# ---- mem_arb_flat ----
Fig. 1: mem_arb_flat, port wiring
Drawn at 4 px/um.
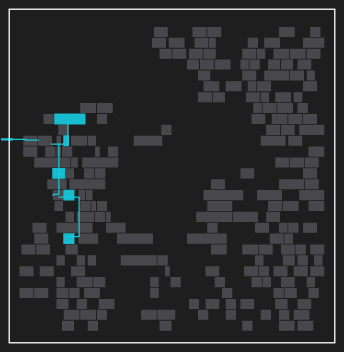

**config.mk**
```make
export PLATFORM = sky130hd
export DESIGN_NAME = mem_arb_flat
export DESIGN_NICKNAME = d
export VERILOG_FILES = /design/src/rtl/mem_arb_pkg.sv /design/src/rtl/mem_arb_if.sv /design/src/rtl/mem_arb_tagpipe.sv /design/src/rtl/mem_arb.sv /design/src/flat_wrapper.sv
export SDC_FILE = /design/constraint.sdc
export NUM_CORES = 1
export LEC_CHECK = 0
export CORE_AREA = 2 2 79 81
export DETAILED_ROUTE_END_ITERATION = 8
export DIE_AREA = 0 0 81 83
export PLACE_DENSITY_LB_ADDON = 0.15
export SLEW_MARGIN = 40
export SYNTH_ARGS = -nofsm -noshare
export SYNTH_HDL_FRONTEND = slang
export SYNTH_SLANG_ARGS = --single-unit
export TNS_END_PERCENT = 10
```
**constraint.sdc**
```tcl
create_clock -name clock -period 1.45 [get_ports clock]
set_input_delay 0.145 -clock clock [delete_from_list [all_inputs] [get_ports clock]]
set_output_delay 0.145 -clock clock [all_outputs]
set_load 0.02 [all_outputs]
```
**src/rtl/mem_arb_pkg.sv**
```systemverilog
// Shared constants for the fetch/data memory arbiter: port tags and default geometry.
// Pure declarations; no timing or flow-control behaviour lives here.
package mem_arb_pkg;

    localparam int AW_DEF   = 12;
    localparam int DW_DEF   = 32;
    localparam int LAT_DEF  = 1;
    localparam int DMAX_DEF = 4;

    typedef enum logic {
        PORT_I = 1'b0,
        PORT_D = 1'b1
    } port_e;

endpackage

```
**src/rtl/mem_arb_if.sv**
```systemverilog
// Request/grant/response bundle between the two requesters, the arbiter and the RAM.
// slave = arbiter view; master = environment view (requesters plus RAM read data).
interface mem_arb_if #(
    parameter int AW = 12,
    parameter int DW = 32
);
    logic          i_req;
    logic [AW-1:0] i_addr;
    logic          i_gnt;
    logic          i_rvalid;
    logic [DW-1:0] i_rdata;
    logic          d_req;
    logic          d_we;
    logic [AW-1:0] d_addr;
    logic [DW-1:0] d_wdata;
    logic          d_gnt;
    logic          d_rvalid;
    logic [DW-1:0] d_rdata;
    logic [AW-1:0] m_addr;
    logic          m_we;
    logic [DW-1:0] m_wdata;
    logic [DW-1:0] m_rdata;

    modport slave (
        input  i_req, i_addr, d_req, d_we, d_addr, d_wdata, m_rdata,
        output i_gnt, i_rvalid, i_rdata, d_gnt, d_rvalid, d_rdata, m_addr, m_we, m_wdata
    );

    modport master (
        output i_req, i_addr, d_req, d_we, d_addr, d_wdata, m_rdata,
        input  i_gnt, i_rvalid, i_rdata, d_gnt, d_rvalid, d_rdata, m_addr, m_we, m_wdata
    );

endinterface

```
**src/rtl/mem_arb_tagpipe.sv**
```systemverilog
// LAT-deep valid+port-tag shift register tracking reads in flight to the RAM.
// Latency exactly LAT cycles; no backpressure, one entry accepted per cycle.
module mem_arb_tagpipe
    import mem_arb_pkg::*;
#(
    parameter int LAT = LAT_DEF
) (
    input  logic  clock,
    input  logic  reset,
    input  logic  vld_i,
    input  port_e tag_i,
    output logic  vld_o,
    output port_e tag_o
);

    logic [LAT-1:0] vld_q;
    port_e          tag_q [LAT];

    always_ff @(posedge clock or negedge reset) begin
        if (!reset) begin
            vld_q <= '0;
            for (int k = 0; k < LAT; k++) tag_q[k] <= PORT_I;
        end else begin
            vld_q[0] <= vld_i;
            tag_q[0] <= tag_i;
            for (int k = 1; k < LAT; k++) begin
                vld_q[k] <= vld_q[k-1];
                tag_q[k] <= tag_q[k-1];
            end
        end
    end

    assign vld_o = vld_q[LAT-1];
    assign tag_o = tag_q[LAT-1];

endmodule

```
**src/rtl/mem_arb.sv**
```systemverilog
// Fetch/data arbiter for one single-port sync RAM; data wins unless DMAX streak reached.
// Grant is combinational, read data returns LAT cycles later; MEM_ARB_PERF_EN adds stall counters.
module mem_arb
    import mem_arb_pkg::*;
#(
    parameter int AW   = AW_DEF,
    parameter int DW   = DW_DEF,
    parameter int LAT  = LAT_DEF,
    parameter int DMAX = DMAX_DEF
) (
    input  logic        clock,
    input  logic        reset,
    mem_arb_if.slave    bus
`ifdef MEM_ARB_PERF_EN
    ,
    output logic [31:0] perf_istall,
    output logic [31:0] perf_dstall
`endif
);

    localparam int             SW     = $clog2(DMAX + 1);
    localparam logic [SW-1:0]  DMAX_S = SW'(DMAX);

    logic [SW-1:0] streak_q, streak_d;
    logic          i_gnt_w, d_gnt_w;
    logic [AW-1:0] m_addr_w;
    logic          m_we_w;
    logic [DW-1:0] m_wdata_w;
    logic          pipe_vld;
    port_e         pipe_tag;

    // Grants are gated by reset so nothing reaches the RAM while it is held.
    always_comb begin
        i_gnt_w   = 1'b0;
        d_gnt_w   = 1'b0;
        m_addr_w  = '0;
        m_we_w    = 1'b0;
        m_wdata_w = '0;
        if (reset) begin
            if (bus.d_req && !(bus.i_req && streak_q == DMAX_S)) d_gnt_w = 1'b1;
            else if (bus.i_req)                                  i_gnt_w = 1'b1;
        end
        if (i_gnt_w) begin
            m_addr_w = bus.i_addr;
        end else if (d_gnt_w) begin
            m_addr_w  = bus.d_addr;
            m_we_w    = bus.d_we;
            m_wdata_w = bus.d_wdata;
        end
    end

    always_comb begin
        streak_d = streak_q;
        if (!bus.i_req || i_gnt_w)                streak_d = '0;
        else if (d_gnt_w && streak_q != DMAX_S)   streak_d = streak_q + 1'b1;
    end

    always_ff @(posedge clock or negedge reset) begin
        if (!reset) streak_q <= '0;
        else        streak_q <= streak_d;
    end

    mem_arb_tagpipe #(.LAT(LAT)) u_tagpipe (
        .clock (clock),
        .reset (reset),
        .vld_i (i_gnt_w | (d_gnt_w & ~bus.d_we)),
        .tag_i (d_gnt_w ? PORT_D : PORT_I),
        .vld_o (pipe_vld),
        .tag_o (pipe_tag)
    );

    assign bus.i_gnt    = i_gnt_w;
    assign bus.d_gnt    = d_gnt_w;
    assign bus.m_addr   = m_addr_w;
    assign bus.m_we     = m_we_w;
    assign bus.m_wdata  = m_wdata_w;
    assign bus.i_rvalid = pipe_vld && (pipe_tag == PORT_I);
    assign bus.d_rvalid = pipe_vld && (pipe_tag == PORT_D);
    assign bus.i_rdata  = bus.m_rdata;
    assign bus.d_rdata  = bus.m_rdata;

`ifdef MEM_ARB_PERF_EN
    logic [31:0] istall_q, dstall_q;

    always_ff @(posedge clock or negedge reset) begin
        if (!reset) begin
            istall_q <= '0;
            dstall_q <= '0;
        end else begin
            if (bus.i_req && !i_gnt_w && istall_q != '1) istall_q <= istall_q + 1'b1;
            if (bus.d_req && !d_gnt_w && dstall_q != '1) dstall_q <= dstall_q + 1'b1;
        end
    end

    assign perf_istall = istall_q;
    assign perf_dstall = dstall_q;
`endif

endmodule

```
**src/flat_wrapper.sv**
```systemverilog
// flat-port wrapper written by rule: the top's interface ports become plain ports
module mem_arb_flat import mem_arb_pkg::*;
#(
    parameter int AW   = AW_DEF,
    parameter int DW   = DW_DEF,
    parameter int LAT  = LAT_DEF,
    parameter int DMAX = DMAX_DEF
)
  (clock, reset, bus_i_req, bus_i_addr, bus_d_req, bus_d_we, bus_d_addr, bus_d_wdata, bus_m_rdata, bus_i_gnt, bus_i_rvalid, bus_i_rdata, bus_d_gnt, bus_d_rvalid, bus_d_rdata, bus_m_addr, bus_m_we, bus_m_wdata);
  mem_arb_if #(.AW(AW), .DW(DW)) bus_i ();
  input  logic clock;
  input  logic reset;
  input wire logic [$bits(bus_i.i_req)-1:0] bus_i_req;
  input wire logic [$bits(bus_i.i_addr)-1:0] bus_i_addr;
  input wire logic [$bits(bus_i.d_req)-1:0] bus_d_req;
  input wire logic [$bits(bus_i.d_we)-1:0] bus_d_we;
  input wire logic [$bits(bus_i.d_addr)-1:0] bus_d_addr;
  input wire logic [$bits(bus_i.d_wdata)-1:0] bus_d_wdata;
  input wire logic [$bits(bus_i.m_rdata)-1:0] bus_m_rdata;
  output wire logic [$bits(bus_i.i_gnt)-1:0] bus_i_gnt;
  output wire logic [$bits(bus_i.i_rvalid)-1:0] bus_i_rvalid;
  output wire logic [$bits(bus_i.i_rdata)-1:0] bus_i_rdata;
  output wire logic [$bits(bus_i.d_gnt)-1:0] bus_d_gnt;
  output wire logic [$bits(bus_i.d_rvalid)-1:0] bus_d_rvalid;
  output wire logic [$bits(bus_i.d_rdata)-1:0] bus_d_rdata;
  output wire logic [$bits(bus_i.m_addr)-1:0] bus_m_addr;
  output wire logic [$bits(bus_i.m_we)-1:0] bus_m_we;
  output wire logic [$bits(bus_i.m_wdata)-1:0] bus_m_wdata;
  assign bus_i.i_req = bus_i_req;
  assign bus_i.i_addr = bus_i_addr;
  assign bus_i.d_req = bus_d_req;
  assign bus_i.d_we = bus_d_we;
  assign bus_i.d_addr = bus_d_addr;
  assign bus_i.d_wdata = bus_d_wdata;
  assign bus_i.m_rdata = bus_m_rdata;
  assign bus_i_gnt = bus_i.i_gnt;
  assign bus_i_rvalid = bus_i.i_rvalid;
  assign bus_i_rdata = bus_i.i_rdata;
  assign bus_d_gnt = bus_i.d_gnt;
  assign bus_d_rvalid = bus_i.d_rvalid;
  assign bus_d_rdata = bus_i.d_rdata;
  assign bus_m_addr = bus_i.m_addr;
  assign bus_m_we = bus_i.m_we;
  assign bus_m_wdata = bus_i.m_wdata;
  mem_arb #(.AW(AW), .DW(DW), .LAT(LAT), .DMAX(DMAX)) u_core (.clock(clock), .reset(reset), .bus(bus_i));
endmodule
```
# ---- apb_timer_mc ----
**src/rtl/apb_timer_mc.sv**
```systemverilog
// Purpose : multi-channel APB timer, NUM_CH prescaled up-counters with auto-reload,
//           one-shot mode, sticky W1C event flags and a merged interrupt.
// Latency : writes land on the access edge, reads are registered on the setup edge,
//           IRQ outputs are combinational from flops.
// Backpressure: none, PREADY is tied high (zero wait states).
//
// Ports:
//   PCLK, PRESETn          clock, synchronous active-low reset
//   PSEL/PENABLE/PWRITE    APB control
//   PADDR, PWDATA          APB address (only [8:0] decoded) and write data
//   PRDATA, PREADY         registered read data, always-ready
//   PSLVERR                error during the access phase of an unmapped address
//   TIM_IRQ, TIM_IRQ_VEC   merged and per-channel interrupts (STAT & IE)
module apb_timer_mc #(
    parameter int NUM_CH = 2,
    parameter int CNT_W  = 16,
    parameter int PSC_W  = 8
) (
    input  logic              PCLK,
    input  logic              PRESETn,
    input  logic              PSEL,
    input  logic              PENABLE,
    input  logic              PWRITE,
    input  logic [31:0]       PADDR,
    input  logic [31:0]       PWDATA,
    output logic [31:0]       PRDATA,
    output logic              PREADY,
    output logic              PSLVERR,
    output logic              TIM_IRQ,
    output logic [NUM_CH-1:0] TIM_IRQ_VEC
);

    localparam logic [31:0] VER_VAL = {16'h0001, 8'(NUM_CH), 8'(CNT_W)};

    // Per-channel state
    logic [NUM_CH-1:0]            en;
    logic [NUM_CH-1:0]            ie;
    logic [NUM_CH-1:0]            os;
    logic [NUM_CH-1:0][PSC_W-1:0] psc;
    logic [NUM_CH-1:0][CNT_W-1:0] arr;
    logic [NUM_CH-1:0][PSC_W-1:0] pre;
    logic [NUM_CH-1:0][CNT_W-1:0] cnt;
    logic [NUM_CH-1:0]            stat;
    logic                         err_q;

    // Address decode
    logic [8:0]  addr;
    logic [3:0]  ch_idx;
    logic        is_ch;
    logic        is_stat;
    logic        is_ver;
    logic        mapped;
    logic        wr_acc;
    logic        rd_setup;
    logic [31:0] rd_mux;

    assign addr     = PADDR[8:0];
    assign ch_idx   = addr[7:4];
    assign is_ch    = !addr[8] && ({28'd0, ch_idx} < 32'(NUM_CH));
    assign is_stat  = (addr == 9'h100);
    assign is_ver   = (addr == 9'h104);
    assign mapped   = (addr[1:0] == 2'b00) && (is_ch || is_stat || is_ver);
    assign wr_acc   = PSEL && PENABLE && PWRITE && mapped;
    assign rd_setup = PSEL && !PENABLE && !PWRITE;

    // Prescaler wrap and counter wrap. Using >= rather than == lets a PSC or ARR
    // write below the current value take effect on the very next tick.
    logic [NUM_CH-1:0] tick;
    logic [NUM_CH-1:0] evt;
    logic [NUM_CH-1:0] stat_clr;

    always_comb begin
        tick     = '0;
        evt      = '0;
        stat_clr = '0;
        for (int c = 0; c < NUM_CH; c++) begin
            tick[c] = en[c] && (pre[c] >= psc[c]);
            evt[c]  = tick[c] && (cnt[c] >= arr[c]);
        end
        if (wr_acc && is_stat) begin
            stat_clr = PWDATA[NUM_CH-1:0];
        end
    end

    always_comb begin
        rd_mux = '0;
        if (is_ch) begin
            for (int c = 0; c < NUM_CH; c++) begin
                if (ch_idx == 4'(c)) begin
                    case (addr[3:2])
                        2'd0:    rd_mux = {29'd0, os[c], ie[c], en[c]};
                        2'd1:    rd_mux = 32'(psc[c]);
                        2'd2:    rd_mux = 32'(arr[c]);
                        default: rd_mux = 32'(cnt[c]);
                    endcase
                end
            end
        end else if (is_stat) begin
            rd_mux = 32'(stat);
        end else if (is_ver) begin
            rd_mux = VER_VAL;
        end
    end

    always_ff @(posedge PCLK) begin
        if (!PRESETn) begin
            en     <= '0;
            ie     <= '0;
            os     <= '0;
            psc    <= '0;
            arr    <= '0;
            pre    <= '0;
            cnt    <= '0;
            stat   <= '0;
            PRDATA <= '0;
            err_q  <= 1'b0;
        end else begin
            if (rd_setup) begin
                PRDATA <= mapped ? rd_mux : 32'd0;
            end
            // Error status is captured in the setup phase and only shown in the access phase.
            if (PSEL && !PENABLE) begin
                err_q <= !mapped;
            end

            for (int c = 0; c < NUM_CH; c++) begin
                if (en[c]) begin
                    if (tick[c]) begin
                        pre[c] <= '0;
                        if (evt[c]) begin
                            cnt[c] <= '0;
                            if (os[c]) begin
                                en[c] <= 1'b0;
                            end
                        end else begin
                            cnt[c] <= cnt[c] + CNT_W'(1);
                        end
                    end else begin
                        pre[c] <= pre[c] + PSC_W'(1);
                    end
                end

                // Bus writes come after the counting logic so a CTRL write
                // overrides a same-edge one-shot auto-clear.
                if (wr_acc && is_ch && (ch_idx == 4'(c))) begin
                    case (addr[3:2])
                        2'd0: begin
                            en[c] <= PWDATA[0];
                            ie[c] <= PWDATA[1];
                            os[c] <= PWDATA[2];
                            if (!en[c] && PWDATA[0]) begin
                                pre[c] <= '0;
                                cnt[c] <= '0;
                            end
                        end
                        2'd1:    psc[c] <= PWDATA[PSC_W-1:0];
                        2'd2:    arr[c] <= PWDATA[CNT_W-1:0];
                        default: ; // CNT is read-only
                    endcase
                end
            end

            // Hardware set wins over a same-edge write-1-to-clear.
            stat <= (stat & ~stat_clr) | evt;
        end
    end

    assign PREADY      = 1'b1;
    assign PSLVERR     = PSEL && PENABLE && err_q;
    assign TIM_IRQ_VEC = stat & ie;
    assign TIM_IRQ     = |TIM_IRQ_VEC;

    logic unused_bits;
    assign unused_bits = ^{PADDR[31:9], PWDATA};

endmodule

```
**config.mk**
```make
export PLATFORM = sky130hd
export DESIGN_NAME = apb_timer_mc
export DESIGN_NICKNAME = d
export VERILOG_FILES = /design/src/rtl/apb_timer_mc.sv
export SDC_FILE = /design/constraint.sdc
export NUM_CORES = 1
export LEC_CHECK = 0
export CAP_MARGIN = 20
export CORE_MARGIN = 5
export CORE_UTILIZATION = 40
export DETAILED_ROUTE_END_ITERATION = 8
export PLACE_DENSITY = 0.63
export SLEW_MARGIN = 10
export SYNTH_ARGS = -nofsm -noshare
export SYNTH_HDL_FRONTEND = slang
export SYNTH_SLANG_ARGS = --single-unit
```
**constraint.sdc**
```tcl
create_clock -name PCLK -period 4.9 [get_ports PCLK]
set_clock_uncertainty 0.05 [all_clocks]
set_input_delay 0.735 -clock PCLK [delete_from_list [all_inputs] [get_ports PCLK]]
set_output_delay 0.735 -clock PCLK [all_outputs]
set_load 0.02 [all_outputs]
```
# ---- mem_lsu_flat ----
`config.mk`:
```
export PLATFORM = sky130hd
export DESIGN_NAME = mem_lsu_flat
export DESIGN_NICKNAME = d
export VERILOG_FILES = /design/src/rtl/mem_lsu_if.sv /design/src/rtl/mem_lsu.sv /design/src/flat_wrapper.sv
export SDC_FILE = /design/constraint.sdc
export NUM_CORES = 1
export LEC_CHECK = 0
export ABC_AREA = 1
export CELL_PAD_IN_SITES_DETAIL_PLACEMENT = 1
export CELL_PAD_IN_SITES_GLOBAL_PLACEMENT = 2
export CORE_MARGIN = 5
export CORE_UTILIZATION = 20
export DETAILED_ROUTE_END_ITERATION = 10
export PLACE_DENSITY = 0.83
export SLEW_MARGIN = 20
export SYNTH_ARGS = -nofsm -noshare
export SYNTH_HDL_FRONTEND = slang
export SYNTH_SLANG_ARGS = --single-unit
```
`constraint.sdc`:
```
create_clock -name clk -period 4.5 [get_ports clk]
set_clock_uncertainty 0.2 [all_clocks]
set_input_delay 0.9 -clock clk [delete_from_list [all_inputs] [get_ports clk]]
set_output_delay 0.9 -clock clk [all_outputs]
set_load 0.05 [all_outputs]
```
`src/rtl/mem_lsu_if.sv`:
```
// Valid/ready data bus between the MEM-stage LSU (master) and memory (slave).
// Single outstanding request; request fields hold until the ready handshake.
`ifndef XLEN
`define XLEN 32
`endif

interface mem_lsu_if;
    logic              bus_req_valid_o;
    logic              bus_req_ready_i;
    logic [`XLEN-1:0]  bus_req_addr_o;
    logic              bus_req_we_o;
    logic [`XLEN-1:0]  bus_req_wdata_o;
    logic [3:0]        bus_req_wstrb_o;
    logic              bus_rsp_valid_i;
    logic [`XLEN-1:0]  bus_rsp_rdata_i;
    logic              bus_rsp_err_i;

    modport master (
        output bus_req_valid_o, bus_req_addr_o, bus_req_we_o, bus_req_wdata_o, bus_req_wstrb_o,
        input  bus_req_ready_i, bus_rsp_valid_i, bus_rsp_rdata_i, bus_rsp_err_i
    );
    modport slave (
        input  bus_req_valid_o, bus_req_addr_o, bus_req_we_o, bus_req_wdata_o, bus_req_wstrb_o,
        output bus_req_ready_i, bus_rsp_valid_i, bus_rsp_rdata_i, bus_rsp_err_i
    );
endinterface

```
`src/rtl/mem_lsu.sv`:
```
// MEM-stage load/store unit: IDLE->REQ->RESP->DONE bus FSM, stalls upstream while busy.
// Optional LSU_TIMEOUT_EN macro adds a RESP watchdog that forces a bus fault after TIMEOUT_CYC.
`ifndef XLEN
`define XLEN 32
`endif
`ifndef PC_WIDTH
`define PC_WIDTH 32
`endif
`ifndef INSTR_WIDTH
`define INSTR_WIDTH 32
`endif
`ifndef REG_IDX_WIDTH
`define REG_IDX_WIDTH 5
`endif

module mem_lsu #(
    parameter int TIMEOUT_CYC = 255
) (
    input  logic                      clk,
    input  logic                      rst_n,
    input  logic [`PC_WIDTH-1:0]      ex_mem_pc_i,
    input  logic [`INSTR_WIDTH-1:0]   ex_mem_instr_i,
    input  logic [`XLEN-1:0]          ex_mem_rs2_rdata_i,
    input  logic [`XLEN-1:0]          ex_mem_alu_res_i,
    input  logic [`REG_IDX_WIDTH-1:0] ex_mem_rd_idx_i,
    input  logic                      ex_mem_rd_en_i,
    input  logic [`XLEN-1:0]          ex_mem_rd_wdata_i,
    input  logic [5:0]                ex_mem_excp_i,
    input  logic                      flush_i,
    mem_lsu_if.master                 bus,
    output logic                      mem_stall_o,
    output logic [`PC_WIDTH-1:0]      mem_pc_o,
    output logic [`INSTR_WIDTH-1:0]   mem_instr_o,
    output logic [`REG_IDX_WIDTH-1:0] mem_rd_idx_o,
    output logic                      mem_rd_en_o,
    output logic [`XLEN-1:0]          mem_rd_wdata_o,
    output logic [5:0]                mem_excp_o,
    output logic                      mem_excp_ld_misalign_o,
    output logic                      mem_excp_st_misalign_o,
    output logic                      mem_excp_ld_fault_o,
    output logic                      mem_excp_st_fault_o
);
    if (TIMEOUT_CYC < 1) begin : g_bad_timeout
        $error("mem_lsu: TIMEOUT_CYC must be at least 1");
    end

    typedef enum logic [1:0] {IDLE, REQ, RESP, DONE} state_t;
    state_t state;

    logic [6:0] opcode;
    logic [2:0] funct3;
    logic [1:0] off;
    logic       is_load, is_store, mem_op, misalign, excp_any, legal;

    assign opcode   = ex_mem_instr_i[6:0];
    assign funct3   = ex_mem_instr_i[14:12];
    assign off      = ex_mem_alu_res_i[1:0];
    assign is_load  = (opcode == 7'b0000011) &&
                      (funct3 inside {3'b000, 3'b001, 3'b010, 3'b100, 3'b101});
    assign is_store = (opcode == 7'b0100011) && (funct3 inside {3'b000, 3'b001, 3'b010});
    assign mem_op   = is_load | is_store;
    assign misalign = ((funct3[1:0] == 2'b01) & off[0]) | ((funct3[1:0] == 2'b10) & (off != 2'b00));
    assign excp_any = |ex_mem_excp_i;
    assign legal    = mem_op & ~misalign & ~excp_any;

    logic [`XLEN-1:0] st_wdata;
    logic [3:0]       st_wstrb;

    always_comb begin
        st_wdata = ex_mem_rs2_rdata_i;
        st_wstrb = 4'b1111;
        case (funct3[1:0])
            2'b00: begin
                st_wdata = {4{ex_mem_rs2_rdata_i[7:0]}};
                st_wstrb = 4'b0001 << off;
            end
            2'b01: begin
                st_wdata = {2{ex_mem_rs2_rdata_i[15:0]}};
                st_wstrb = 4'b0011 << {off[1], 1'b0};
            end
            default: ;
        endcase
    end

    logic [`XLEN-1:0] rdata_q;
    logic             err_q, killed_q;
    logic [2:0]       f3_q;
    logic [1:0]       off_q;

`ifdef LSU_TIMEOUT_EN
    localparam int CNT_W = $clog2(TIMEOUT_CYC + 1);
    logic [CNT_W-1:0] to_cnt;
`endif

    always_ff @(posedge clk or negedge rst_n) begin
        if (!rst_n) begin
            state               <= IDLE;
            bus.bus_req_valid_o <= 1'b0;
            bus.bus_req_addr_o  <= '0;
            bus.bus_req_we_o    <= 1'b0;
            bus.bus_req_wdata_o <= '0;
            bus.bus_req_wstrb_o <= '0;
            rdata_q             <= '0;
            err_q               <= 1'b0;
            killed_q            <= 1'b0;
            f3_q                <= '0;
            off_q               <= '0;
`ifdef LSU_TIMEOUT_EN
            to_cnt              <= '0;
`endif
        end else begin
            case (state)
                IDLE: if (legal && !flush_i) begin
                    state               <= REQ;
                    bus.bus_req_valid_o <= 1'b1;
                    bus.bus_req_addr_o  <= {ex_mem_alu_res_i[`XLEN-1:2], 2'b00};
                    bus.bus_req_we_o    <= is_store;
                    bus.bus_req_wdata_o <= st_wdata;
                    bus.bus_req_wstrb_o <= is_store ? st_wstrb : 4'b0000;
                    f3_q                <= funct3;
                    off_q               <= off;
                    err_q               <= 1'b0;
                    killed_q            <= 1'b0;
                end
                REQ: if (bus.bus_req_ready_i) begin
                    // Once accepted the response must still be drained, so a flush only marks it killed.
                    bus.bus_req_valid_o <= 1'b0;
                    killed_q            <= flush_i;
                    state               <= RESP;
                end else if (flush_i) begin
                    bus.bus_req_valid_o <= 1'b0;
                    state               <= IDLE;
                end
                RESP: begin
                    if (flush_i) killed_q <= 1'b1;
                    if (bus.bus_rsp_valid_i) begin
                        rdata_q <= bus.bus_rsp_rdata_i;
                        err_q   <= bus.bus_rsp_err_i;
                        state   <= DONE;
`ifdef LSU_TIMEOUT_EN
                        to_cnt  <= '0;
                    end else if (to_cnt == CNT_W'(TIMEOUT_CYC - 1)) begin
                        err_q   <= 1'b1;
                        state   <= DONE;
                        to_cnt  <= '0;
                    end else begin
                        to_cnt  <= to_cnt + 1'b1;
`endif
                    end
                end
                default: state <= IDLE;
            endcase
        end
    end

    logic [`XLEN-1:0] shifted, ld_data;

    always_comb begin
        shifted = rdata_q >> {off_q, 3'b000};
        case (f3_q)
            3'b000:  ld_data = {{(`XLEN-8){shifted[7]}}, shifted[7:0]};
            3'b001:  ld_data = {{(`XLEN-16){shifted[15]}}, shifted[15:0]};
            3'b100:  ld_data = {{(`XLEN-8){1'b0}}, shifted[7:0]};
            3'b101:  ld_data = {{(`XLEN-16){1'b0}}, shifted[15:0]};
            default: ld_data = shifted;
        endcase
    end

    assign mem_stall_o  = ((state == IDLE) & legal & ~flush_i) | (state == REQ) | (state == RESP);
    assign mem_pc_o     = ex_mem_pc_i;
    assign mem_instr_o  = ex_mem_instr_i;
    assign mem_rd_idx_o = ex_mem_rd_idx_i;
    assign mem_excp_o   = ex_mem_excp_i;

    always_comb begin
        mem_rd_wdata_o         = ex_mem_rd_wdata_i;
        mem_rd_en_o            = ex_mem_rd_en_i & ~flush_i & ~mem_op & ~excp_any;
        mem_excp_ld_misalign_o = 1'b0;
        mem_excp_st_misalign_o = 1'b0;
        mem_excp_ld_fault_o    = 1'b0;
        mem_excp_st_fault_o    = 1'b0;
        case (state)
            IDLE: begin
                mem_excp_ld_misalign_o = is_load  & misalign & ~excp_any & ~flush_i;
                mem_excp_st_misalign_o = is_store & misalign & ~excp_any & ~flush_i;
            end
            DONE: begin
                mem_rd_en_o         = ex_mem_rd_en_i & ~err_q & ~killed_q & ~flush_i;
                if (!bus.bus_req_we_o) mem_rd_wdata_o = ld_data;
                mem_excp_ld_fault_o = err_q & ~killed_q & ~bus.bus_req_we_o;
                mem_excp_st_fault_o = err_q & ~killed_q &  bus.bus_req_we_o;
            end
            default: mem_rd_en_o = 1'b0;
        endcase
    end
endmodule

```
`src/flat_wrapper.sv`:
```
// flat-port wrapper written by rule: the top's interface ports become plain ports
module mem_lsu_flat 
#(
    parameter int TIMEOUT_CYC = 255
)
  (clk, rst_n, ex_mem_pc_i, ex_mem_instr_i, ex_mem_rs2_rdata_i, ex_mem_alu_res_i, ex_mem_rd_idx_i, ex_mem_rd_en_i, ex_mem_rd_wdata_i, ex_mem_excp_i, flush_i, mem_stall_o, mem_pc_o, mem_instr_o, mem_rd_idx_o, mem_rd_en_o, mem_rd_wdata_o, mem_excp_o, mem_excp_ld_misalign_o, mem_excp_st_misalign_o, mem_excp_ld_fault_o, mem_excp_st_fault_o, bus_bus_req_valid_o, bus_bus_req_addr_o, bus_bus_req_we_o, bus_bus_req_wdata_o, bus_bus_req_wstrb_o, bus_bus_req_ready_i, bus_bus_rsp_valid_i, bus_bus_rsp_rdata_i, bus_bus_rsp_err_i);
  mem_lsu_if bus_i ();
  input  logic clk;
  input  logic rst_n;
  input  logic [`PC_WIDTH-1:0] ex_mem_pc_i;
  input  logic [`INSTR_WIDTH-1:0] ex_mem_instr_i;
  input  logic [`XLEN-1:0] ex_mem_rs2_rdata_i;
  input  logic [`XLEN-1:0] ex_mem_alu_res_i;
  input  logic [`REG_IDX_WIDTH-1:0] ex_mem_rd_idx_i;
  input  logic ex_mem_rd_en_i;
  input  logic [`XLEN-1:0] ex_mem_rd_wdata_i;
  input  logic [5:0] ex_mem_excp_i;
  input  logic flush_i;
  output logic mem_stall_o;
  output logic [`PC_WIDTH-1:0] mem_pc_o;
  output logic [`INSTR_WIDTH-1:0] mem_instr_o;
  output logic [`REG_IDX_WIDTH-1:0] mem_rd_idx_o;
  output logic mem_rd_en_o;
  output logic [`XLEN-1:0] mem_rd_wdata_o;
  output logic [5:0] mem_excp_o;
  output logic mem_excp_ld_misalign_o;
  output logic mem_excp_st_misalign_o;
  output logic mem_excp_ld_fault_o;
  output logic mem_excp_st_fault_o;
  output wire logic [$bits(bus_i.bus_req_valid_o)-1:0] bus_bus_req_valid_o;
  output wire logic [$bits(bus_i.bus_req_addr_o)-1:0] bus_bus_req_addr_o;
  output wire logic [$bits(bus_i.bus_req_we_o)-1:0] bus_bus_req_we_o;
  output wire logic [$bits(bus_i.bus_req_wdata_o)-1:0] bus_bus_req_wdata_o;
  output wire logic [$bits(bus_i.bus_req_wstrb_o)-1:0] bus_bus_req_wstrb_o;
  input wire logic [$bits(bus_i.bus_req_ready_i)-1:0] bus_bus_req_ready_i;
  input wire logic [$bits(bus_i.bus_rsp_valid_i)-1:0] bus_bus_rsp_valid_i;
  input wire logic [$bits(bus_i.bus_rsp_rdata_i)-1:0] bus_bus_rsp_rdata_i;
  input wire logic [$bits(bus_i.bus_rsp_err_i)-1:0] bus_bus_rsp_err_i;
  assign bus_bus_req_valid_o = bus_i.bus_req_valid_o;
  assign bus_bus_req_addr_o = bus_i.bus_req_addr_o;
  assign bus_bus_req_we_o = bus_i.bus_req_we_o;
  assign bus_bus_req_wdata_o = bus_i.bus_req_wdata_o;
  assign bus_bus_req_wstrb_o = bus_i.bus_req_wstrb_o;
  assign bus_i.bus_req_ready_i = bus_bus_req_ready_i;
  assign bus_i.bus_rsp_valid_i = bus_bus_rsp_valid_i;
  assign bus_i.bus_rsp_rdata_i = bus_bus_rsp_rdata_i;
  assign bus_i.bus_rsp_err_i = bus_bus_rsp_err_i;
  mem_lsu #(.TIMEOUT_CYC(TIMEOUT_CYC)) u_core (.clk(clk), .rst_n(rst_n), .ex_mem_pc_i(ex_mem_pc_i), .ex_mem_instr_i(ex_mem_instr_i), .ex_mem_rs2_rdata_i(ex_mem_rs2_rdata_i), .ex_mem_alu_res_i(ex_mem_alu_res_i), .ex_mem_rd_idx_i(ex_mem_rd_idx_i), .ex_mem_rd_en_i(ex_mem_rd_en_i), .ex_mem_rd_wdata_i(ex_mem_rd_wdata_i), .ex_mem_excp_i(ex_mem_excp_i), .flush_i(flush_i), .bus(bus_i), .mem_stall_o(mem_stall_o), .mem_pc_o(mem_pc_o), .mem_instr_o(mem_instr_o), .mem_rd_idx_o(mem_rd_idx_o), .mem_rd_en_o(mem_rd_en_o), .mem_rd_wdata_o(mem_rd_wdata_o), .mem_excp_o(mem_excp_o), .mem_excp_ld_misalign_o(mem_excp_ld_misalign_o), .mem_excp_st_misalign_o(mem_excp_st_misalign_o), .mem_excp_ld_fault_o(mem_excp_ld_fault_o), .mem_excp_st_fault_o(mem_excp_st_fault_o));
endmodule
```

## Gallery

Ports around the boundary.
shot_01.png
Drawn at 2 px/um. Pins as bars across the die edge, other pins in gray.
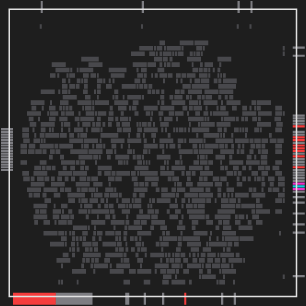
shot_02.png
Drawn at 1.5 px/um. Pins as bars across the die edge, other pins in gray.
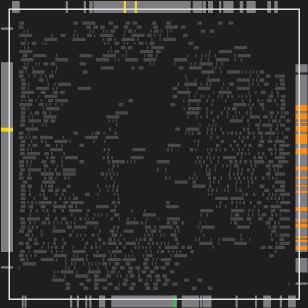
shot_03.png
Drawn at 3 px/um. Pins as bars across the die edge, other pins in gray.
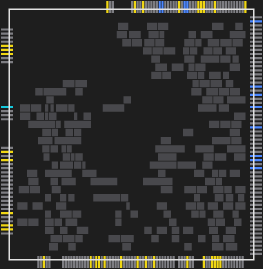
shot_03.png is mem_arb_flat.
shot_01.png is apb_timer_mc.
shot_02.png is mem_lsu_flat.
- smallest die: shot_03.png

Key to shot_02.png:
- green: bus_bus_rsp_err_i (pins 1; direction input; edge south)
- orange: ex_mem_rd_wdata_i (pins 32; direction input; edge east)
- yellow: bus_bus_req_wstrb_o (pins 4; direction output; edge 2 west, 2 north)
- all pins by edge: 110 north, 99 east, 95 west, 89 south

Fig. 2: mem_arb_flat, signal wires by layer
Drawn at 4 px/um.
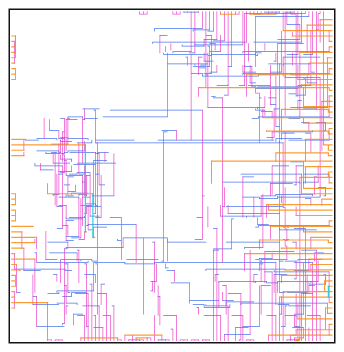
- cyan: M4 (wire length 39.4 um)
- magenta: M2 (wire length 2170 um)
- orange: M3 (wire length 648 um)
- blue: M1 (wire length 1500 um)
routed len/inst: 15.5 um
Tot GR Track Use: 12.0%
final wirelength: 4.36 mm
Via Count: 1131

Notes on Fig. 1 above:
- cyan: bus_i_req (bits 1; direction input; end cells 5; buffers 2; wire 51.9 um)
# IOs: 206
number of port buffers: 109

==> flow_summary_export.csv, mem_arb_flat <==
group,metric,value,unit
run_status,status,"finished with violations",
run_status,violations,"setup timing",
sta,setup_viol_count_final,47,
logic_synthesis,synth_flops,5,
clock_tree,cts_setup_buffers,4,
power_and_ir_drop,sequentialPower,0.000149,W
floorplan,fp.dieH,83,um
sta,fin_ws,-0.321,ns
logic_synthesis,avgSynthCellArea,7.91,um^2
detailed_routing,top_layer,"met4",
detailed_routing,wl_met2,2.17,mm
power_and_ir_drop,pwr-share-comb,58.2,%
logic_synthesis,synthTopLogicFamily,"buffers and inverters",
power_and_ir_drop,power.group.top,"combinational logic",
sta,min_period,1.77,ns
critical_path,r2r-end,"u_core.streak_q[2]",
detailed_routing,dr_wl_met3,648,um
critical_path,regToRegStartpoint,"u_core.streak_q[0]",
critical_path,cp_slowest_stage_delay,0.38,ns
logic_synthesis,common_cells,"buf_4, and2_1, a22o_1",
mem_arb_flat: through the flow:
step / hold slack, ns / total power (W) / cells / setup TNS (ns) / utilization, %
after floorplan: -0.151 / 0.000603 / 144 / -0.766 / -
after global placement: 0.290 / 0.000662 / 269 / -27.93 / 34.0
after detailed placement: 0.290 / 0.000666 / 269 / -29.33 / 34.0
after CTS: 0.290 / 0.000968 / 279 / -12.61 / 36.0
after global routing: 0.290 / 0.00103 / 281 / -14.08 / 37.1
final: 0.290 / 0.000965 / 281 / -10.53 / 37.1
Fig. 3: apb_timer_mc, routing congestion
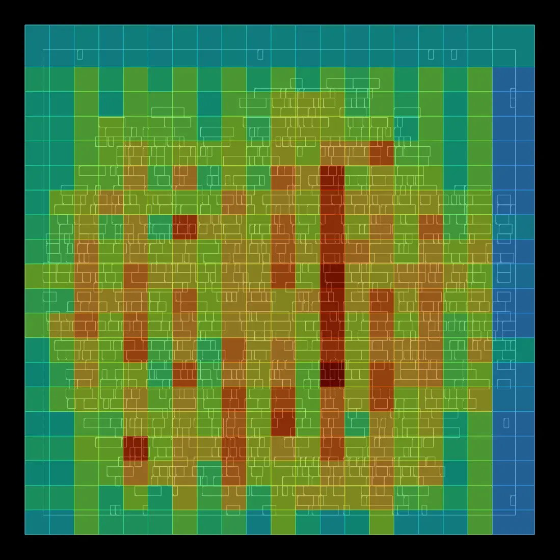
met3 usage: 3.45%
GR Layer Usage met2: 27.0%
busiest metal layer after global routing: met2

==> flow_summary_export.csv, apb_timer_mc <==
group,metric,value,unit
detailed_routing,dr_wl_met3,706,um
detailed_routing,wl_met2,7.67,mm
critical_path,cp_top_family,"simple AND/OR/NAND/NOR gates",
clock_tree,cts-buffers-inserted,17,
clock_tree,numClockSinks,122,
run_status,status,"complete, no violations",
place,dpl_cell_area,7690,um^2
layout,layout_top_cell,"dfxtp_1",
logic_synthesis,ys_types,61,
critical_path,cpMaxStageDelayCell,"or4_1",
logic_synthesis,syn_area,7060,um^2
place,io_buffers,50,
logic_synthesis,ys_sh_adder,9.21,%
place,dpl.hpwl,12.7,mm
layout,nonClkBufAreaFrac,6.78,%
power_and_ir_drop,power.leakage,2.94,nW
layout,largestClassByArea,"logic gates",
sta,min_period,3.43,ns
power_and_ir_drop,power_frac_clock,50.9,%
==> apb_timer_mc: worst min path at each step <==
stage              start        end  slack (ns)  cells past startpoint
6_report       PRDATA[9]  PRDATA[9]        0.41                      2
3_5_place_dp   PRDATA[9]  PRDATA[9]        0.41                      2
3_3_place_gp      arr[3]     arr[3]        0.40                      2
5_1_grt           arr[4]     arr[4]        0.44                      2
4_1_cts        PRDATA[9]  PRDATA[9]        0.41                      2
2_1_floorplan     arr[3]     arr[3]        0.39                      2
Fig. 4: mem_lsu_flat, routing congestion
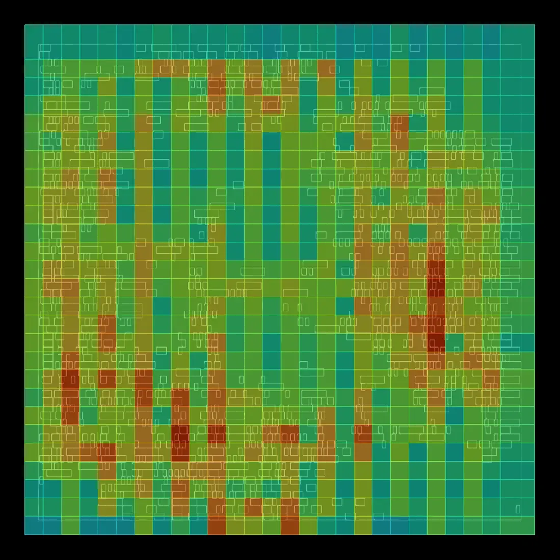
GRT met1 Usage: 17.2%
GR Layer Usage met2: 24.0%
met3 usage: 4.40%
Tot GR Track Use: 14.1%
busiest metal layer after global routing: met2

==> flow_summary_export.csv, mem_lsu_flat <==
group,metric,value,unit
layout,n_antenna_cell,0,
critical_path,cp_slowest_stage_delay,0.83,ns
detailed_routing,wire_per_inst,17.0,um
place,dpl.hpwl,20.6,mm
power_and_ir_drop,power_density,378,nW/um^2
sta,worst_pin_slew,1.01,ns
detailed_routing,top_layer,"met5",
run_status,status,"complete, no violations",
layout,nonClkBufAreaFrac,32.1,%
logic_synthesis,synthCells,944,
power_and_ir_drop,clk-power,0.000785,W
logic_synthesis,topCellsByArea,"dfrtp_1, nand2_1, buf_4, inv_1, nand3_1",
logic_synthesis,ys_cells,944,
min_path,min_from,"u_core.bus.bus_req_valid_o",
place,dpl_cell_area,9490,um^2
logic_synthesis,most_common_cell,"nand2_1",
detailed_routing,initialDrtViolationCount,337,
floorplan,initial_core_util,20.3,%
power_and_ir_drop,sequentialPower,0.00128,W
layout,layout_top_cell,"nand2_1",
layout,final_util,29.9,%
critical_path,path_class,"flop to output pin",
mem_lsu_flat: worst max-delay path: cells and delay by family, from the launching register on:
kind / cells / cell delay, ns
fa+ha+maj: 1 / 0.20
flops: 1 / 0.44
buf+inv: 3 / 1.27
compound gates: 1 / 0.14
simple gates: 2 / 0.35
mem_lsu_flat: through the flow:
stage / cells / total power (W)
2_1_floorplan: 945 / 0.00231
3_3_place_gp: 1552 / 0.00292
3_5_place_dp: 1552 / 0.00295
4_1_cts: 1568 / 0.00377
5_1_grt: 1568 / 0.00394
6_report: 1568 / 0.00369

# ---- pcie_ltssm_detect_polling ----
Fig. 5: pcie_ltssm_detect_polling, ports around the boundary
Drawn at 3 px/um. Pins as bars across the die edge, other pins in gray.
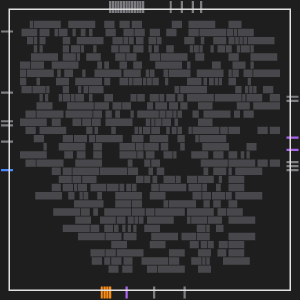

File: src/rtl/pcie_ltssm_detect_polling.sv
// LTSSM front end: Detect.Quiet/Active and Polling.Active/Configuration with
// per-lane TS handshake counting, timeouts and lane-mask narrowing.

module pcie_ltssm_lane_cnt #(
  parameter int MATCH = 8
) (
  input  logic clk_i,
  input  logic rst_i,
  input  logic clr_i,
  input  logic pulse_i,
  output logic sat_o
);
  localparam int CW = $clog2(MATCH + 1);
  localparam logic [CW-1:0] LAST = CW'(MATCH);

  logic [CW-1:0] r_cnt;

  always_ff @(posedge clk_i or posedge rst_i) begin
    if (rst_i)                          r_cnt <= '0;
    else if (clr_i)                     r_cnt <= '0;
    else if (pulse_i && r_cnt != LAST)  r_cnt <= r_cnt + CW'(1);
  end

  assign sat_o = (r_cnt == LAST);
endmodule

module pcie_ltssm_detect_polling #(
  parameter int NUM_LANES           = 4,
  parameter int QUIET_CYCLES        = 12,
  parameter int TS1_TX_MIN          = 16,
  parameter int TS_RX_MATCH         = 8,
  parameter int TS2_TX_AFTER        = 16,
  parameter int POLL_ACTIVE_TIMEOUT = 24,
  parameter int POLL_CFG_TIMEOUT    = 48
) (
  input  logic                 clk_i,
  input  logic                 rst_i,
  input  logic [NUM_LANES-1:0] phy_layer_lane_detect_i,
  input  logic                 rx_detect_done_i,
  input  logic [NUM_LANES-1:0] rx_elec_idle_exit_i,
  input  logic [NUM_LANES-1:0] rx_ts1_valid_i,
  input  logic [NUM_LANES-1:0] rx_ts2_valid_i,
  input  logic                 tx_os_ready_i,
  input  logic                 link_down_i,
  output logic                 rx_detect_req_o,
  output logic                 tx_ts1_req_o,
  output logic                 tx_ts2_req_o,
  output logic [NUM_LANES-1:0] tx_lane_en_o,
  output logic [NUM_LANES-1:0] active_lanes_o,
  output logic [2:0]           ltssm_state_o,
  output logic                 polling_done_o,
  output logic                 en_8b10b_encoder_o
);
  localparam int QW  = $clog2(QUIET_CYCLES + 1);
  localparam int AW  = $clog2(POLL_ACTIVE_TIMEOUT + 1);
  localparam int CW  = $clog2(POLL_CFG_TIMEOUT + 1);
  localparam int S1W = $clog2(TS1_TX_MIN + 1);
  localparam int S2W = $clog2(TS2_TX_AFTER + 1);

  localparam logic [QW-1:0]  QUIET_LAST = QW'(QUIET_CYCLES - 1);
  localparam logic [AW-1:0]  PA_LAST    = AW'(POLL_ACTIVE_TIMEOUT - 1);
  localparam logic [CW-1:0]  PC_LAST    = CW'(POLL_CFG_TIMEOUT - 1);
  localparam logic [S1W-1:0] TS1_TGT    = S1W'(TS1_TX_MIN);
  localparam logic [S2W-1:0] TS2_TGT    = S2W'(TS2_TX_AFTER);

  typedef enum logic [2:0] {
    DETECT_QUIET   = 3'd0,
    DETECT_ACTIVE  = 3'd1,
    POLLING_ACTIVE = 3'd2,
    POLLING_CONFIG = 3'd3,
    CONFIG_ENTRY   = 3'd4
  } state_t;

  state_t               r_state;
  logic [NUM_LANES-1:0] r_mask;
  logic [QW-1:0]        r_quiet_tmr;
  logic [AW-1:0]        r_pa_tmr;
  logic [CW-1:0]        r_pc_tmr;
  logic [S1W-1:0]       r_ts1_sent;
  logic [S2W-1:0]       r_ts2_sent;
  logic                 r_ts2_seen;
  logic                 r_rx_detect_req;
  logic                 r_tx_ts1_req;
  logic                 r_tx_ts2_req;
  logic [NUM_LANES-1:0] r_tx_lane_en;
  logic                 r_polling_done;
  logic                 r_enc_en;

  state_t               w_nxt_state;
  logic [NUM_LANES-1:0] w_nxt_mask;
  logic                 w_chg;
  logic                 w_in_pa;
  logic                 w_in_pc;
  logic [NUM_LANES-1:0] w_sat;
  logic [NUM_LANES-1:0] w_lane_pulse;
  logic                 w_all_sat;
  logic                 w_any_sat;
  logic                 w_ts2_seen;
  logic                 w_ts1_inc;
  logic                 w_ts2_inc;
  logic                 w_pa_ok;
  logic                 w_pc_ok;

  assign w_in_pa = (r_state == POLLING_ACTIVE);
  assign w_in_pc = (r_state == POLLING_CONFIG);

  // Lanes outside the mask never count; TS1 and TS2 together still count once.
  assign w_lane_pulse = r_mask & (({NUM_LANES{w_in_pa}} & (rx_ts1_valid_i | rx_ts2_valid_i)) |
                                  ({NUM_LANES{w_in_pc}} & rx_ts2_valid_i));

  for (genvar g = 0; g < NUM_LANES; g++) begin : g_lane
    pcie_ltssm_lane_cnt #(.MATCH(TS_RX_MATCH)) u_lane (
      .clk_i   (clk_i),
      .rst_i   (rst_i),
      .clr_i   (w_chg),
      .pulse_i (w_lane_pulse[g]),
      .sat_o   (w_sat[g])
    );
  end

  assign w_all_sat  = &(w_sat | ~r_mask);
  assign w_any_sat  = |(w_sat & r_mask);
  // A TS2 arriving alongside an accepted send already unlocks that send.
  assign w_ts2_seen = r_ts2_seen | (w_in_pc & |(rx_ts2_valid_i & r_mask));
  assign w_ts1_inc  = w_in_pa && r_tx_ts1_req && tx_os_ready_i && (r_ts1_sent != TS1_TGT);
  assign w_ts2_inc  = w_in_pc && r_tx_ts2_req && tx_os_ready_i && w_ts2_seen &&
                      (r_ts2_sent != TS2_TGT);
  assign w_pa_ok    = (r_ts1_sent == TS1_TGT) && w_all_sat;
  assign w_pc_ok    = (r_ts2_sent == TS2_TGT) && w_all_sat;

  always_comb begin
    w_nxt_state = r_state;
    w_nxt_mask  = r_mask;
    unique case (r_state)
      DETECT_QUIET: begin
        if (r_quiet_tmr == QUIET_LAST || |rx_elec_idle_exit_i)
          w_nxt_state = DETECT_ACTIVE;
      end
      DETECT_ACTIVE: begin
        if (rx_detect_done_i) begin
          if (|phy_layer_lane_detect_i) begin
            w_nxt_state = POLLING_ACTIVE;
            w_nxt_mask  = phy_layer_lane_detect_i;
          end else begin
            w_nxt_state = DETECT_QUIET;
          end
        end
      end
      POLLING_ACTIVE: begin
        if (w_pa_ok) begin
          w_nxt_state = POLLING_CONFIG;
        end else if (r_pa_tmr == PA_LAST) begin
          if (w_any_sat) begin
            w_nxt_state = POLLING_CONFIG;
            w_nxt_mask  = w_sat & r_mask;
          end else begin
            w_nxt_state = DETECT_QUIET;
            w_nxt_mask  = '0;
          end
        end
      end
      POLLING_CONFIG: begin
        if (w_pc_ok) begin
          w_nxt_state = CONFIG_ENTRY;
        end else if (r_pc_tmr == PC_LAST) begin
          w_nxt_state = DETECT_QUIET;
          w_nxt_mask  = '0;
        end
      end
      CONFIG_ENTRY: begin
        if (link_down_i) begin
          w_nxt_state = DETECT_QUIET;
          w_nxt_mask  = '0;
        end
      end
      default: begin
        w_nxt_state = DETECT_QUIET;
        w_nxt_mask  = '0;
      end
    endcase
  end

  assign w_chg = (w_nxt_state != r_state);

  // Outputs are registered from the next state so they line up with ltssm_state_o.
  always_ff @(posedge clk_i or posedge rst_i) begin
    if (rst_i) begin
      r_state         <= DETECT_QUIET;
      r_mask          <= '0;
      r_quiet_tmr     <= '0;
      r_pa_tmr        <= '0;
      r_pc_tmr        <= '0;
      r_ts1_sent      <= '0;
      r_ts2_sent      <= '0;
      r_ts2_seen      <= 1'b0;
      r_rx_detect_req <= 1'b0;
      r_tx_ts1_req    <= 1'b0;
      r_tx_ts2_req    <= 1'b0;
      r_tx_lane_en    <= '0;
      r_polling_done  <= 1'b0;
      r_enc_en        <= 1'b0;
    end else begin
      r_state <= w_nxt_state;
      r_mask  <= w_nxt_mask;

      if (w_chg) begin
        r_quiet_tmr <= '0;
        r_pa_tmr    <= '0;
        r_pc_tmr    <= '0;
        r_ts1_sent  <= '0;
        r_ts2_sent  <= '0;
        r_ts2_seen  <= 1'b0;
      end else begin
        if (r_state == DETECT_QUIET) r_quiet_tmr <= r_quiet_tmr + QW'(1);
        if (w_in_pa)                 r_pa_tmr    <= r_pa_tmr + AW'(1);
        if (w_in_pc)                 r_pc_tmr    <= r_pc_tmr + CW'(1);
        if (w_ts1_inc)               r_ts1_sent  <= r_ts1_sent + S1W'(1);
        if (w_ts2_inc)               r_ts2_sent  <= r_ts2_sent + S2W'(1);
        r_ts2_seen <= w_ts2_seen;
      end

      r_rx_detect_req <= (w_nxt_state == DETECT_ACTIVE);
      r_tx_ts1_req    <= (w_nxt_state == POLLING_ACTIVE);
      r_tx_ts2_req    <= (w_nxt_state == POLLING_CONFIG);
      r_tx_lane_en    <= (w_nxt_state == POLLING_ACTIVE || w_nxt_state == POLLING_CONFIG) ?
                         w_nxt_mask : '0;
      r_polling_done  <= (w_nxt_state == CONFIG_ENTRY) && (r_state != CONFIG_ENTRY);
      r_enc_en        <= (w_nxt_state == POLLING_ACTIVE) || (w_nxt_state == POLLING_CONFIG) ||
                         (w_nxt_state == CONFIG_ENTRY);
    end
  end

  assign rx_detect_req_o    = r_rx_detect_req;
  assign tx_ts1_req_o       = r_tx_ts1_req;
  assign tx_ts2_req_o       = r_tx_ts2_req;
  assign tx_lane_en_o       = r_tx_lane_en;
  assign active_lanes_o     = r_mask;
  assign ltssm_state_o      = r_state;
  assign polling_done_o     = r_polling_done;
  assign en_8b10b_encoder_o = r_enc_en;
endmodule

File: config.mk
export PLATFORM = sky130hd
export DESIGN_NAME = pcie_ltssm_detect_polling
export DESIGN_NICKNAME = d
export VERILOG_FILES = /design/src/rtl/pcie_ltssm_detect_polling.sv
export SDC_FILE = /design/constraint.sdc
export NUM_CORES = 1
export LEC_CHECK = 0
export CORE_MARGIN = 3
export CORE_UTILIZATION = 47
export CTS_CLUSTER_DIAMETER = 30
export DETAILED_ROUTE_END_ITERATION = 6
export GPL_TIMING_DRIVEN = 0
export HOLD_SLACK_MARGIN = 0.1
export PLACE_DENSITY_LB_ADDON = 0.2
export SLEW_MARGIN = 0
export SYNTH_ARGS = -nofsm -noshare
export SYNTH_HDL_FRONTEND = slang
export SYNTH_HIERARCHICAL = 1
export SYNTH_SLANG_ARGS = --single-unit
File: constraint.sdc
create_clock -name clk_i -period 4.4 [get_ports clk_i]
set_clock_uncertainty 0.2 [all_clocks]
set_input_delay 0.66 -clock clk_i [delete_from_list [all_inputs] [get_ports clk_i]]
set_output_delay 0.66 -clock clk_i [all_outputs]
set_load 0.05 [all_outputs]
# ---- data_channel_wrapper_flat ----
File: src/rtl/data_channel_wrapper_if.sv
// Controller-side bundle for one BERT data channel: command/operand inputs and channel controls.
// Latency: none (wires only). Backpressure: none; commands are level-coded and edge-detected by the wrapper.
// The wrapper uses the slave modport; the BERT controller uses the master modport.
interface data_channel_wrapper_if #(
    parameter int CW = 25
);
    logic [2:0]    ctrl_sig;
    logic [2:0]    val;
    logic [2:0]    val1;
    logic [CW-1:0] earlier_cl_val;
    logic [CW-1:0] wanted_cl_val;
    logic          channel_reset;
    logic [2:0]    datawidth;
    logic          ref_clock;

    modport master (
        output ctrl_sig, val, val1, earlier_cl_val, wanted_cl_val,
        input  channel_reset, datawidth, ref_clock
    );

    modport slave (
        input  ctrl_sig, val, val1, earlier_cl_val, wanted_cl_val,
        output channel_reset, datawidth, ref_clock
    );
endinterface

File: src/rtl/data_channel_wrapper.sv
// Channel control wrapper: decodes controller commands into a reset pulse, divided ref clock and width code.
// Latency: reset/width 1 edge after trigger; ref-clock retune applies at trigger+26 (25-step serial divide).
// Backpressure: none; a retune issued mid-divide restarts it. DCW_AUTO_RESET_EN adds reset pulses on width/retune.
module data_channel_wrapper #(
    parameter int CW        = 25,
    parameter int DIV_RESET = 1
) (
    input  logic                  clock,
    input  logic                  reset_n,
    data_channel_wrapper_if.slave bus
);
    localparam int SW = $clog2(CW + 1);

    logic [2:0]    prev_q,      prev_d;
    logic          chan_rst_q,  chan_rst_d;
    logic [2:0]    rst_cnt_q,   rst_cnt_d;
    logic [2:0]    datawidth_q, datawidth_d;
    logic          ref_q,       ref_d;
    logic [CW-1:0] ref_cnt_q,   ref_cnt_d;
    logic [CW-1:0] half_q,      half_d;
    logic          busy_q,      busy_d;
    logic [SW-1:0] step_q,      step_d;
    logic [CW-1:0] rem_q,       rem_d;
    logic [CW-1:0] quo_q,       quo_d;
    logic [CW-1:0] dvs_q,       dvs_d;

    logic          trig;
    logic          cmd1;
    logic          cmd2;
    logic          cmd3;
    logic          div_done;
    logic          pulse_start;
    logic [CW:0]   rem_sh;
    logic [CW-1:0] new_half;

    always_comb begin
        prev_d      = bus.ctrl_sig;
        chan_rst_d  = chan_rst_q;
        rst_cnt_d   = rst_cnt_q;
        datawidth_d = datawidth_q;
        ref_d       = ref_q;
        ref_cnt_d   = ref_cnt_q;
        half_d      = half_q;
        busy_d      = busy_q;
        step_d      = step_q;
        rem_d       = rem_q;
        quo_d       = quo_q;
        dvs_d       = dvs_q;
        new_half    = '0;

        // Commands fire only on a change of ctrl_sig, so holding a code is harmless.
        trig     = (bus.ctrl_sig != prev_q);
        cmd1     = trig && (bus.ctrl_sig == 3'd1);
        cmd2     = trig && (bus.ctrl_sig == 3'd2);
        cmd3     = trig && (bus.ctrl_sig == 3'd3);
        div_done = busy_q && (step_q == SW'(CW));
        rem_sh   = {rem_q, quo_q[CW-1]};

        if (ref_cnt_q == half_q - CW'(1)) begin
            ref_d     = ~ref_q;
            ref_cnt_d = '0;
        end else begin
            ref_cnt_d = ref_cnt_q + CW'(1);
        end

        if (dvs_q == '0) begin
            new_half = CW'(1) << (CW - 1);
        end else if (quo_q[CW-1:1] == '0) begin
            new_half = CW'(1);
        end else begin
            new_half = {1'b0, quo_q[CW-1:1]};
        end

        if (cmd2) begin
            busy_d = 1'b1;
            step_d = '0;
            rem_d  = '0;
            quo_d  = bus.earlier_cl_val;
            dvs_d  = bus.wanted_cl_val;
        end else if (div_done) begin
            busy_d    = 1'b0;
            half_d    = new_half;
            ref_cnt_d = '0;
            ref_d     = 1'b0;
        end else if (busy_q) begin
            // One restoring step: shift the next dividend bit into the remainder.
            step_d = step_q + SW'(1);
            if (rem_sh >= {1'b0, dvs_q}) begin
                rem_d = CW'(rem_sh - {1'b0, dvs_q});
                quo_d = {quo_q[CW-2:0], 1'b1};
            end else begin
                rem_d = rem_sh[CW-1:0];
                quo_d = {quo_q[CW-2:0], 1'b0};
            end
        end

`ifdef DCW_AUTO_RESET_EN
        pulse_start = cmd1 || cmd3 || div_done;
`else
        pulse_start = cmd1;
`endif

        if (pulse_start) begin
            chan_rst_d = 1'b1;
            rst_cnt_d  = bus.val;
        end else if (chan_rst_q) begin
            if (rst_cnt_q == 3'd0) begin
                chan_rst_d = 1'b0;
            end else begin
                rst_cnt_d = rst_cnt_q - 3'd1;
            end
        end

        if (cmd3) begin
            datawidth_d = bus.val1;
        end
    end

    always_ff @(posedge clock or negedge reset_n) begin
        if (!reset_n) begin
            prev_q      <= '0;
            chan_rst_q  <= 1'b0;
            rst_cnt_q   <= '0;
            datawidth_q <= '0;
            ref_q       <= 1'b0;
            ref_cnt_q   <= '0;
            half_q      <= CW'(DIV_RESET);
            busy_q      <= 1'b0;
            step_q      <= '0;
            rem_q       <= '0;
            quo_q       <= '0;
            dvs_q       <= '0;
        end else begin
            prev_q      <= prev_d;
            chan_rst_q  <= chan_rst_d;
            rst_cnt_q   <= rst_cnt_d;
            datawidth_q <= datawidth_d;
            ref_q       <= ref_d;
            ref_cnt_q   <= ref_cnt_d;
            half_q      <= half_d;
            busy_q      <= busy_d;
            step_q      <= step_d;
            rem_q       <= rem_d;
            quo_q       <= quo_d;
            dvs_q       <= dvs_d;
        end
    end

    assign bus.channel_reset = chan_rst_q;
    assign bus.datawidth     = datawidth_q;
    assign bus.ref_clock     = ref_q;
endmodule

File: src/flat_wrapper.sv
// flat-port wrapper written by rule: the top's interface ports become plain ports
module data_channel_wrapper_flat 
#(
    parameter int CW        = 25,
    parameter int DIV_RESET = 1
)
  (clock, reset_n, bus_ctrl_sig, bus_val, bus_val1, bus_earlier_cl_val, bus_wanted_cl_val, bus_channel_reset, bus_datawidth, bus_ref_clock);
  data_channel_wrapper_if #(.CW(CW)) bus_i ();
  input  logic clock;
  input  logic reset_n;
  input wire logic [$bits(bus_i.ctrl_sig)-1:0] bus_ctrl_sig;
  input wire logic [$bits(bus_i.val)-1:0] bus_val;
  input wire logic [$bits(bus_i.val1)-1:0] bus_val1;
  input wire logic [$bits(bus_i.earlier_cl_val)-1:0] bus_earlier_cl_val;
  input wire logic [$bits(bus_i.wanted_cl_val)-1:0] bus_wanted_cl_val;
  output wire logic [$bits(bus_i.channel_reset)-1:0] bus_channel_reset;
  output wire logic [$bits(bus_i.datawidth)-1:0] bus_datawidth;
  output wire logic [$bits(bus_i.ref_clock)-1:0] bus_ref_clock;
  assign bus_i.ctrl_sig = bus_ctrl_sig;
  assign bus_i.val = bus_val;
  assign bus_i.val1 = bus_val1;
  assign bus_i.earlier_cl_val = bus_earlier_cl_val;
  assign bus_i.wanted_cl_val = bus_wanted_cl_val;
  assign bus_channel_reset = bus_i.channel_reset;
  assign bus_datawidth = bus_i.datawidth;
  assign bus_ref_clock = bus_i.ref_clock;
  data_channel_wrapper #(.CW(CW), .DIV_RESET(DIV_RESET)) u_core (.clock(clock), .reset_n(reset_n), .bus(bus_i));
endmodule
File: config.mk
export PLATFORM = sky130hd
export DESIGN_NAME = data_channel_wrapper_flat
export DESIGN_NICKNAME = d
export VERILOG_FILES = /design/src/rtl/data_channel_wrapper_if.sv /design/src/rtl/data_channel_wrapper.sv /design/src/flat_wrapper.sv
export SDC_FILE = /design/constraint.sdc
export NUM_CORES = 1
export LEC_CHECK = 0
export CAP_MARGIN = 30
export CORE_UTILIZATION = 50
export CTS_BUF_LIST = sky130_fd_sc_hd__clkbuf_16
export CTS_CLUSTER_DIAMETER = 60
export DETAILED_ROUTE_END_ITERATION = 16
export PLACE_DENSITY = 0.81
export REMOVE_ABC_BUFFERS = 1
export SYNTH_ARGS = -nofsm -noshare
export SYNTH_HDL_FRONTEND = slang
export SYNTH_SLANG_ARGS = --single-unit
File: constraint.sdc
create_clock -name clock -period 6.8 [get_ports clock]
set_clock_uncertainty 0.15 [all_clocks]
set_input_delay 2.04 -clock clock [delete_from_list [all_inputs] [get_ports clock]]
set_output_delay 2.04 -clock clock [all_outputs]
set_load 0.02 [all_outputs]
# ---- mem_port_arb ----
===== src/rtl/mem_arb_pkg.sv =====
// mem_arb_pkg: shared types and helpers for the memory port arbiter.
//   arb_state_e  : outstanding-return tracking state of mem_port_arb.
//   FUNC3_*      : load/store width encodings.
//   be_gen       : store byte-enable pattern for a width and byte offset.
//   is_misaligned: alignment check for a width and byte offset.
package mem_arb_pkg;

    typedef enum logic [2:0] {
        IDLE  = 3'd0,
        F_RD  = 3'd1,
        D_RD  = 3'd2,
        D_WR  = 3'd3,
        D_ERR = 3'd4
    } arb_state_e;

    localparam logic [2:0] FUNC3_LB  = 3'b000;
    localparam logic [2:0] FUNC3_LH  = 3'b001;
    localparam logic [2:0] FUNC3_LW  = 3'b010;
    localparam logic [2:0] FUNC3_LBU = 3'b100;
    localparam logic [2:0] FUNC3_LHU = 3'b101;
    localparam logic [2:0] FUNC3_SB  = 3'b000;
    localparam logic [2:0] FUNC3_SH  = 3'b001;
    localparam logic [2:0] FUNC3_SW  = 3'b010;

    // Width is carried by func3[1:0]; 2'b11 (and therefore 011/111) falls
    // through to word, as does 110.
    function automatic logic [3:0] be_gen(input logic [2:0] func3,
                                          input logic [1:0] addr_lo);
        logic [3:0] be;
        case (func3[1:0])
            2'b00:   be = 4'b0001 << addr_lo;
            2'b01:   be = 4'b0011 << addr_lo;
            default: be = 4'b1111;
        endcase
        return be;
    endfunction

    function automatic logic is_misaligned(input logic [2:0] func3,
                                           input logic [1:0] addr_lo);
        logic mis;
        case (func3[1:0])
            2'b00:   mis = 1'b0;
            2'b01:   mis = addr_lo[0];
            default: mis = |addr_lo;
        endcase
        return mis;
    endfunction

endpackage


===== src/rtl/mem_port_arb_ls_align.sv =====
// ls_align: combinational byte-lane handling for the load/store port.
//   st_func3_i, st_wdata_i   -> st_wdata_o  : store data replicated to all lanes
//   ld_func3_i, ld_addr_lo_i,
//   ld_rdata_i               -> ld_data_o   : selected lane, sign/zero extended
module ls_align
    import mem_arb_pkg::*;
(
    input  logic [2:0]  st_func3_i,
    input  logic [31:0] st_wdata_i,
    input  logic [2:0]  ld_func3_i,
    input  logic [1:0]  ld_addr_lo_i,
    input  logic [31:0] ld_rdata_i,
    output logic [31:0] st_wdata_o,
    output logic [31:0] ld_data_o
);

    logic [31:0] ld_shifted;
    logic [7:0]  ld_byte;
    logic [15:0] ld_half;
    logic        ld_sext;
    logic        unused_st_func3;

    assign unused_st_func3 = st_func3_i[2];

    assign ld_shifted = ld_rdata_i >> {ld_addr_lo_i, 3'b000};
    assign ld_byte    = ld_shifted[7:0];
    assign ld_half    = ld_addr_lo_i[1] ? ld_rdata_i[31:16] : ld_rdata_i[15:0];
    assign ld_sext    = ~ld_func3_i[2];

    always_comb begin
        case (st_func3_i[1:0])
            2'b00:   st_wdata_o = {4{st_wdata_i[7:0]}};
            2'b01:   st_wdata_o = {2{st_wdata_i[15:0]}};
            default: st_wdata_o = st_wdata_i;
        endcase
    end

    always_comb begin
        case (ld_func3_i[1:0])
            2'b00:   ld_data_o = {{24{ld_sext & ld_byte[7]}}, ld_byte};
            2'b01:   ld_data_o = {{16{ld_sext & ld_half[15]}}, ld_half};
            default: ld_data_o = ld_rdata_i;
        endcase
    end

endmodule


===== src/rtl/mem_port_arb.sv =====
// mem_port_arb: shares a single-port synchronous RAM between instruction
// fetch (IF) and load/store (LS). LS wins unless it has starved IF for
// STARVE_LIM consecutive grants. One access per cycle; read data returns
// the cycle after the grant and is presented with a registered valid.
//
// Ports:
//   clk, rst                  clock, async active-high reset
//   if_req/if_addr            fetch request; if_gnt, if_valid, if_rdata
//   ls_req/ls_we/ls_func3/
//   ls_addr/ls_wdata          load/store request; ls_gnt, ls_valid,
//                             ls_err, ls_rdata
//   stall                     LS request not granted this cycle
//   mem_en/we/be/addr/wdata   RAM strobe side; mem_rdata read return
//
// Optional (MEM_ARB_STATS_EN): stat_clr, stat_if_cnt, stat_ls_cnt,
// stat_conf_cnt saturating 16-bit grant/conflict counters.
module mem_port_arb
    import mem_arb_pkg::*;
#(
    parameter int STARVE_LIM = 4,
    parameter int ADDR_W     = 32
) (
    input  logic              clk,
    input  logic              rst,
`ifdef MEM_ARB_STATS_EN
    input  logic              stat_clr,
    output logic [15:0]       stat_if_cnt,
    output logic [15:0]       stat_ls_cnt,
    output logic [15:0]       stat_conf_cnt,
`endif
    input  logic              if_req,
    input  logic [ADDR_W-1:0] if_addr,
    output logic              if_gnt,
    output logic              if_valid,
    output logic [31:0]       if_rdata,
    input  logic              ls_req,
    input  logic              ls_we,
    input  logic [2:0]        ls_func3,
    input  logic [ADDR_W-1:0] ls_addr,
    input  logic [31:0]       ls_wdata,
    output logic              ls_gnt,
    output logic              ls_valid,
    output logic              ls_err,
    output logic [31:0]       ls_rdata,
    output logic              stall,
    output logic              mem_en,
    output logic              mem_we,
    output logic [3:0]        mem_be,
    output logic [ADDR_W-3:0] mem_addr,
    output logic [31:0]       mem_wdata,
    input  logic [31:0]       mem_rdata
);

    localparam logic [3:0] STARVE_LIM_C = 4'(STARVE_LIM);

    arb_state_e  state_q, state_d;
    logic [3:0]  starve_cnt_q, starve_cnt_d;
    logic [2:0]  ld_func3_q;
    logic [1:0]  ld_addr_lo_q;
    logic        if_valid_q, ls_valid_q, ls_err_q;
    logic        ls_mis;
    logic [31:0] st_wdata_rep;
    logic [31:0] ld_data;
    logic        unused_if_addr;

    assign unused_if_addr = ^if_addr[1:0];

    // Grants are forced low during reset even though the request inputs
    // may already be active.
    assign ls_mis = is_misaligned(ls_func3, ls_addr[1:0]);
    assign ls_gnt = ~rst & ls_req & (~if_req | (starve_cnt_q < STARVE_LIM_C));
    assign if_gnt = ~rst & if_req & ~ls_gnt;
    assign stall  = ls_req & ~ls_gnt;

    // A misaligned access is granted (to retire with an error) but never
    // reaches the RAM.
    assign mem_en    = if_gnt | (ls_gnt & ~ls_mis);
    assign mem_we    = ls_gnt & ls_we & ~ls_mis;
    assign mem_be    = !mem_en ? 4'b0000 :
                       mem_we  ? be_gen(ls_func3, ls_addr[1:0]) : 4'b1111;
    assign mem_addr  = ls_gnt ? ls_addr[ADDR_W-1:2] :
                       if_gnt ? if_addr[ADDR_W-1:2] : '0;
    assign mem_wdata = st_wdata_rep;

    ls_align u_ls_align (
        .st_func3_i   (ls_func3),
        .st_wdata_i   (ls_wdata),
        .ld_func3_i   (ld_func3_q),
        .ld_addr_lo_i (ld_addr_lo_q),
        .ld_rdata_i   (mem_rdata),
        .st_wdata_o   (st_wdata_rep),
        .ld_data_o    (ld_data)
    );

    always_comb begin
        starve_cnt_d = starve_cnt_q;
        if (if_gnt || !if_req) begin
            starve_cnt_d = '0;
        end else if (ls_gnt && (starve_cnt_q < STARVE_LIM_C)) begin
            starve_cnt_d = starve_cnt_q + 4'd1;
        end
    end

    always_comb begin
        state_d = IDLE;
        if (ls_gnt) begin
            if (ls_mis)     state_d = D_ERR;
            else if (ls_we) state_d = D_WR;
            else            state_d = D_RD;
        end else if (if_gnt) begin
            state_d = F_RD;
        end
    end

    // The state records which return is due next cycle; valid flags are
    // registered alongside it so they leave the block straight from flops.
    always_ff @(posedge clk or posedge rst) begin
        if (rst) begin
            state_q      <= IDLE;
            starve_cnt_q <= '0;
            ld_func3_q   <= '0;
            ld_addr_lo_q <= '0;
            if_valid_q   <= 1'b0;
            ls_valid_q   <= 1'b0;
            ls_err_q     <= 1'b0;
        end else begin
            state_q      <= state_d;
            starve_cnt_q <= starve_cnt_d;
            if_valid_q   <= (state_d == F_RD);
            ls_valid_q   <= (state_d == D_RD) || (state_d == D_WR) || (state_d == D_ERR);
            ls_err_q     <= (state_d == D_ERR);
            if (ls_gnt && !ls_we) begin
                ld_func3_q   <= ls_func3;
                ld_addr_lo_q <= ls_addr[1:0];
            end
        end
    end

    assign if_valid = if_valid_q;
    assign ls_valid = ls_valid_q;
    assign ls_err   = ls_err_q;
    assign if_rdata = (state_q == F_RD) ? mem_rdata : '0;
    assign ls_rdata = (state_q == D_RD) ? ld_data : '0;

`ifdef MEM_ARB_STATS_EN
    logic [15:0] stat_if_q, stat_ls_q, stat_conf_q;

    always_ff @(posedge clk or posedge rst) begin
        if (rst) begin
            stat_if_q   <= '0;
            stat_ls_q   <= '0;
            stat_conf_q <= '0;
        end else if (stat_clr) begin
            stat_if_q   <= '0;
            stat_ls_q   <= '0;
            stat_conf_q <= '0;
        end else begin
            if (if_gnt && (stat_if_q != 16'hFFFF))           stat_if_q   <= stat_if_q + 16'd1;
            if (ls_gnt && (stat_ls_q != 16'hFFFF))           stat_ls_q   <= stat_ls_q + 16'd1;
            if (if_req && ls_req && (stat_conf_q != 16'hFFFF)) stat_conf_q <= stat_conf_q + 16'd1;
        end
    end

    assign stat_if_cnt   = stat_if_q;
    assign stat_ls_cnt   = stat_ls_q;
    assign stat_conf_cnt = stat_conf_q;
`endif

endmodule


===== config.mk =====
export PLATFORM = sky130hd
export DESIGN_NAME = mem_port_arb
export DESIGN_NICKNAME = d
export VERILOG_FILES = /design/src/rtl/mem_arb_pkg.sv /design/src/rtl/mem_port_arb_ls_align.sv /design/src/rtl/mem_port_arb.sv
export SDC_FILE = /design/constraint.sdc
export NUM_CORES = 1
export LEC_CHECK = 0
export ABC_AREA = 0
export CORE_AREA = 3 3 104 106
export DETAILED_ROUTE_END_ITERATION = 6
export DIE_AREA = 0 0 107 109
export PLACE_DENSITY = 0.85
export SYNTH_ARGS = -nofsm -noshare
export SYNTH_HDL_FRONTEND = slang
export SYNTH_HIERARCHICAL = 1
export SYNTH_SLANG_ARGS = --single-unit

===== constraint.sdc =====
create_clock -name clk -period 4.9 [get_ports clk]
set_clock_uncertainty 0.1 [all_clocks]
set_input_delay 0.98 -clock clk [delete_from_list [all_inputs] [get_ports clk]]
set_output_delay 0.98 -clock clk [all_outputs]
set_load 0.01 [all_outputs]

Fig. 6: data_channel_wrapper_flat, signal wires by layer
Drawn at 3 px/um.
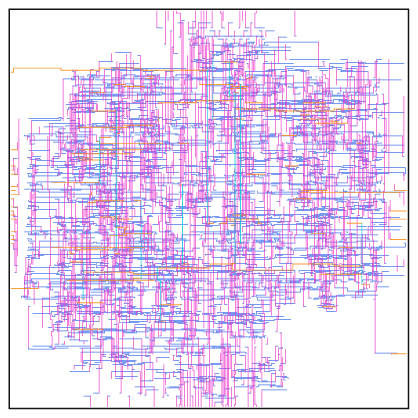
- orange: M3 (wire length 815 um)
- blue: M1 (wire length 9000 um)
- magenta: M2 (wire length 10100 um)
- cyan: M4 (wire length 359 um)
final wirelength: 20.3 mm
Tot GR Track Use: 24.5%
Via Count: 7298
routed len/inst: 15.9 um

Fig. 7: data_channel_wrapper_flat, ports around the boundary
Drawn at 2 px/um. Pins as bars across the die edge, other pins in gray.
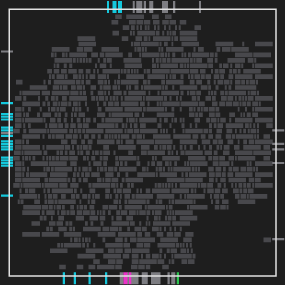
- magenta: bus_datawidth (pins 3; direction output; edge south)
- green: bus_channel_reset (pins 1; direction output; edge south)
- cyan: bus_wanted_cl_val (pins 25; direction input; edge 16 west, 5 north, 4 south)
- all pins by edge: 26 south, 18 west, 17 north, 5 east
Die W: 133 um
number of port buffers: 65

==> flow_summary_export.csv, data_channel_wrapper_flat <==
group,metric,value,unit
power_and_ir_drop,power_frac_clock,20.2,%
sta,rsz0062_at_grt,"no",
logic_synthesis,flop_cell,"dfrtp_1",
logic_synthesis,synthAoiAreaFrac,15.3,%
critical_path,path_cells,"clkdlybuf4s50_1 -> nor2_1 -> and3_2 -> or3b_2 -> nand2_2 -> nor2_1",
clock_tree,cts_root_buf,"clkbuf_16",
power_and_ir_drop,swShare,41.3,%
detailed_routing,initialDrtViolationCount,464,
detailed_routing,drt-met1-wl,9.00,mm
detailed_routing,dr_wl_met3,815,um
floorplan,std_cell_rows,47,
critical_path,crit_arrival,4.20,ns
layout,clkbuf_count,17,
clock_tree,cts-resized-gates,0,
layout,fin_nets,1138,
place,dpl.hpwl,14.1,mm
layout,finalNonFillerCells,1278,
logic_synthesis,synthCells,1003,
global_route,grt_max_degree,93,
floorplan,io_pins,66,
run_status,status,"complete, no violations",
floorplan,num_tap_cells,220,
clock_tree,ctsHtreeMaxLevel,4,
data_channel_wrapper_flat: synthesized netlist by cell type (all sizes together), types with 3 or more instances:
cell,instances
nand2,157
dfrtp,141
nor2,111
o21ai,91
xnor2,46
clkbuf,43
inv,39
a21oi,36
ha,31
a31oi,30
xor2,30
nand3,27
nor3,26
mux2i,19
nor4,19
and3,17
a21o,9
or4,9
nor2b,8
and4,7
buf,7
nand4,7
o21a,7
a2111oi,6
or3,6
and2,5
mux2,5
nor3b,5
o211ai,5
o21bai,5
a211oi,4
nand4b,4
nand2b,3
o2111ai,3
o22ai,3
o31ai,3
or3b,3
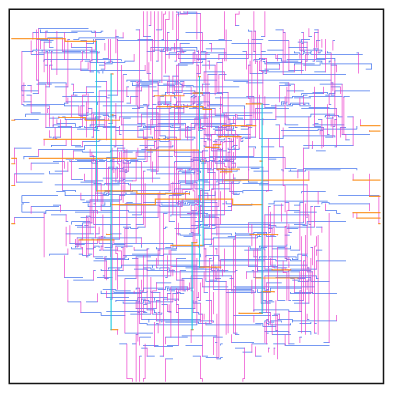
Fig. 8. Signal wires by layer (pcie_ltssm_detect_polling).
Drawn at 4 px/um.
- orange: M3 (wire length 343 um)
- cyan: M4 (wire length 244 um)
- blue: M1 (wire length 3820 um)
- magenta: M2 (wire length 3550 um)
Tot GR Track Use: 19.9%
final wirelength: 7.95 mm
Via Count: 2791

Fig. 9: pcie_ltssm_detect_polling, port wiring
Drawn at 4 px/um.
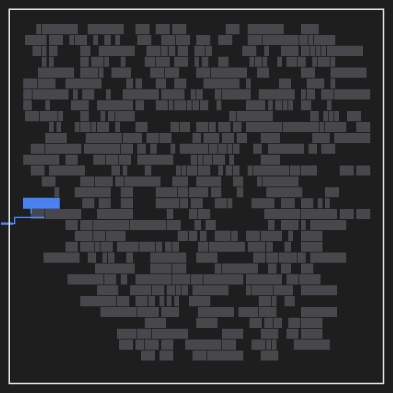
- blue: rx_detect_req_o (bits 1; direction output; end cells 1; buffers 1; wire 18.2 um)
number of port buffers: 36
# IOs: 37

## Picture notes: Fig. 5
- blue: rx_detect_req_o (pins 1; direction output; edge west)
- orange: rx_elec_idle_exit_i (pins 4; direction input; edge south)
- purple: ltssm_state_o (pins 3; direction output; edge 2 east, 1 south)
- all pins by edge: 17 north, 7 east, 7 south, 6 west
Die W: 93.2 um
Die H: 93.2 um

==> flow_summary_export.csv, pcie_ltssm_detect_polling <==
group,metric,value,unit
layout,areaGrowthSynthToFinish,18.9,%
layout,drive_above_1_share,16.9,%
run_status,status,"complete, no violations",
global_route,antenna_found_initial,0,
logic_synthesis,synth-edff-count,0,
clock_tree,cts-buffers-inserted,9,
layout,layout_top_cells,"dfrtp_1, clkdlybuf4s50_1, nand2_1",
layout,layout_top_cell,"dfrtp_1",
clock_tree,cts_root_buf,"clkbuf_8",
floorplan,core,7330,um^2
global_route,grt_max_degree,25,
logic_synthesis,synth_area_leader_cell,"dfrtp_1",
layout,fin_nets,417,
run,max_cap_violations,0,
critical_path,endpoint_kind,"flop",
sta,setup_viol_count_final,0,
critical_path,crit_start,"g_lane[1].u_lane/r_cnt[0]",
layout,final_area,4250,um^2
logic_synthesis,ys_sh_mux,4.20,%
place,dpl.hpwl,5.77,mm
logic_synthesis,synthTopLogicFamily,"AND-OR/OR-AND gates",
logic_synthesis,yosys_warnings,6,
logic_synthesis,synth_flops,58,
clock_tree,numClockSinks,58,
layout,finalNonFillerCells,484,
power_and_ir_drop,power.group.top,"combinational logic",
layout,clkbuf_count,12,
layout,logic_area,1940,um^2
logic_synthesis,ys_types,54,
sta,rsz0062_at_grt,"no",
logic_synthesis,async_reset_ff_share,100,%
critical_path,r2r_cells,12,
detailed_routing,wire_per_inst,16.4,um
critical_path,reg2reg_slack,0.64,ns
sta,finalSetupTns,0,ns
logic_synthesis,avgSynthCellArea,10.7,um^2
global_route,grt_pass1_wl,13.3,mm
## pcie_ltssm_detect_polling: flip-flops by register name, indices dropped and copies added, names as in the netlist, 4 cells and up
name / count
active_lanes_o: 4
r_ts2_sent: 5
r_pc_tmr: 6
tx_lane_en_o: 4
r_quiet_tmr: 4
r_ts1_sent: 5
g_lane.u_lane/r_cnt: 16
r_pa_tmr: 5
## pcie_ltssm_detect_polling: timing repair
action,CTS,global route
setup buffers,0,0
setup endpoints to repair,0,3
resized,0,1
Fig. 10: mem_port_arb, signal wires by layer
Drawn at 3 px/um.
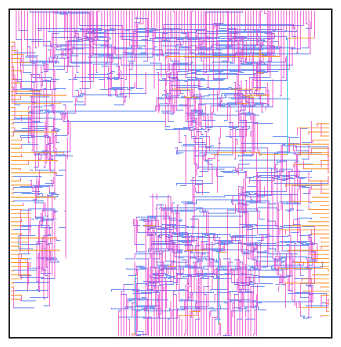
- orange: M3 (wire length 773 um)
- cyan: M4 (wire length 82.3 um)
- magenta: M2 (wire length 6400 um)
- blue: M1 (wire length 4980 um)
routed len/inst: 17.6 um
final wirelength: 12.2 mm
Via Count: 3401

==> flow_summary_export.csv, mem_port_arb <==
group,metric,value,unit
run_status,status,"complete, no violations",
logic_synthesis,ys_sh_adder,0.473,%
power_and_ir_drop,power.leakage,2.09,nW
layout,signal_buffers,275,
place,io_buffers,271,
power_and_ir_drop,p_sw,0.000292,W
layout,finalNonFillerCells,697,
global_route,gr-usage-met2,35.2,%
floorplan,fp.dieH,109,um
logic_synthesis,postSynthSeqShare,14.2,%
power_and_ir_drop,pwr-share-comb,66.7,%
layout,comb_cells,263,
clock_tree,cts_root_buf,"clkbuf_8",
floorplan,initial_core_util,26.8,%
min_path,min_path_type,"flop to flop",
logic_synthesis,syn_area,2640,um^2
global_route,grt_pass1_vias,3411,
layout,seq_share,6.98,%
logic_synthesis,avgSynthCellArea,8.26,um^2
place,dpl_cell_area,5330,um^2
logic_synthesis,synthCells,320,
layout,seq_area,375,um^2
critical_path,path_buffers,2,
power_and_ir_drop,swShare,36.2,%
layout,nonClkBufAreaFrac,51.0,%
logic_synthesis,synth_area_leader_cell,"and2_1",
layout,flop-count,15,
layout,areaGrowthSynthToFinish,103,%
place,dpl.cell_count,693,
critical_path,cp.required,3.82,ns
critical_path,cp-start-kind,"primary input",
clock_tree,cts-resized-gates,0,
place,dpl.hpwl,10.1,mm
logic_synthesis,ys_types,44,
power_and_ir_drop,power_frac_clock,12.2,%
clock_tree,cts_setup_buffers,0,
power_and_ir_drop,clk-power,0.0000982,W
global_route,gr-max-usage-layer,"met2",
detailed_routing,antenna_left,0,
sta,hold_violations,0,
power_and_ir_drop,sequentialPower,0.000171,W
-- mem_port_arb: sequential cells by signal, summed over array words and instances (netlist names) --
signal,cells
ld_addr_lo_q,2
ls_err,1
ld_func3_q,3
ls_valid,1
state_q,3
if_valid,1
starve_cnt_q,4
-- mem_port_arb: layer usage --
metal,vias up,routed length [um]
met5,-,0
met4,0,82
met3,6,772
met2,147,6400
met1,1600,4980
li1,1648,-
-- mem_port_arb: worst register-to-register path, delay by kind of cell (launching register included) --
family / cells / cell delay, ns
compound gates: 1 / 0.28
flops: 1 / 0.42
mux: 1 / 0.38
simple gates: 1 / 0.26


## Gallery

Port wiring.
(a)
Drawn at 2 px/um.
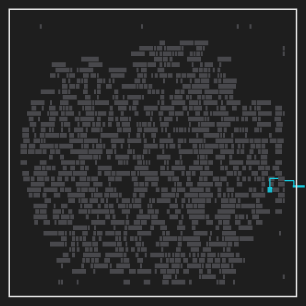
(b)
Drawn at 3 px/um.
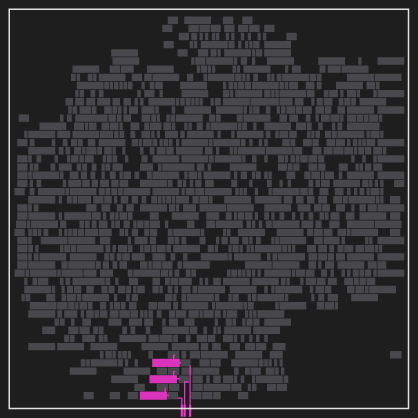
(c)
Drawn at 2 px/um.
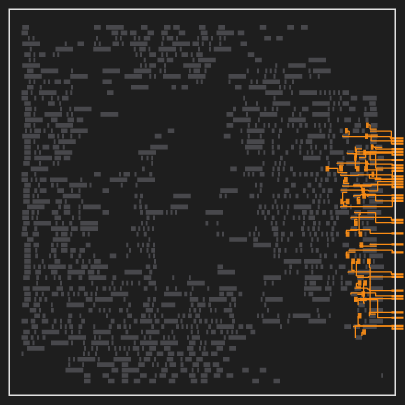
(d)
Drawn at 3 px/um.
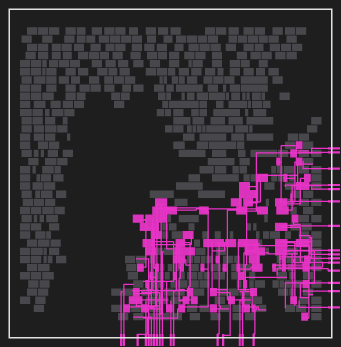
- mem_port_arb = (d)
- data_channel_wrapper_flat = (b)
- mem_lsu_flat = (c)
- apb_timer_mc = (a)
- largest die: (c)
- smallest die: (d)

Key to (d):
- magenta: mem_rdata (bits 32; direction input; end cells 85; buffers 32; wire 1630 um)


## Gallery

Routing congestion.
image #1
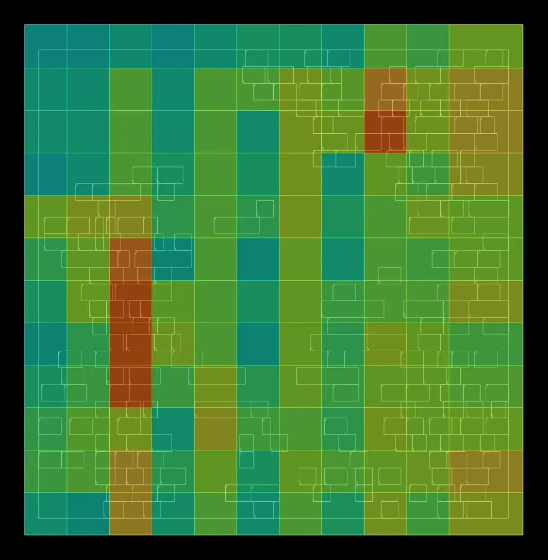
image #2
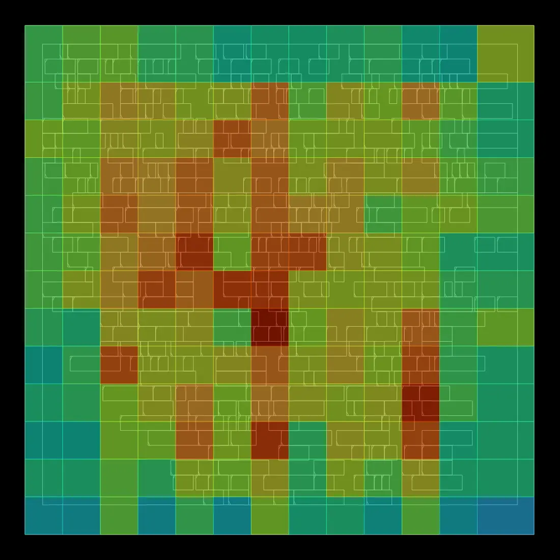
image #3
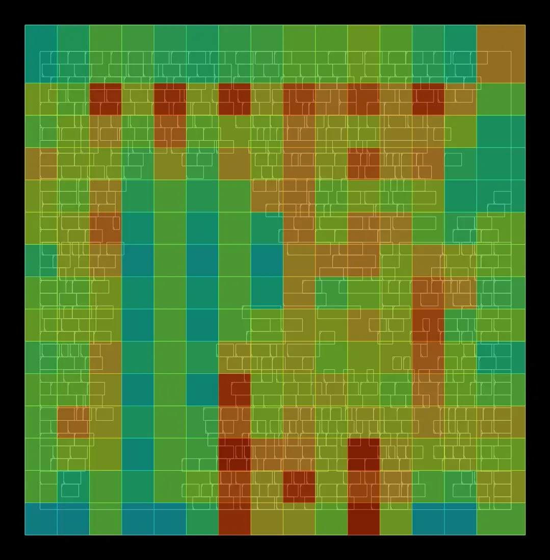
image #4
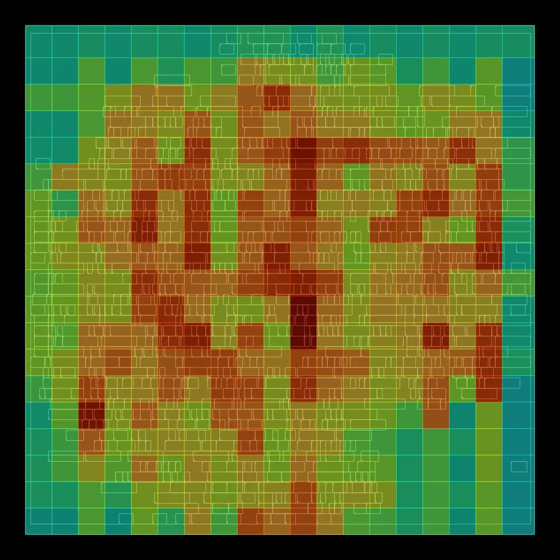
image #4: data_channel_wrapper_flat
image #1: mem_arb_flat
image #2: pcie_ltssm_detect_polling
image #3: mem_port_arb

Power is estimated from default activity; no workload was simulated.
